# ---- compuertas_logicas_acum_flat ----
Figure 1. Sequential cells grouped by signal name (compuertas_logicas_acum_flat).
Bar = 20 um. Other sequential cells in the stronger gray, the rest of the logic in the fainter gray.
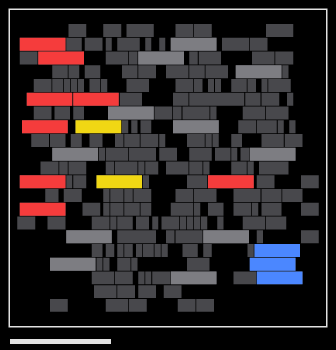

$ cat src/rtl/compuertas_logicas_acum_if.sv
// Operand/result stream bundle for compuertas_logicas_acum.
//   sel        operation code, sampled with the first operand of a result
//   ent        operand data          ent_valid / ent_ready  operand handshake
//   sal        result data           sal_valid / sal_ready  result handshake
//   err_sel    invalid opcode flag for the result currently on sal
// slave modport is the accumulator's view; master is the producer/consumer side.
interface compuertas_logicas_acum_if #(
    parameter int unsigned ANCHO = 8
);
    logic [2:0]       sel;
    logic [ANCHO-1:0] ent;
    logic             ent_valid;
    logic             ent_ready;
    logic [ANCHO-1:0] sal;
    logic             sal_valid;
    logic             sal_ready;
    logic             err_sel;

    modport slave (
        input  sel, ent, ent_valid, sal_ready,
        output ent_ready, sal, sal_valid, err_sel
    );

    modport master (
        output sel, ent, ent_valid, sal_ready,
        input  ent_ready, sal, sal_valid, err_sel
    );
endinterface

$ cat src/rtl/compuertas_logicas_acum.sv
// Sequential gate reducer: folds NUM_OPER operands of ANCHO bits through
// AND/OR/XOR (optionally inverted once at the end) and presents the result
// on a valid/ready stream.
//   clk      rising-edge clock
//   rst_n    asynchronous active-low reset
//   act      enable; 0 blocks operand acceptance, result handshake unaffected
//   ocupado  1 while accumulating or holding a result
//   bus      operand/result streams (compuertas_logicas_acum_if.slave)
module compuertas_logicas_acum #(
    parameter int unsigned ANCHO    = 8,
    parameter int unsigned NUM_OPER = 3
) (
    input  logic                      clk,
    input  logic                      rst_n,
    input  logic                      act,
    output logic                      ocupado,
    compuertas_logicas_acum_if.slave  bus
);
    localparam int unsigned   CW     = (NUM_OPER > 1) ? $clog2(NUM_OPER) : 1;
    localparam logic [CW-1:0] ULTIMO = CW'(NUM_OPER - 1);

    typedef enum logic [1:0] {IDLE, ACUM, SALIDA} estado_t;

    estado_t          state_q, state_d;
    logic [ANCHO-1:0] acc_q, acc_d;
    logic [CW-1:0]    cnt_q, cnt_d;
    logic [2:0]       sel_q, sel_d;
    logic [ANCHO-1:0] sal_q, sal_d;
    logic             err_q, err_d;
    logic             ready;
    logic             acepta;
    logic [ANCHO-1:0] paso;

    function automatic logic [ANCHO-1:0] operar(input logic [2:0] s,
                                                input logic [ANCHO-1:0] a,
                                                input logic [ANCHO-1:0] b);
        case (s)
            3'b001, 3'b100: operar = a & b;
            3'b010, 3'b101: operar = a | b;
            3'b011, 3'b110: operar = a ^ b;
            default:        operar = '0;
        endcase
    endfunction

    function automatic logic [ANCHO-1:0] finalizar(input logic [2:0] s,
                                                   input logic [ANCHO-1:0] r);
        case (s)
            3'b100, 3'b101, 3'b110: finalizar = ~r;
            3'b001, 3'b010, 3'b011: finalizar = r;
            default:                finalizar = '0;
        endcase
    endfunction

    // Reset also forces ready low so nothing is offered as accepted while held in reset.
    assign ready         = rst_n & act & (state_q != SALIDA);
    assign acepta        = bus.ent_valid & ready;
    assign paso          = operar(sel_q, acc_q, bus.ent);

    assign bus.ent_ready = ready;
    assign bus.sal       = sal_q;
    assign bus.sal_valid = (state_q == SALIDA);
    assign bus.err_sel   = err_q;
    assign ocupado       = (state_q == ACUM) || (state_q == SALIDA);

    always_comb begin
        state_d = state_q;
        acc_d   = acc_q;
        cnt_d   = cnt_q;
        sel_d   = sel_q;
        sal_d   = sal_q;
        err_d   = err_q;
        case (state_q)
            IDLE: begin
                if (acepta) begin
                    sel_d   = bus.sel;
                    acc_d   = bus.ent;
                    cnt_d   = CW'(1);
                    state_d = ACUM;
                end
            end
            ACUM: begin
                if (acepta) begin
                    acc_d = paso;
                    if (cnt_q == ULTIMO) begin
                        // cnt holds on the last beat so it never wraps at power-of-two NUM_OPER
                        sal_d   = finalizar(sel_q, paso);
                        err_d   = (sel_q == 3'b000) || (sel_q == 3'b111);
                        state_d = SALIDA;
                    end else begin
                        cnt_d = cnt_q + CW'(1);
                    end
                end
            end
            SALIDA: begin
                if (bus.sal_ready) state_d = IDLE;
            end
            default: state_d = IDLE;
        endcase
    end

    always_ff @(posedge clk or negedge rst_n) begin
        if (!rst_n) begin
            state_q <= IDLE;
            acc_q   <= '0;
            cnt_q   <= '0;
            sel_q   <= '0;
            sal_q   <= '0;
            err_q   <= 1'b0;
        end else begin
            state_q <= state_d;
            acc_q   <= acc_d;
            cnt_q   <= cnt_d;
            sel_q   <= sel_d;
            sal_q   <= sal_d;
            err_q   <= err_d;
        end
    end
endmodule

$ cat src/flat_wrapper.sv
// flat-port wrapper written by rule: the top's interface ports become plain ports
module compuertas_logicas_acum_flat 
#(
    parameter int unsigned ANCHO    = 8,
    parameter int unsigned NUM_OPER = 3
)
  (clk, rst_n, act, ocupado, bus_sel, bus_ent, bus_ent_valid, bus_sal_ready, bus_ent_ready, bus_sal, bus_sal_valid, bus_err_sel);
  compuertas_logicas_acum_if #(.ANCHO(ANCHO)) bus_i ();
  input  logic clk;
  input  logic rst_n;
  input  logic act;
  output logic ocupado;
  input wire logic [$bits(bus_i.sel)-1:0] bus_sel;
  input wire logic [$bits(bus_i.ent)-1:0] bus_ent;
  input wire logic [$bits(bus_i.ent_valid)-1:0] bus_ent_valid;
  input wire logic [$bits(bus_i.sal_ready)-1:0] bus_sal_ready;
  output wire logic [$bits(bus_i.ent_ready)-1:0] bus_ent_ready;
  output wire logic [$bits(bus_i.sal)-1:0] bus_sal;
  output wire logic [$bits(bus_i.sal_valid)-1:0] bus_sal_valid;
  output wire logic [$bits(bus_i.err_sel)-1:0] bus_err_sel;
  assign bus_i.sel = bus_sel;
  assign bus_i.ent = bus_ent;
  assign bus_i.ent_valid = bus_ent_valid;
  assign bus_i.sal_ready = bus_sal_ready;
  assign bus_ent_ready = bus_i.ent_ready;
  assign bus_sal = bus_i.sal;
  assign bus_sal_valid = bus_i.sal_valid;
  assign bus_err_sel = bus_i.err_sel;
  compuertas_logicas_acum #(.ANCHO(ANCHO), .NUM_OPER(NUM_OPER)) u_core (.clk(clk), .rst_n(rst_n), .act(act), .ocupado(ocupado), .bus(bus_i));
endmodule
$ cat config.mk
export PLATFORM = sky130hd
export DESIGN_NAME = compuertas_logicas_acum_flat
export DESIGN_NICKNAME = d
export VERILOG_FILES = /design/src/rtl/compuertas_logicas_acum_if.sv /design/src/rtl/compuertas_logicas_acum.sv /design/src/flat_wrapper.sv
export SDC_FILE = /design/constraint.sdc
export NUM_CORES = 1
export LEC_CHECK = 0
export CORE_UTILIZATION = 50
export DETAILED_ROUTE_END_ITERATION = 10
export GPL_TIMING_DRIVEN = 1
export PLACE_DENSITY = 0.79
export SLEW_MARGIN = 20
export SYNTH_ARGS = -nofsm -noshare
export SYNTH_HDL_FRONTEND = slang
export SYNTH_SLANG_ARGS = --single-unit
$ cat constraint.sdc
create_clock -name clk -period 3.9 [get_ports clk]
set_clock_uncertainty 0.05 [all_clocks]
set_input_delay 0.78 -clock clk [delete_from_list [all_inputs] [get_ports clk]]
set_output_delay 0.78 -clock clk [all_outputs]
set_load 0.005 [all_outputs]
# ---- weight_tile_buffer ----
[src/rtl/weight_tile_buffer.sv]
// Ping-pong tile buffer: packs a scalar weight stream into ARRAY_DIM x ARRAY_DIM tiles and
// drains each full tile one row per handshake. Define WEIGHT_TILE_BUFFER_ZERO_PAD_EN to pad on flush.
module weight_tile_buffer #(
  parameter int unsigned DATA_WIDTH = 8,
  parameter int unsigned ARRAY_DIM  = 4,
  localparam int unsigned CNT_W     = $clog2(ARRAY_DIM * ARRAY_DIM + 1),
  localparam int unsigned ROW_W     = $clog2(ARRAY_DIM)
) (
  input  logic                          clk,
  input  logic                          reset,
  input  logic                          s_tvalid,
  output logic                          s_tready,
  input  logic [DATA_WIDTH-1:0]         s_tdata,
  input  logic                          flush,
  output logic                          row_valid,
  input  logic                          row_ready,
  output logic [ARRAY_DIM*DATA_WIDTH-1:0] row_data,
  output logic [ROW_W-1:0]              row_index,
  output logic                          row_last,
  output logic [CNT_W-1:0]              fill_level,
  output logic [15:0]                   tiles_done,
  output logic                          busy
);

  localparam int unsigned TileSize = ARRAY_DIM * ARRAY_DIM;
  localparam int unsigned IdxW     = $clog2(TileSize);

  logic [DATA_WIDTH-1:0] bank_q [2][TileSize];
  logic [DATA_WIDTH-1:0] bank_d [2][TileSize];
  logic [1:0]            bank_full_q, bank_full_d;
  logic                  fill_sel_q, fill_sel_d;
  logic                  drain_sel_q, drain_sel_d;
  logic [CNT_W-1:0]      fill_cnt_q, fill_cnt_d;
  logic [ROW_W-1:0]      drain_row_q, drain_row_d;
  logic [15:0]           tiles_done_q, tiles_done_d;

  logic                  s_acc;
  logic                  row_acc;
  logic [IdxW-1:0]       rd_idx;

  always_comb begin
    s_tready  = !reset && !flush && !bank_full_q[fill_sel_q];
    s_acc     = s_tvalid && s_tready;
    row_valid = bank_full_q[drain_sel_q];
    row_acc   = row_valid && row_ready;
    row_last  = row_valid && (drain_row_q == ROW_W'(ARRAY_DIM - 1));
    row_data  = '0;
    row_index = '0;
    rd_idx    = '0;
    // Zero the row bus whenever nothing is presented.
    if (row_valid) begin
      row_index = drain_row_q;
      for (int c = 0; c < int'(ARRAY_DIM); c++) begin
        rd_idx = IdxW'(int'(drain_row_q) * int'(ARRAY_DIM) + c);
        row_data[c*DATA_WIDTH +: DATA_WIDTH] = bank_q[drain_sel_q][rd_idx];
      end
    end
    fill_level = fill_cnt_q;
    tiles_done = tiles_done_q;
    busy       = (|bank_full_q) || (fill_cnt_q != '0);
  end

  always_comb begin
    bank_d       = bank_q;
    bank_full_d  = bank_full_q;
    fill_sel_d   = fill_sel_q;
    drain_sel_d  = drain_sel_q;
    fill_cnt_d   = fill_cnt_q;
    drain_row_d  = drain_row_q;
    tiles_done_d = tiles_done_q;

    if (s_acc) begin
      bank_d[fill_sel_q][IdxW'(fill_cnt_q)] = s_tdata;
      if (fill_cnt_q == CNT_W'(TileSize - 1)) begin
        bank_full_d[fill_sel_q] = 1'b1;
        fill_sel_d              = ~fill_sel_q;
        fill_cnt_d              = '0;
      end else begin
        fill_cnt_d = fill_cnt_q + 1'b1;
      end
    end

    // s_tready is low during flush, so this never races with an accept.
    if (flush && (fill_cnt_q != '0)) begin
`ifdef WEIGHT_TILE_BUFFER_ZERO_PAD_EN
      for (int k = 0; k < int'(TileSize); k++) begin
        if (CNT_W'(k) >= fill_cnt_q) begin
          bank_d[fill_sel_q][k] = '0;
        end
      end
      bank_full_d[fill_sel_q] = 1'b1;
      fill_sel_d              = ~fill_sel_q;
`endif
      fill_cnt_d = '0;
    end

    if (row_acc) begin
      if (row_last) begin
        bank_full_d[drain_sel_q] = 1'b0;
        drain_sel_d              = ~drain_sel_q;
        drain_row_d              = '0;
        tiles_done_d             = tiles_done_q + 16'd1;
      end else begin
        drain_row_d = drain_row_q + 1'b1;
      end
    end
  end

  always_ff @(posedge clk or posedge reset) begin
    if (reset) begin
      bank_full_q  <= '0;
      fill_sel_q   <= 1'b0;
      drain_sel_q  <= 1'b0;
      fill_cnt_q   <= '0;
      drain_row_q  <= '0;
      tiles_done_q <= '0;
    end else begin
      bank_full_q  <= bank_full_d;
      fill_sel_q   <= fill_sel_d;
      drain_sel_q  <= drain_sel_d;
      fill_cnt_q   <= fill_cnt_d;
      drain_row_q  <= drain_row_d;
      tiles_done_q <= tiles_done_d;
    end
  end

  // Storage carries no reset; the full flags gate every read.
  always_ff @(posedge clk) begin
    bank_q <= bank_d;
  end

endmodule

[config.mk]
export PLATFORM = sky130hd
export DESIGN_NAME = weight_tile_buffer
export DESIGN_NICKNAME = d
export VERILOG_FILES = /design/src/rtl/weight_tile_buffer.sv
export SDC_FILE = /design/constraint.sdc
export NUM_CORES = 1
export LEC_CHECK = 0
export CORE_MARGIN = 5
export CORE_UTILIZATION = 30
export DETAILED_ROUTE_END_ITERATION = 16
export PLACE_DENSITY = 0.57
export SYNTH_ARGS = -nofsm -noshare
export SYNTH_HDL_FRONTEND = slang
export SYNTH_SLANG_ARGS = --single-unit
[constraint.sdc]
create_clock -name clk -period 2.9 [get_ports clk]
set_clock_uncertainty 0.2 [all_clocks]
set_input_delay 0.29 -clock clk [delete_from_list [all_inputs] [get_ports clk]]
set_output_delay 0.29 -clock clk [all_outputs]
set_load 0.02 [all_outputs]
# ---- serial_word_receiver ----
--- config.mk ---
export PLATFORM = sky130hd
export DESIGN_NAME = serial_word_receiver
export DESIGN_NICKNAME = d
export VERILOG_FILES = /design/src/rtl/serial_word_receiver.sv
export SDC_FILE = /design/constraint.sdc
export NUM_CORES = 1
export LEC_CHECK = 0
export CAP_MARGIN = 0
export CORE_ASPECT_RATIO = 1.2
export CORE_MARGIN = 3
export CORE_UTILIZATION = 30
export CTS_CLUSTER_SIZE = 10
export DETAILED_ROUTE_END_ITERATION = 12
export PLACE_DENSITY = 0.5
export SYNTH_ARGS = -nofsm -noshare
export SYNTH_HDL_FRONTEND = slang
export SYNTH_SLANG_ARGS = --single-unit
export TNS_END_PERCENT = 50
--- constraint.sdc ---
create_clock -name clk -period 2.57 [get_ports clk]
set_clock_uncertainty 0.05 [all_clocks]
set_input_delay 0.771 -clock clk [delete_from_list [all_inputs] [get_ports clk]]
set_output_delay 0.771 -clock clk [all_outputs]
set_load 0.005 [all_outputs]
--- src/rtl/serial_word_receiver.sv ---
// Packs the serial bit stream MSB-first into words and queues them in a small FWFT FIFO.
// Count is shown on an active-low seven-segment digit.
module serial_word_receiver #(
  parameter int WIDTH = 8,
  parameter int DEPTH = 4
) (
  input  logic                     clk,
  input  logic                     rst,
  input  logic                     SerIn,
  input  logic                     SerInValid,
  input  logic                     rd_en,
  output logic [WIDTH-1:0]         Dout,
  output logic                     Empty,
  output logic                     Full,
  output logic [$clog2(DEPTH):0]   Count,
  output logic [$clog2(WIDTH)-1:0] BitCnt,
  output logic                     FrameDone,
  output logic                     Overflow,
  output logic [6:0]               seven_segments
);

  localparam int AW = $clog2(DEPTH);
  localparam int BW = $clog2(WIDTH);
  localparam int CW = AW + 1;

  logic [WIDTH-1:0] shreg;
  logic             validQ;
  logic [WIDTH-1:0] mem [DEPTH];
  logic [AW-1:0]    wrPtr;
  logic [AW-1:0]    rdPtr;

  logic             wordDone;
  logic             frameEnd;
  logic             pushReq;
  logic             pushOk;
  logic             pop;
  logic [BW:0]      padShift;
  logic [WIDTH-1:0] pushWord;

  // A frame-end push left-aligns the k collected bits, zero-filling the rest.
  always_comb begin
    wordDone = SerInValid && (BitCnt == BW'(WIDTH - 1));
    frameEnd = !SerInValid && validQ;
    pushReq  = wordDone || (frameEnd && (BitCnt != '0));
    padShift = (BW + 1)'(WIDTH) - {1'b0, BitCnt};
    pushWord = wordDone ? {shreg[WIDTH-2:0], SerIn} : (shreg << padShift);
    pop      = rd_en && !Empty;
    pushOk   = pushReq && (!Full || pop);
  end

  assign Dout  = mem[rdPtr];
  assign Empty = (Count == '0);
  assign Full  = (Count == CW'(DEPTH));

  always_ff @(posedge clk or negedge rst) begin
    if (!rst) begin
      shreg     <= '0;
      BitCnt    <= '0;
      validQ    <= 1'b0;
      FrameDone <= 1'b0;
      Overflow  <= 1'b0;
      wrPtr     <= '0;
      rdPtr     <= '0;
      Count     <= '0;
      for (int i = 0; i < DEPTH; i++) begin
        mem[i] <= '0;
      end
    end else begin
      validQ    <= SerInValid;
      FrameDone <= frameEnd;

      if (SerInValid) begin
        shreg  <= {shreg[WIDTH-2:0], SerIn};
        BitCnt <= wordDone ? '0 : BitCnt + 1'b1;
      end else if (frameEnd && (BitCnt != '0)) begin
        shreg  <= '0;
        BitCnt <= '0;
      end

      if (pushOk) begin
        mem[wrPtr] <= pushWord;
        wrPtr      <= wrPtr + 1'b1;
      end
      if (pop) begin
        rdPtr <= rdPtr + 1'b1;
      end
      // A refused push loses the word for good, so remember it until reset.
      if (pushReq && !pushOk) begin
        Overflow <= 1'b1;
      end

      if (pushOk && !pop) begin
        Count <= Count + 1'b1;
      end else if (pop && !pushOk) begin
        Count <= Count - 1'b1;
      end
    end
  end

  always_comb begin
    case (int'(Count))
      0:       seven_segments = 7'b1000000;
      1:       seven_segments = 7'b1111001;
      2:       seven_segments = 7'b0100100;
      3:       seven_segments = 7'b0110000;
      4:       seven_segments = 7'b0011001;
      5:       seven_segments = 7'b0010010;
      6:       seven_segments = 7'b0000010;
      7:       seven_segments = 7'b1111000;
      8:       seven_segments = 7'b0000000;
      default: seven_segments = 7'b1111111;
    endcase
  end

endmodule


==> notes/layouts.md <==
Pictures saved along the way, in no particular order.

Logic cells by family.
picture 1
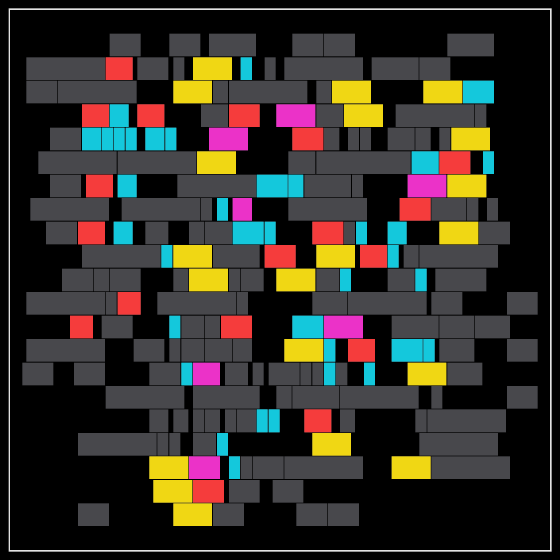
picture 2
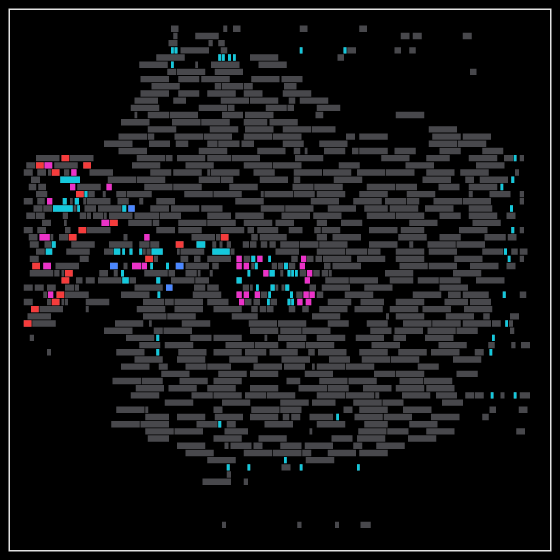
picture 3
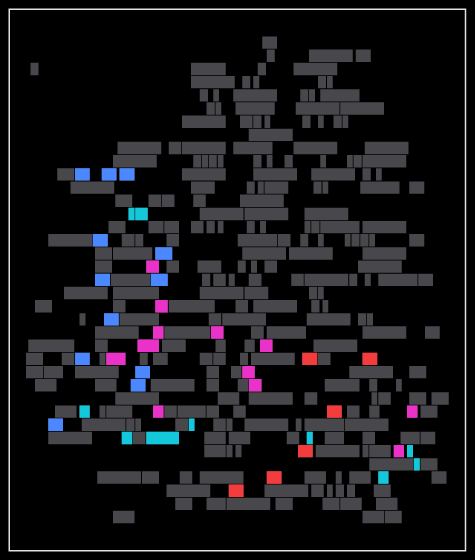
Of these, fewest cells: picture 1
Picture 1 comes from compuertas_logicas_acum_flat.
Picture 2 comes from weight_tile_buffer.
Picture 3 comes from serial_word_receiver.

Figure 2. Sequential cells grouped by signal name (serial_word_receiver).
Bar = 20 um. Other sequential cells in the stronger gray, the rest of the logic in the fainter gray.
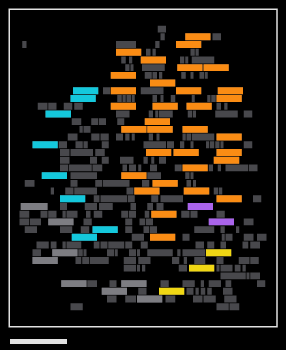
| color | signal | flops |
|---|---|---|
| yellow | `Count` | 3 |
| orange | `mem` | 32 |
| purple | `rdPtr` | 2 |
| cyan | `shreg` | 8 |
not colored: 8

Figure 3. Met2 routing (serial_word_receiver).
Bar = 20 um.
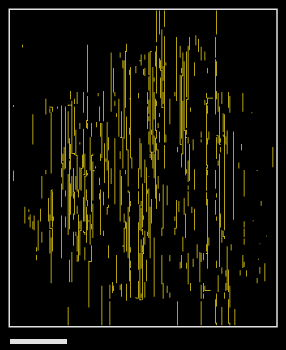
wire length on this layer: 2820 um
main direction: vertical
longest straight run: 40.8 um
nets with wire on the layer: 245
share of all routed wire: 50%

==> CHANGELOG.md, serial_word_receiver <==
## Implementation

* Status: completed
* GR peak layer: met2
* Synth Seq Share at 0.477
* Post-synthesis async set-or-reset flop share at 1.00
* Max Buffers Root-to-Sink at 2
* Synthesis area per yosys at between 0.002 and 0.003 mm2
* Placed Cells incl. Taps at 394
* Seq/total area at 0.379
* Slew at the pin closest to its max-slew limit at 882 ps
* Final std cells w/o fill at slightly above 400
* Most frequent cell after synthesis: dfrtp_1
* Max VDD drop at 0.545 mV
* GP Congestion at 0.762
* Max-slew violation count at 0
* DR WL/cell at ~14 um
* Initial DRC Count at 114
* Non-clk buf share at 0.146
* Routed via count at 1881
* Plain + repair buffers at 57
* Yosys simple share at 0.104
* Met2 routed WL at 2.82 mm
* Tap cells at around 120
* Logic gate fraction of the total cell area at 0.395
* CP delay by family, top: multiplexers
* Yosys reg bits at 53
* CTS Root Cell: clkbuf_8
* Crit. End Element: output pin
* Logic area at 0.00138 mm2
* GRT met1 Usage at 0.159
* Clock Power Share at 0.126
* Syn Area/Cell at 11.7 um2
* Worst reg-to-reg path cell count at 10
* Multiplexer share at 0.133
* XOR Share, Synth at 0.0189
* CLK BUF at 5
* CP Data Arrival Time at 1650 ps
* Leading register cell type out of synthesis: dfrtp_1
* Power Total at 0.00381 W
* PostCTS Resize Cnt at 13
* Crit Path Max Fanout at 8
* Seq pwr at 0.00140 W
* Clock group power at 0.000480 W
* Worst skew pair latency at ~300 ps
* DR WL met3 at 186 um
* Commonest Layout Cell: dfrtp_1
* Post-synth top area cell: dfrtp_1
* TritonCTS Buffers at 5
* Gr ovfl total at 0
* Commonest cells post-synth: dfrtp_1 (53), o21ai_0 (31), nand2_1 (30)
* Initial antenna violation count at 0
* Num rows at 37
* DIE WIDTH at 93.9 um
* Mapped Cells at 237
* GRT Util Overall at 0.116
* P per Cell Area at 1090 mW/mm2
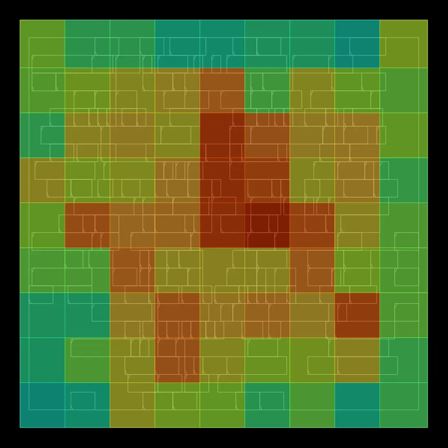
Figure 4: compuertas_logicas_acum_flat, routing congestion map.
met3 Resource Use GR: 0.0438
GR peak layer: met2

Notes on Figure 1 above:
| color | signal | flops |
|---|---|---|
| blue | `u_core.sel_q` | 3 |
| yellow | `u_core.cnt_q` | 2 |
| red | `u_core.bus.sal` | 8 |

==> CHANGELOG.md, compuertas_logicas_acum_flat <==
## Implementation

* GRT Util Overall at 0.237
* Peak per-stage delay on the critical path at 510 ps
* P per Cell Area at 697 mW/mm2
* Hold Path End: u_core.bus.sal[7]
* Placed cell area at 0.00212 mm2
* Pre-antenna DRT Iters at 4
* Max VDD drop at 0.341 mV
* Slowest stage cell, crit path: clkdlybuf4s50_1
* Status: completed
* CTS Root Cell: clkbuf_4
* Comb pwr share at 0.561
* Cell Int Power at 0.000871 W
* CTS sink count at 24
* Worst skew pair latency at 320 ps
* Comb power at 0.000850 W
* H-Tree Depth at 1
* CLK BUF at 3
* Clock group power at 0.000184 W
* Plain + repair buffers at 28
* Crit path cell chain: clkdlybuf4s50_1 -> and3b_1 -> clkdlybuf4s50_1
* Final net count at approximately 240
* PnR worst setup slack at 1060 ps
Figure 5. Met2 routing (weight_tile_buffer).
Bar = 50 um.
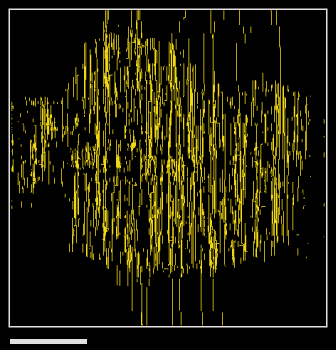
nets with wire on the layer: 652
main direction: vertical
longest straight run: 55.1 um

==> CHANGELOG.md, weight_tile_buffer <==
## Implementation

* Status: completed
* Period utilization at 0.982
* Sw Share at 0.207
* XOR Share, Synth at 0.0139
* Worst hold path type: in -> async
* F_max at around 350 MHz
* DR top layer: met4
* H-Tree Depth at 1
* Via-per-instance ratio at 4.57
* Routed via count at about 5800
* GRT Util Overall at 0.120
* Power Total at 0.00853 W
* Worst skew pair latency at 540 ps
* Main logic family: multiplexers
* Initial DRC Count at 463
* Crit. End Element: output pin

# ---- muldiv_sequencer ----
Figure 6. Routing congestion map (muldiv_sequencer).
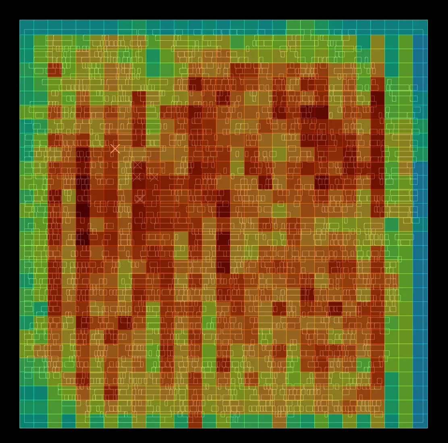

[config.mk]
export PLATFORM = sky130hd
export DESIGN_NAME = muldiv_sequencer
export DESIGN_NICKNAME = d
export VERILOG_FILES = /design/src/rtl/muldiv_sequencer.sv
export SDC_FILE = /design/constraint.sdc
export NUM_CORES = 1
export LEC_CHECK = 0
export CORE_MARGIN = 2
export CORE_UTILIZATION = 40
export CTS_CLUSTER_DIAMETER = 80
export DETAILED_ROUTE_END_ITERATION = 6
export GPL_ROUTABILITY_DRIVEN = 1
export GPL_TIMING_DRIVEN = 0
export PLACE_DENSITY = 0.6
export SYNTH_ARGS = -nofsm -noshare
export SYNTH_HDL_FRONTEND = slang
export SYNTH_SLANG_ARGS = --single-unit
[constraint.sdc]
create_clock -name clk -period 4.9 [get_ports clk]
set_input_delay 0.98 -clock clk [delete_from_list [all_inputs] [get_ports clk]]
set_output_delay 0.98 -clock clk [all_outputs]
set_load 0.005 [all_outputs]
[src/rtl/muldiv_sequencer.sv]
// Iterative RV32M multiply/divide: one bit per cycle, result valid XLEN+1 edges after accept (1 edge for divide-by-zero).
// Result is held in DONE until ready_i; new requests are refused while busy, and flush_i aborts from any state.
module muldiv_sequencer #(
  parameter int XLEN  = 32,
  parameter int CNT_W = 6
) (
  input  logic            clk,
  input  logic            rst,
  input  logic            valid_i,
  output logic            ready_o,
  input  logic [2:0]      funct3_i,
  input  logic [XLEN-1:0] r0data_i,
  input  logic [XLEN-1:0] r1data_i,
  input  logic            flush_i,
  output logic            valid_ro,
  input  logic            ready_i,
  output logic [XLEN-1:0] result_ro,
  output logic            busy_o
);

  localparam logic [2:0] S_IDLE  = 3'd0;
  localparam logic [2:0] S_MUL   = 3'd1;
  localparam logic [2:0] S_DIV   = 3'd2;
  localparam logic [2:0] S_FIXUP = 3'd3;
  localparam logic [2:0] S_DONE  = 3'd4;

  logic [2:0]        r_state;
  logic [2:0]        r_f3;
  logic              r_neg_a;
  logic              r_neg_b;
  logic              r_dz;
  logic [CNT_W-1:0]  r_cnt;
  logic [2*XLEN-1:0] r_acc;
  logic [XLEN-1:0]   r_b;

  logic              w_sa;
  logic              w_sb;
  logic              w_a_neg;
  logic              w_b_neg;
  logic              w_div0;
  logic              w_last;
  logic              w_qbit;
  logic [XLEN-1:0]   w_a_mag;
  logic [XLEN-1:0]   w_b_mag;
  logic [XLEN:0]     w_mul_sum;
  logic [XLEN:0]     w_div_trial;
  logic [2*XLEN-1:0] w_prod;
  logic [XLEN-1:0]   w_quo;
  logic [XLEN-1:0]   w_rem;
  logic [XLEN-1:0]   w_fix_res;

  assign ready_o = (r_state == S_IDLE) & ~flush_i;
  assign busy_o  = (r_state != S_IDLE);

  // rs1 is unsigned only for MULHU/DIVU/REMU; rs2 is unsigned for MULHSU as well
  assign w_sa    = ~((funct3_i == 3'b011) | (funct3_i[2] & funct3_i[0]));
  assign w_sb    = funct3_i[2] ? ~funct3_i[0] : ~funct3_i[1];
  assign w_a_neg = w_sa & r0data_i[XLEN-1];
  assign w_b_neg = w_sb & r1data_i[XLEN-1];
  assign w_a_mag = w_a_neg ? -r0data_i : r0data_i;
  assign w_b_mag = w_b_neg ? -r1data_i : r1data_i;
  assign w_div0  = funct3_i[2] & (r1data_i == '0);
  assign w_last  = (r_cnt == CNT_W'(XLEN - 1));

  // MUL: r_acc = {partial product, remaining multiplier bits}; r_b = multiplicand
  assign w_mul_sum = {1'b0, r_acc[2*XLEN-1:XLEN]} + ({(XLEN+1){r_acc[0]}} & {1'b0, r_b});

  // DIV: r_acc = {partial remainder, dividend bits / quotient bits}; r_b = divisor
  assign w_div_trial = r_acc[2*XLEN-1:XLEN-1] - {1'b0, r_b};
  assign w_qbit      = ~w_div_trial[XLEN];

  assign w_prod = (r_neg_a ^ r_neg_b) ? -r_acc : r_acc;
  assign w_quo  = (r_neg_a ^ r_neg_b) ? -r_acc[XLEN-1:0] : r_acc[XLEN-1:0];
  assign w_rem  = r_neg_a ? -r_acc[2*XLEN-1:XLEN] : r_acc[2*XLEN-1:XLEN];

  always_comb begin
    w_fix_res = '0;
    if (r_dz)
      w_fix_res = r_f3[1] ? r_acc[XLEN-1:0] : r_acc[2*XLEN-1:XLEN];
    else if (!r_f3[2])
      w_fix_res = (r_f3[1:0] == 2'b00) ? w_prod[XLEN-1:0] : w_prod[2*XLEN-1:XLEN];
    else
      w_fix_res = r_f3[1] ? w_rem : w_quo;
  end

  always_ff @(posedge clk or posedge rst) begin
    if (rst) begin
      r_state   <= S_IDLE;
      r_f3      <= '0;
      r_neg_a   <= 1'b0;
      r_neg_b   <= 1'b0;
      r_dz      <= 1'b0;
      r_cnt     <= '0;
      r_acc     <= '0;
      r_b       <= '0;
      valid_ro  <= 1'b0;
      result_ro <= '0;
    end else if (flush_i) begin
      r_state  <= S_IDLE;
      valid_ro <= 1'b0;
    end else begin
      case (r_state)
        S_IDLE: begin
          if (valid_i) begin
            r_f3    <= funct3_i;
            r_neg_a <= w_a_neg;
            r_neg_b <= w_b_neg;
            r_dz    <= w_div0;
            r_cnt   <= '0;
            if (w_div0) begin
              // Zero divisor skips iteration; FIXUP picks all-ones or the raw dividend
              r_acc   <= {{XLEN{1'b1}}, r0data_i};
              r_state <= S_FIXUP;
            end else if (funct3_i[2]) begin
              r_acc   <= {{XLEN{1'b0}}, w_a_mag};
              r_b     <= w_b_mag;
              r_state <= S_DIV;
            end else begin
              r_acc   <= {{XLEN{1'b0}}, w_b_mag};
              r_b     <= w_a_mag;
              r_state <= S_MUL;
            end
          end
        end
        S_MUL: begin
          r_acc <= {w_mul_sum, r_acc[XLEN-1:1]};
          r_cnt <= r_cnt + 1'b1;
          if (w_last) r_state <= S_FIXUP;
        end
        S_DIV: begin
          r_acc <= {(w_qbit ? w_div_trial[XLEN-1:0] : r_acc[2*XLEN-2:XLEN-1]),
                    r_acc[XLEN-2:0], w_qbit};
          r_cnt <= r_cnt + 1'b1;
          if (w_last) r_state <= S_FIXUP;
        end
        S_FIXUP: begin
          result_ro <= w_fix_res;
          valid_ro  <= 1'b1;
          r_state   <= S_DONE;
        end
        S_DONE: begin
          if (ready_i) begin
            valid_ro <= 1'b0;
            r_state  <= S_IDLE;
          end
        end
        default: r_state <= S_IDLE;
      endcase
    end
  end

endmodule

# ---- spell_matcher ----
$ cat config.mk
export PLATFORM = sky130hd
export DESIGN_NAME = spell_matcher
export DESIGN_NICKNAME = d
export VERILOG_FILES = /design/src/rtl/spell_matcher.sv
export SDC_FILE = /design/constraint.sdc
export NUM_CORES = 1
export LEC_CHECK = 0
export ABC_AREA = 1
export CORE_MARGIN = 5
export CORE_UTILIZATION = 37
export CTS_BUF_LIST = sky130_fd_sc_hd__clkbuf_2 sky130_fd_sc_hd__clkbuf_4 sky130_fd_sc_hd__clkbuf_8
export CTS_CLUSTER_SIZE = 12
export DETAILED_ROUTE_END_ITERATION = 8
export HOLD_SLACK_MARGIN = 0.02
export SETUP_SLACK_MARGIN = 0.3
export SKIP_LAST_GASP = 1
export SLEW_MARGIN = 20
export SYNTH_ARGS = -nofsm -noshare
export SYNTH_HDL_FRONTEND = slang
export SYNTH_SLANG_ARGS = --single-unit
$ cat constraint.sdc
create_clock -name clk -period 4.9 [get_ports clk]
set_clock_uncertainty 0.2 [all_clocks]
set_input_delay 0.98 -clock clk [delete_from_list [all_inputs] [get_ports clk]]
set_output_delay 0.98 -clock clk [all_outputs]
set_load 0.01 [all_outputs]
$ cat src/rtl/spell_matcher.sv
// spell_matcher: tracks wand hits over a latched grid pattern and reports pass/fail per attempt
module spell_matcher #(
  parameter int TIMEOUT_CYCLES = 50000000,
  parameter int STRAY_MAX = 3,
  parameter int TW = 26
) (
  input  logic        clk,
  input  logic        resetn,
  input  logic        start,
  input  logic        abort,
  input  logic [15:0] trace,
  input  logic [15:0] ir_in,
  output logic        busy,
  output logic        done,
  output logic        pass,
  output logic [15:0] coverage,
  output logic [4:0]  progress,
  output logic [3:0]  strays
);
  typedef enum logic [1:0] {IDLE, ARM, TRACE, RESULT} state_t;
  state_t state;
  logic [15:0] pat_q, ir_prev, cov_next;
  logic [TW-1:0] timer;
  logic [3:0] strays_next;
  logic [4:0] pop;
  logic stray, complete, over, tmo;
  always_comb begin
    cov_next = coverage | (ir_in & pat_q);
    stray = |(ir_in & ~pat_q & ~ir_prev);
    strays_next = (stray && strays != 4'hf) ? strays + 4'd1 : strays;
    complete = (cov_next & pat_q) == pat_q;
    over = int'(strays_next) > STRAY_MAX;
    tmo = timer == TW'(TIMEOUT_CYCLES - 1);
    pop = '0;
    for (int i = 0; i < 16; i++) pop = pop + 5'(cov_next[i]);
  end
  always_ff @(posedge clk) begin
    if (!resetn) begin
      state <= IDLE;
      busy <= 1'b0;
      done <= 1'b0;
      pass <= 1'b0;
      coverage <= '0;
      progress <= '0;
      strays <= '0;
      timer <= '0;
      pat_q <= '0;
      ir_prev <= '0;
    end else begin
      ir_prev <= ir_in;
      done <= 1'b0;
      case (state)
        IDLE: if (start) begin
          pat_q <= trace;
          coverage <= '0;
          progress <= '0;
          strays <= '0;
          timer <= '0;
          pass <= 1'b0;
          state <= (trace == '0) ? RESULT : ARM;
          done <= trace == '0;
          busy <= trace != '0;
        end
        ARM: begin
          timer <= timer + 1'b1;
          if (abort) begin
            state <= IDLE;
            busy <= 1'b0;
          end else if (tmo) begin
            state <= RESULT;
            busy <= 1'b0;
            done <= 1'b1;
          end else if (ir_in == '0) state <= TRACE;
        end
        TRACE: begin
          timer <= timer + 1'b1;
          if (abort) begin
            state <= IDLE;
            busy <= 1'b0;
          end else begin
            coverage <= cov_next;
            progress <= pop;
            strays <= strays_next;
            // completion wins over both failure causes on the same cycle
            if (complete || over || tmo) begin
              state <= RESULT;
              busy <= 1'b0;
              done <= 1'b1;
              pass <= complete;
            end
          end
        end
        default: state <= IDLE;
      endcase
    end
  end
endmodule

# ---- bram_loader ----
### src/rtl/bram_loader.sv
// Byte-stream boot loader: packs incoming bytes little-endian into 32-bit words
// and writes them to consecutive BRAM addresses, holding the core until the load completes.
module bram_loader #(
  parameter int ADDR_WIDTH = 10,
  parameter int DATA_WIDTH = 32
) (
  input  logic                  clk,
  input  logic                  rst,
  input  logic                  start,
  input  logic [ADDR_WIDTH:0]   word_count,
  input  logic [7:0]            in_byte,
  input  logic                  in_valid,
  output logic                  in_ready,
  output logic [ADDR_WIDTH-1:0] w_addr,
  output logic [DATA_WIDTH-1:0] w_dat,
  output logic                  w_enb,
  output logic                  busy,
  output logic                  done,
  output logic                  core_hold
);

  typedef enum logic [1:0] {IDLE, RECV, WRITE, DONE} state_t;

  localparam logic [ADDR_WIDTH:0] MAX_WORDS = {1'b1, {ADDR_WIDTH{1'b0}}};

  state_t                state;
  logic [ADDR_WIDTH:0]   count;
  logic [ADDR_WIDTH-1:0] word_idx;
  logic [1:0]            byte_idx;
  logic [23:0]           word_buf;

  function automatic logic [ADDR_WIDTH:0] sat_count(input logic [ADDR_WIDTH:0] n);
    return (n > MAX_WORDS) ? MAX_WORDS : n;
  endfunction

  always_ff @(posedge clk) begin
    if (!rst) begin
      state     <= IDLE;
      count     <= '0;
      word_idx  <= '0;
      byte_idx  <= '0;
      word_buf  <= '0;
      in_ready  <= 1'b0;
      w_enb     <= 1'b0;
      w_addr    <= '0;
      w_dat     <= '0;
      busy      <= 1'b0;
      done      <= 1'b0;
      core_hold <= 1'b1;
    end else begin
      case (state)
        IDLE, DONE: begin
          if (start) begin
            count    <= sat_count(word_count);
            word_idx <= '0;
            byte_idx <= '0;
            if (word_count == '0) begin
              state     <= DONE;
              done      <= 1'b1;
              core_hold <= 1'b0;
              busy      <= 1'b0;
              in_ready  <= 1'b0;
            end else begin
              state     <= RECV;
              done      <= 1'b0;
              core_hold <= 1'b1;
              busy      <= 1'b1;
              in_ready  <= 1'b1;
            end
          end
        end

        RECV: begin
          if (in_valid) begin
            byte_idx <= byte_idx + 2'd1;
            case (byte_idx)
              2'd0: word_buf[7:0]   <= in_byte;
              2'd1: word_buf[15:8]  <= in_byte;
              2'd2: word_buf[23:16] <= in_byte;
              default: begin
                // Last byte goes straight to the output register; partial bytes
                // stay in word_buf so w_dat only changes when a word is written.
                w_dat    <= {in_byte, word_buf};
                w_addr   <= word_idx;
                w_enb    <= 1'b1;
                in_ready <= 1'b0;
                state    <= WRITE;
              end
            endcase
          end
        end

        WRITE: begin
          w_enb <= 1'b0;
          if ({1'b0, word_idx} == count - 1'b1) begin
            state     <= DONE;
            busy      <= 1'b0;
            done      <= 1'b1;
            core_hold <= 1'b0;
          end else begin
            word_idx <= word_idx + 1'b1;
            in_ready <= 1'b1;
            state    <= RECV;
          end
        end

        default: state <= IDLE;
      endcase
    end
  end

endmodule

### config.mk
export PLATFORM = sky130hd
export DESIGN_NAME = bram_loader
export DESIGN_NICKNAME = d
export VERILOG_FILES = /design/src/rtl/bram_loader.sv
export SDC_FILE = /design/constraint.sdc
export NUM_CORES = 1
export LEC_CHECK = 0
export CORE_MARGIN = 2
export CORE_UTILIZATION = 48
export CTS_CLUSTER_DIAMETER = 60
export CTS_CLUSTER_SIZE = 25
export DETAILED_ROUTE_END_ITERATION = 12
export PLACE_DENSITY = 0.73
export SKIP_LAST_GASP = 1
export SYNTH_ARGS = -nofsm -noshare
export SYNTH_HDL_FRONTEND = slang
export SYNTH_SLANG_ARGS = --single-unit
export TNS_END_PERCENT = 30
### constraint.sdc
create_clock -name clk -period 2.4 [get_ports clk]
set_input_delay 0.36 -clock clk [delete_from_list [all_inputs] [get_ports clk]]
set_output_delay 0.36 -clock clk [all_outputs]
set_load 0.05 [all_outputs]
Figure 7. Sequential cells grouped by signal name (spell_matcher).
Bar = 20 um. Other sequential cells in the stronger gray, the rest of the logic in the fainter gray.
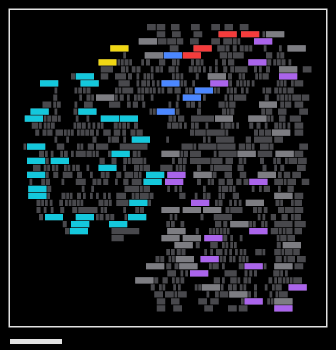
| color | signal | flops |
|---|---|---|
| cyan | `timer` | 26 |
| blue | `progress` | 5 |
| purple | `ir_prev` | 16 |
| red | `strays` | 4 |
| yellow | `state` | 2 |

Figure 8. Logic cells by family (spell_matcher).
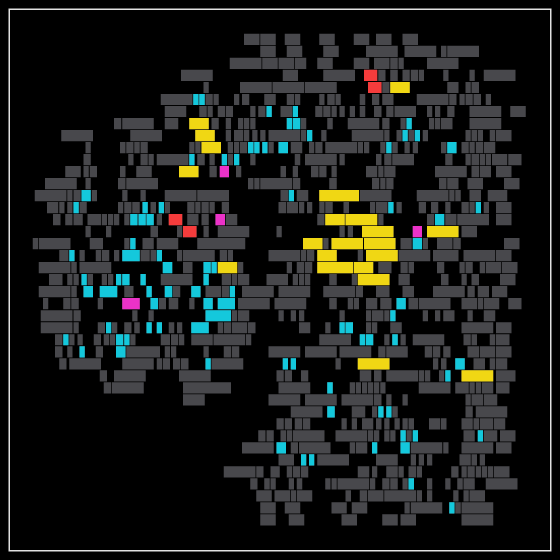
| color | family | cells |
|---|---|---|
| cyan | nor cells | 88 |
| magenta | and/or cells | 4 |
| red | xor and xnor cells | 4 |
| yellow | fa/ha/maj cells | 21 |

==> CHANGELOG.md, spell_matcher <==
## Implementation

* Status: completed
* Max_cap viols at 0
* GP Congestion at 0.971
* Post-Syn Area at approximately 0.0047 mm2
* Count of tool warnings at 29
* AO/OA Area Share at 0.144
* Mapped Cells at ~660
* Pwr top: sequential cells
* Reg2Reg Setup Slack at 950 ps
* Met2 routed WL at 6.22 mm
* Crit. End Element: flip-flop
* CP delay by family, top: adder cells
* Synthesis area per yosys at 0.00466 mm2
* Seq/total area at 0.299
* XOR Share, Synth at 0.00751
* R2r endpoint: progress[2]
* DR top layer: met4
* Comb pwr share at 0.376
* Flip-flops with a built-in enable at 0
* Logic gate fraction of the total cell area at 0.403
* First-pass GRT wire length at 20.9 mm
* Clock group power at around 0.00057 W
* DRC at 0
* Met2 Usage GRT at 0.313
* Cell Type Count at 39
* Largest cell class: combinational gates
* Plain + repair buffers at 86
* DR WL met3 at 635 um
* Worst path buffer plus inverter count at 6
* Worst skew pair latency at 380 ps
* Final std cells w/o fill at 925
* F_max at approximately 230 MHz
* Logic area at 0.00238 mm2
* Top reg by flops: timer
* Area growth syn-to-layout at 26.4%
* LEAKAGE at roughly 2.7 nW
* Met3 Resource Use GR at 0.0313
* PnR worst setup slack at 459 ps
* Via-per-instance ratio at 4.76
* GRT met1 Usage at 0.212
* Slowest stage cell, crit path: fa_1
* Synth Seq Share at 0.378
* Post-synth top area cell: dfxtp_1
* Storage cell area at 0.00176 mm2
* Crit Path Max Fanout at 2
* Die Ht at 122 um
* Post-synth net total at 720
* Setup_tns at 0 ps
* Non-clk invs at approximately 140
* Max Buffers Root-to-Sink at 2
* Worst reg-to-reg path cell count at 15
* Initial antenna violation count at 0
* Yosys reg bits at ~88
* Final HPWL DP at 9.88 mm
* Period utilization at 0.906
* Commonest cells post-synth: inv_1 (136), nand2_1 (125), dfxtp_1 (88)
* FILL cells at 1285
* WHS at 275 ps
* Final min period at 4440 ps
* GRT Util Overall at 0.179
* I/O pin count at 64
Figure 9. Sequential cells grouped by signal name (muldiv_sequencer).
Bar = 50 um. Other sequential cells in the stronger gray, the rest of the logic in the fainter gray.
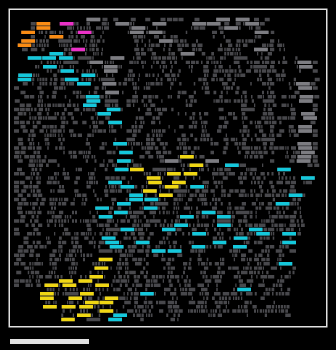
| color | signal | flops |
|---|---|---|
| yellow | `r_b` | 32 |
| cyan | `r_acc` | 64 |
| magenta | `r_state` | 3 |
| orange | `r_cnt` | 6 |
not colored: 39

About Figure 6:
met3 Resource Use GR: 0.0672
met2 Usage GRT: 0.548

==> CHANGELOG.md, muldiv_sequencer <==
## Implementation

* Placed Cells incl. Taps at 2691
* Syn Area/Cell at around 7.4 um2
* Clock Power Share at 0.091
* Total die size at just over 0.04 mm2
* Failing checks: DRC
* DRC at 12
* Initial antenna violation count at 1
* Final net count at 2342
* Seq/total area at 0.203
* Layout clock area frac at 0.0320
* FILL cells at 3942
* Buffers on Ports at around 100
* RSZ-0062 raised after global routing: no
* Yosys cell count at 2076
* Cell Type Count at 90
* Crit. End Element: flip-flop
* Tap cells at 511
* CP delay by family, top: simple AND/OR/NAND/NOR gates
* Vias in the first global route at 16200
* XOR Share, Synth at 0.124
* Leading register cell type out of synthesis: dfrtp_1
* Setup_tns at 0 ps
* Sw power at 0.00819 W
* Worst reg-to-reg path cell count at 14
* R2r endpoint: r_acc[34]
* CLK BUF at 17
* Post-CTS Setup Inserts at 0
* Main logic family: AND-OR/OR-AND gates
* Final Hold Viols at 0
* Final std cells w/o fill at 2723
* Clock Skew at 18.2 ps
* Routed via count at about 17000
* Status: complete, but fails checks
* DR WL met3 at 6.13 mm
* Count of tool warnings at 26
* Logic area at 0.0110 mm2
* Sw Share at 0.563
* Post-synth top area cell: dfrtp_1
* Share of layout cells above drive strength 1 at 0.0402
* LEAKAGE at 7.05 nW
* Pre-antenna DRT Iters at 7
* Non-clk buf share at 0.0962
* Synth Seq Share at 0.233
* PnR worst setup slack at 105 ps
* Max-slew violation count at 0
* Yosys warnings at 0
* Largest cell class: combinational gates
* DR WL/cell at 25.9 um
* Worst path buffer plus inverter count at 3
* H-Tree Depth at 4
* Flop pwr share at 0.157
* Via-per-instance ratio at 6.30
* CTS Root Cell: clkbuf_16
Figure 10. Sequential cells grouped by signal name (bram_loader).
Bar = 20 um. Other sequential cells in the stronger gray, the rest of the logic in the fainter gray.
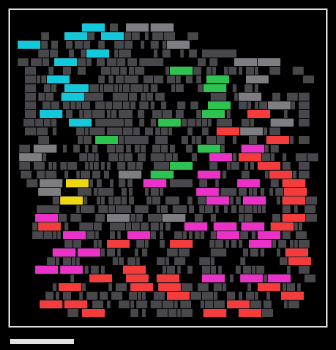
| color | signal | flops |
|---|---|---|
| magenta | `word_buf` | 24 |
| cyan | `count` | 11 |
| yellow | `state` | 2 |
| green | `word_idx` | 10 |
| red | `w_dat` | 32 |

==> CHANGELOG.md, bram_loader <==
## Implementation

* Status: completed
* Cell Type Count at 46
* Synth Seq Share at 0.440
* H-Tree Depth at 3
* DR WL met3 at 525 um
* WHS at 463 ps
* Commonest Layout Cell: nand2_1
* Setup_tns at 0 ps
* Leading register cell type out of synthesis: dfxtp_1
* Final HPWL DP at 7.07 mm
* Hold Path End: w_addr[8]
* Plain + repair buffers at 86
* Period utilization at 0.984
* Pre-CTS setup slack at between 15 and 20 ps
* DIE WIDTH at roughly 99 um
* Yosys cell count at 525
* Non-clk buf share at 0.154
* PnR worst setup slack at slightly below 40 ps
* Commonest cells post-synth: nand2_1 (129), dfxtp_1 (96), a21boi_0 (67)
* DR top layer: met4
* Comb pwr share at 0.310
* Crit path cell chain: or3_1 -> nor4_2 -> or4b_4 -> nor4_4 -> and3_2 -> or4_1 -> a21oi_1
* Post-synth net total at 557
* Clock group power at 0.00113 W
* Count of tool warnings at 33
* CP delay by family, top: simple AND/OR/NAND/NOR gates
* Hold Crit Depth at 2
* Setup violators final at 0
* Syn Area/Cell at 8.31 um2
* Crit Path Max Fanout at 8
* Worst skew pair latency at ~350 ps
* First-pass GRT wire length at 17.1 mm
* Worst Hold Launch: w_addr[8]
* Top reg by flops: w_dat
* Yosys simple share at 0.263
* CTS tree: built
* F_max at 424 MHz
* Post-synth top area cell: dfxtp_1
* Fin area at 0.00545 mm2
* XOR Share, Synth at 0.0201
* Num rows at 34
* Share of layout cells above drive strength 1 at 0.0859
* Core area at 0.00876 mm2
* Startpoint Class: flip-flop
* Worst reg-to-reg path cell count at 7
* CLK BUF at 10
* Sw power at 0.00149 W
* GP Congestion at 0.820
* WP depth at 7
* Main area contributors: dfxtp_1 (44%), a21boi_0 (12%), nand2_1 (11%), nand3_1 (3.9%), clkbuf_1 (2.6%)
* Core Util at FP at 0.498
* Cell Int Power at approximately 0.0027 W
* Post-CTS Setup Inserts at 0
* Vias in the first global route at 3645
* GR peak layer: met2
* Initial DRC Count at 175
* Peak per-stage delay on the critical path at 500 ps
* Logic area at 0.00230 mm2
* Power Total at 0.00421 W
* CTS Root Cell: clkbuf_8
* Clock Skew at 10.5 ps

==> screenshots <==
Met3 routing.
Plate I
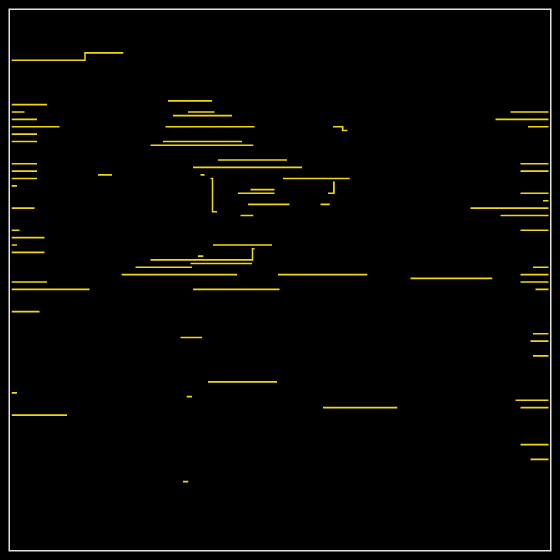
Plate II
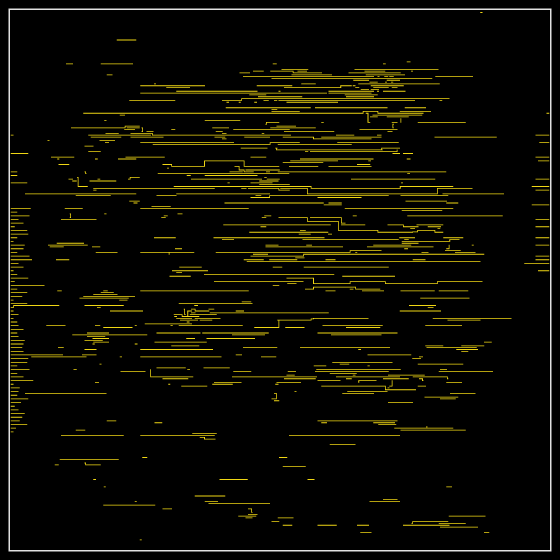
Plate III
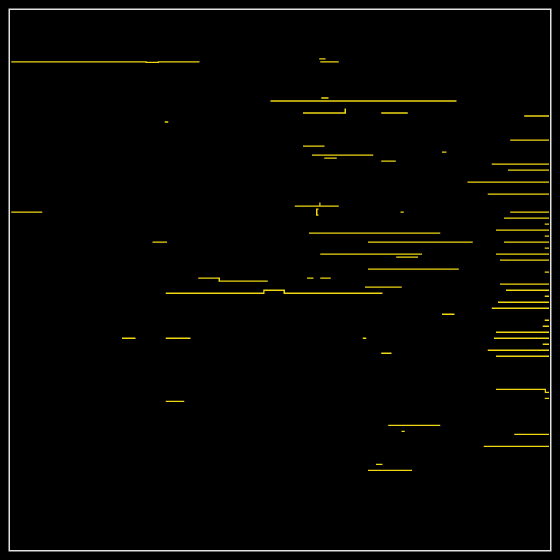
| from | picture |
|---|---|
| bram_loader | Plate I |
| spell_matcher | Plate III |
| muldiv_sequencer | Plate II |

Key to Plate II:
main direction: horizontal
wire length on this layer: 6130 um
nets with wire on the layer: 361


# ---- dmem_arbiter ----
Figure 11. Routing congestion map (dmem_arbiter).
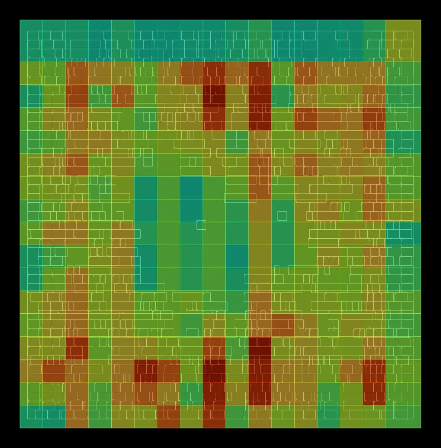
Figure 12. Met3 routing (dmem_arbiter).
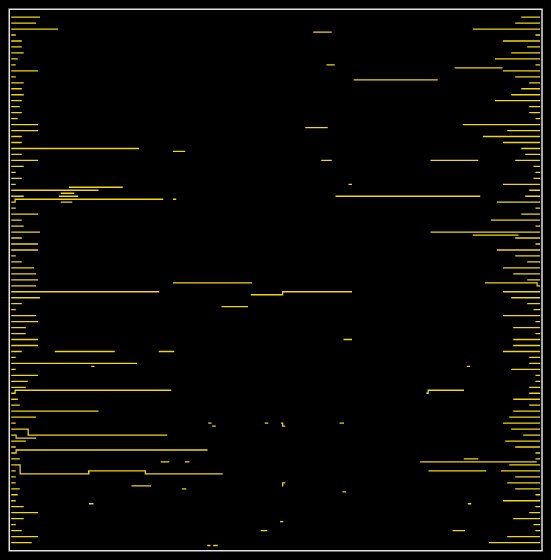
Figure 13. Wires at chosen ports, followed through buffers (dmem_arbiter).
Bar = 20 um.
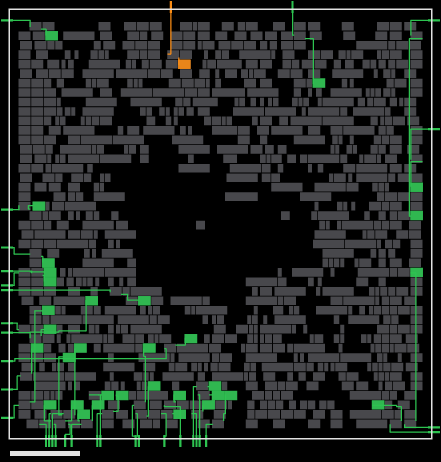
--- src/rtl/dmem_arb_pkg.sv ---
// Shared types and constants for the two-port data-memory arbiter.
package dmem_arb_pkg;

    localparam int ARB_ADDR_W = 32;
    localparam int ARB_DATA_W = 32;

    typedef enum logic [0:0] {
        ARB_IDLE   = 1'b0,
        ARB_ACCESS = 1'b1
    } arb_state_e;

    localparam logic PORT_CPU = 1'b0;
    localparam logic PORT_LDR = 1'b1;

    typedef struct packed {
        logic                  we;
        logic                  lock;
        logic [ARB_ADDR_W-1:0] addr;
        logic [ARB_DATA_W-1:0] wdata;
    } dmem_req_t;

endpackage

--- src/rtl/dmem_arbiter_rr_arb2.sv ---
// Combinational two-way round-robin grant with lock override.
module rr_arb2 (
    input  logic [1:0] valid,
    input  logic       last_grant,
    input  logic       lock_active,
    input  logic       lock_owner,
    output logic [1:0] grant
);

    always_comb begin
        grant = 2'b00;
        // A held lock shuts the other port out even while the owner is idle.
        if (lock_active) begin
            grant[lock_owner] = valid[lock_owner];
        end else if (valid == 2'b11) begin
            grant[~last_grant] = 1'b1;
        end else begin
            grant = valid;
        end
    end

endmodule

--- src/rtl/dmem_arbiter.sv ---
// Shares one combinational-read DMem between the CPU port (0) and the loader port (1):
// accept, one access cycle, then a one-cycle response pulse on the originating port.
module dmem_arbiter
    import dmem_arb_pkg::*;
#(
    parameter int ADDR_WIDTH = 32,
    parameter int DATA_WIDTH = 32
) (
    input  logic                  clk,
    input  logic                  rst_n,
    input  logic                  req_valid_0,
    output logic                  req_ready_0,
    input  logic                  req_we_0,
    input  logic                  req_lock_0,
    input  logic [ADDR_WIDTH-1:0] req_addr_0,
    input  logic [DATA_WIDTH-1:0] req_wdata_0,
    input  logic                  req_valid_1,
    output logic                  req_ready_1,
    input  logic                  req_we_1,
    input  logic                  req_lock_1,
    input  logic [ADDR_WIDTH-1:0] req_addr_1,
    input  logic [DATA_WIDTH-1:0] req_wdata_1,
    output logic                  rsp_valid_0,
    output logic [DATA_WIDTH-1:0] rsp_rdata_0,
    output logic                  rsp_valid_1,
    output logic [DATA_WIDTH-1:0] rsp_rdata_1,
    output logic                  mem_we,
    output logic                  mem_re,
    output logic [ADDR_WIDTH-1:0] mem_addr,
    output logic [DATA_WIDTH-1:0] mem_wdata,
    input  logic [DATA_WIDTH-1:0] mem_rdata
);

    arb_state_e            state_q, state_d;
    logic                  last_grant_q, last_grant_d;
    logic                  lock_active_q, lock_active_d;
    logic                  lock_owner_q, lock_owner_d;
    logic                  hold_we_q, hold_we_d;
    logic                  hold_port_q, hold_port_d;
    logic [ADDR_WIDTH-1:0] hold_addr_q, hold_addr_d;
    logic [DATA_WIDTH-1:0] hold_wdata_q, hold_wdata_d;
    logic                  rsp_valid_q, rsp_valid_d;
    logic                  rsp_port_q, rsp_port_d;
    logic [DATA_WIDTH-1:0] rsp_rdata_q, rsp_rdata_d;

    logic [1:0] grant;
    logic       in_idle;
    logic       in_access;
    logic       sel_port;

    rr_arb2 u_rr_arb2 (
        .valid       ({req_valid_1, req_valid_0}),
        .last_grant  (last_grant_q),
        .lock_active (lock_active_q),
        .lock_owner  (lock_owner_q),
        .grant       (grant)
    );

    assign in_idle   = (state_q == ARB_IDLE);
    assign in_access = (state_q == ARB_ACCESS);
    assign sel_port  = grant[1] ? PORT_LDR : PORT_CPU;

    always_comb begin
        state_d       = state_q;
        last_grant_d  = last_grant_q;
        lock_active_d = lock_active_q;
        lock_owner_d  = lock_owner_q;
        hold_we_d     = hold_we_q;
        hold_port_d   = hold_port_q;
        hold_addr_d   = hold_addr_q;
        hold_wdata_d  = hold_wdata_q;
        rsp_valid_d   = 1'b0;
        rsp_port_d    = rsp_port_q;
        rsp_rdata_d   = rsp_rdata_q;
        if (in_idle) begin
            if (grant != 2'b00) begin
                state_d       = ARB_ACCESS;
                last_grant_d  = sel_port;
                hold_port_d   = sel_port;
                hold_we_d     = sel_port ? req_we_1    : req_we_0;
                hold_addr_d   = sel_port ? req_addr_1  : req_addr_0;
                hold_wdata_d  = sel_port ? req_wdata_1 : req_wdata_0;
                lock_active_d = sel_port ? req_lock_1  : req_lock_0;
                lock_owner_d  = sel_port;
            end
        end else begin
            state_d     = ARB_IDLE;
            rsp_valid_d = 1'b1;
            rsp_port_d  = hold_port_q;
            rsp_rdata_d = hold_we_q ? '0 : mem_rdata;
        end
    end

    always_ff @(posedge clk or negedge rst_n) begin
        if (!rst_n) begin
            state_q       <= ARB_IDLE;
            last_grant_q  <= PORT_LDR;
            lock_active_q <= 1'b0;
            lock_owner_q  <= PORT_CPU;
            hold_we_q     <= 1'b0;
            hold_port_q   <= PORT_CPU;
            hold_addr_q   <= '0;
            hold_wdata_q  <= '0;
            rsp_valid_q   <= 1'b0;
            rsp_port_q    <= PORT_CPU;
            rsp_rdata_q   <= '0;
        end else begin
            state_q       <= state_d;
            last_grant_q  <= last_grant_d;
            lock_active_q <= lock_active_d;
            lock_owner_q  <= lock_owner_d;
            hold_we_q     <= hold_we_d;
            hold_port_q   <= hold_port_d;
            hold_addr_q   <= hold_addr_d;
            hold_wdata_q  <= hold_wdata_d;
            rsp_valid_q   <= rsp_valid_d;
            rsp_port_q    <= rsp_port_d;
            rsp_rdata_q   <= rsp_rdata_d;
        end
    end

    // Readies are gated by rst_n so every output is quiet while reset is held.
    assign req_ready_0 = grant[0] & in_idle & rst_n;
    assign req_ready_1 = grant[1] & in_idle & rst_n;

    assign mem_we    = in_access & hold_we_q;
    assign mem_re    = in_access & ~hold_we_q;
    assign mem_addr  = in_access ? hold_addr_q  : '0;
    assign mem_wdata = in_access ? hold_wdata_q : '0;

    assign rsp_valid_0 = rsp_valid_q & (rsp_port_q == PORT_CPU);
    assign rsp_valid_1 = rsp_valid_q & (rsp_port_q == PORT_LDR);
    assign rsp_rdata_0 = rsp_valid_0 ? rsp_rdata_q : '0;
    assign rsp_rdata_1 = rsp_valid_1 ? rsp_rdata_q : '0;

endmodule

--- config.mk ---
export PLATFORM = sky130hd
export DESIGN_NAME = dmem_arbiter
export DESIGN_NICKNAME = d
export VERILOG_FILES = /design/src/rtl/dmem_arb_pkg.sv /design/src/rtl/dmem_arbiter_rr_arb2.sv /design/src/rtl/dmem_arbiter.sv
export SDC_FILE = /design/constraint.sdc
export NUM_CORES = 1
export LEC_CHECK = 0
export CORE_AREA = 2 2 119 121
export CTS_BUF_LIST = sky130_fd_sc_hd__clkbuf_4
export DETAILED_ROUTE_END_ITERATION = 10
export DIE_AREA = 0 0 121 123
export HOLD_SLACK_MARGIN = 0.05
export MAX_ROUTING_LAYER = met4
export PLACE_DENSITY_LB_ADDON = 0.3
export SLEW_MARGIN = 10
export SYNTH_ARGS = -nofsm -noshare
export SYNTH_HDL_FRONTEND = slang
export SYNTH_SLANG_ARGS = --single-unit
export TNS_END_PERCENT = 10
--- constraint.sdc ---
create_clock -name clk -period 4.1 [get_ports clk]
set_clock_uncertainty 0.2 [all_clocks]
set_input_delay 0.615 -clock clk [delete_from_list [all_inputs] [get_ports clk]]
set_output_delay 0.615 -clock clk [all_outputs]
set_load 0.02 [all_outputs]
==> CHANGELOG.md <==
## Implementation

* RSZ-0062 raised after global routing: no
* Pre-CTS setup slack at between 900 and 1000 ps
* Crit path cell chain: nor2b_2 -> buf_4 -> clkdlybuf4s50_1
* DR WL met3 at 1.29 mm
* Yosys reg bits at 103
* Cell Int Power at 0.00303 W
* GP Congestion at 0.865
* Status: completed
* Final HPWL DP at 12.0 mm
* Non-clk invs at 33
* Worst hold path type: in -> async
* Multiplexer share at 0.127
* Post-route ant nets at 0
* Num rows at 43
* Largest cell class: non-clock buffers
* XOR Share, Synth at 0
* Initial DRC Count at roughly 200
* Syn Area/Cell at 9.06 um2
* Largest net degree at the start of global routing at about 100
* Main area contributors: dfrtp_1 (48%), mux2i_1 (13%), and2_1 (11%), a21oi_1 (6.2%), nor2_1 (4.8%)
* Initial antenna violation count at 0
* Placed Cells incl. Taps at 1038
* Max-slew violation count at 0
* Power Total at 0.00532 W
* DIE WIDTH at 121 um
* Yosys cell count at 592
* Most frequent cell after synthesis: dfrtp_1
## Picture notes: Figure 11
GRT Util Overall: 0.219
GRT met1 Usage: 0.257
met2 Usage GRT: 0.372

## Picture notes: Figure 12
share of all routed wire: 8.0%
main direction: horizontal
longest straight run: 43.5 um

## Picture notes: Figure 13
| color | port | bits | direction | edge | end cells | buffers | wire |
|---|---|---|---|---|---|---|---|
| green | `req_wdata_1` | 32 | input | 16 bottom, 11 left, 4 right, 1 top | 32 | 32 | 657 um |
| orange | `req_lock_1` | 1 | input | top | 1 | 1 | 15.4 um |



==> gallery <==
Logic cells by family.
image #1
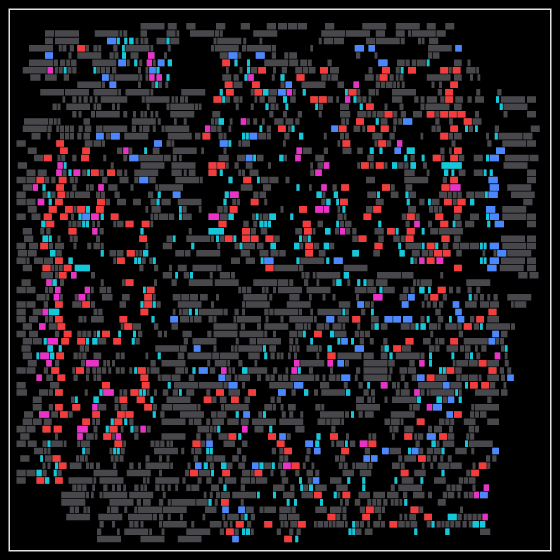
image #2
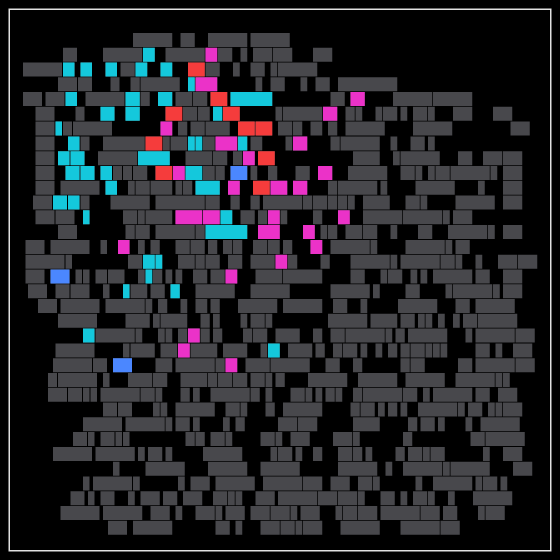
image #3
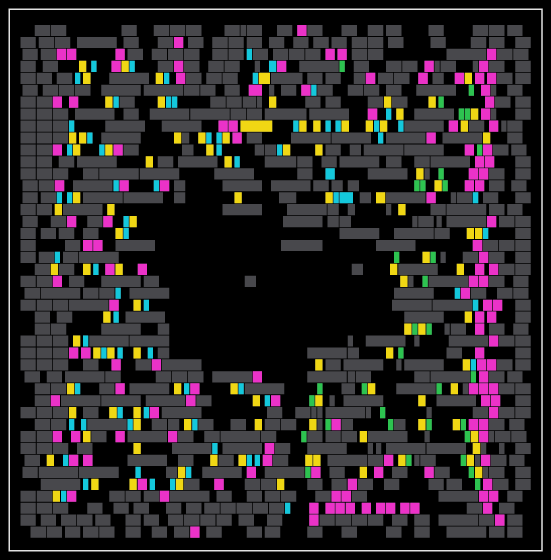
| picture | from |
|---|---|
| image #3 | dmem_arbiter |
| image #2 | bram_loader |
| image #1 | muldiv_sequencer |
The one with the most cells is image #1.
The one with the fewest cells is image #2.

Key to image #3:
| color | family | cells |
|---|---|---|
| green | inv cells | 33 |
| cyan | nor cells | 71 |
| magenta | and/or cells | 131 |
| yellow | aoi and oai cells | 102 |


==> screenshots <==
Met2 routing.
panel A
Bar = 20 um.
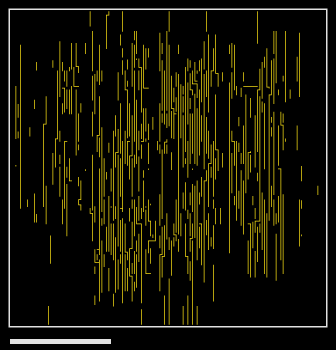
panel B
Bar = 20 um.
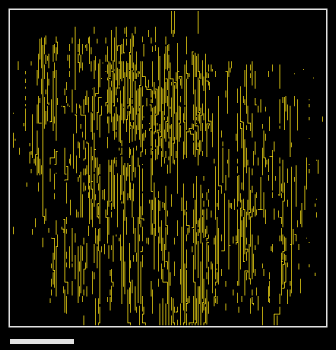
panel C
Bar = 20 um.
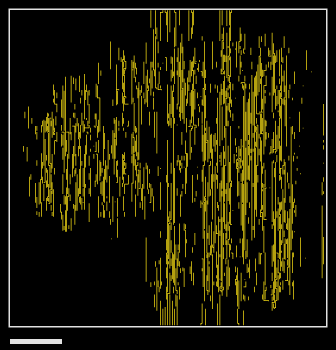
panel D
Bar = 20 um.
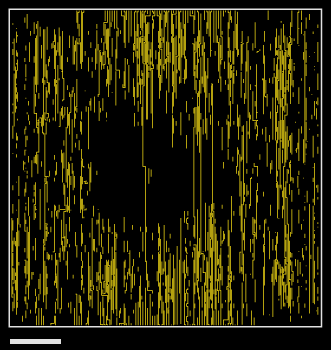
panel E
Bar = 50 um.
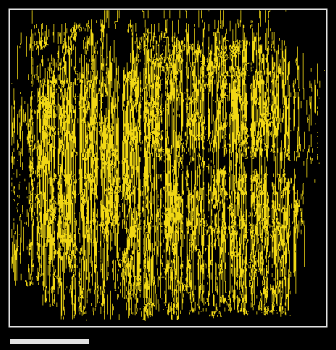
For bram_loader, see panel B.
For compuertas_logicas_acum_flat, see panel A.
For dmem_arbiter, see panel D.
For spell_matcher, see panel C.
For muldiv_sequencer, see panel E.

Key to panel A:
wire length on this layer: 2140 um
main direction: vertical
longest straight run: 33.7 um
share of all routed wire: 50%

Power figures rest on the tool's default switching activity, not on a simulated workload.
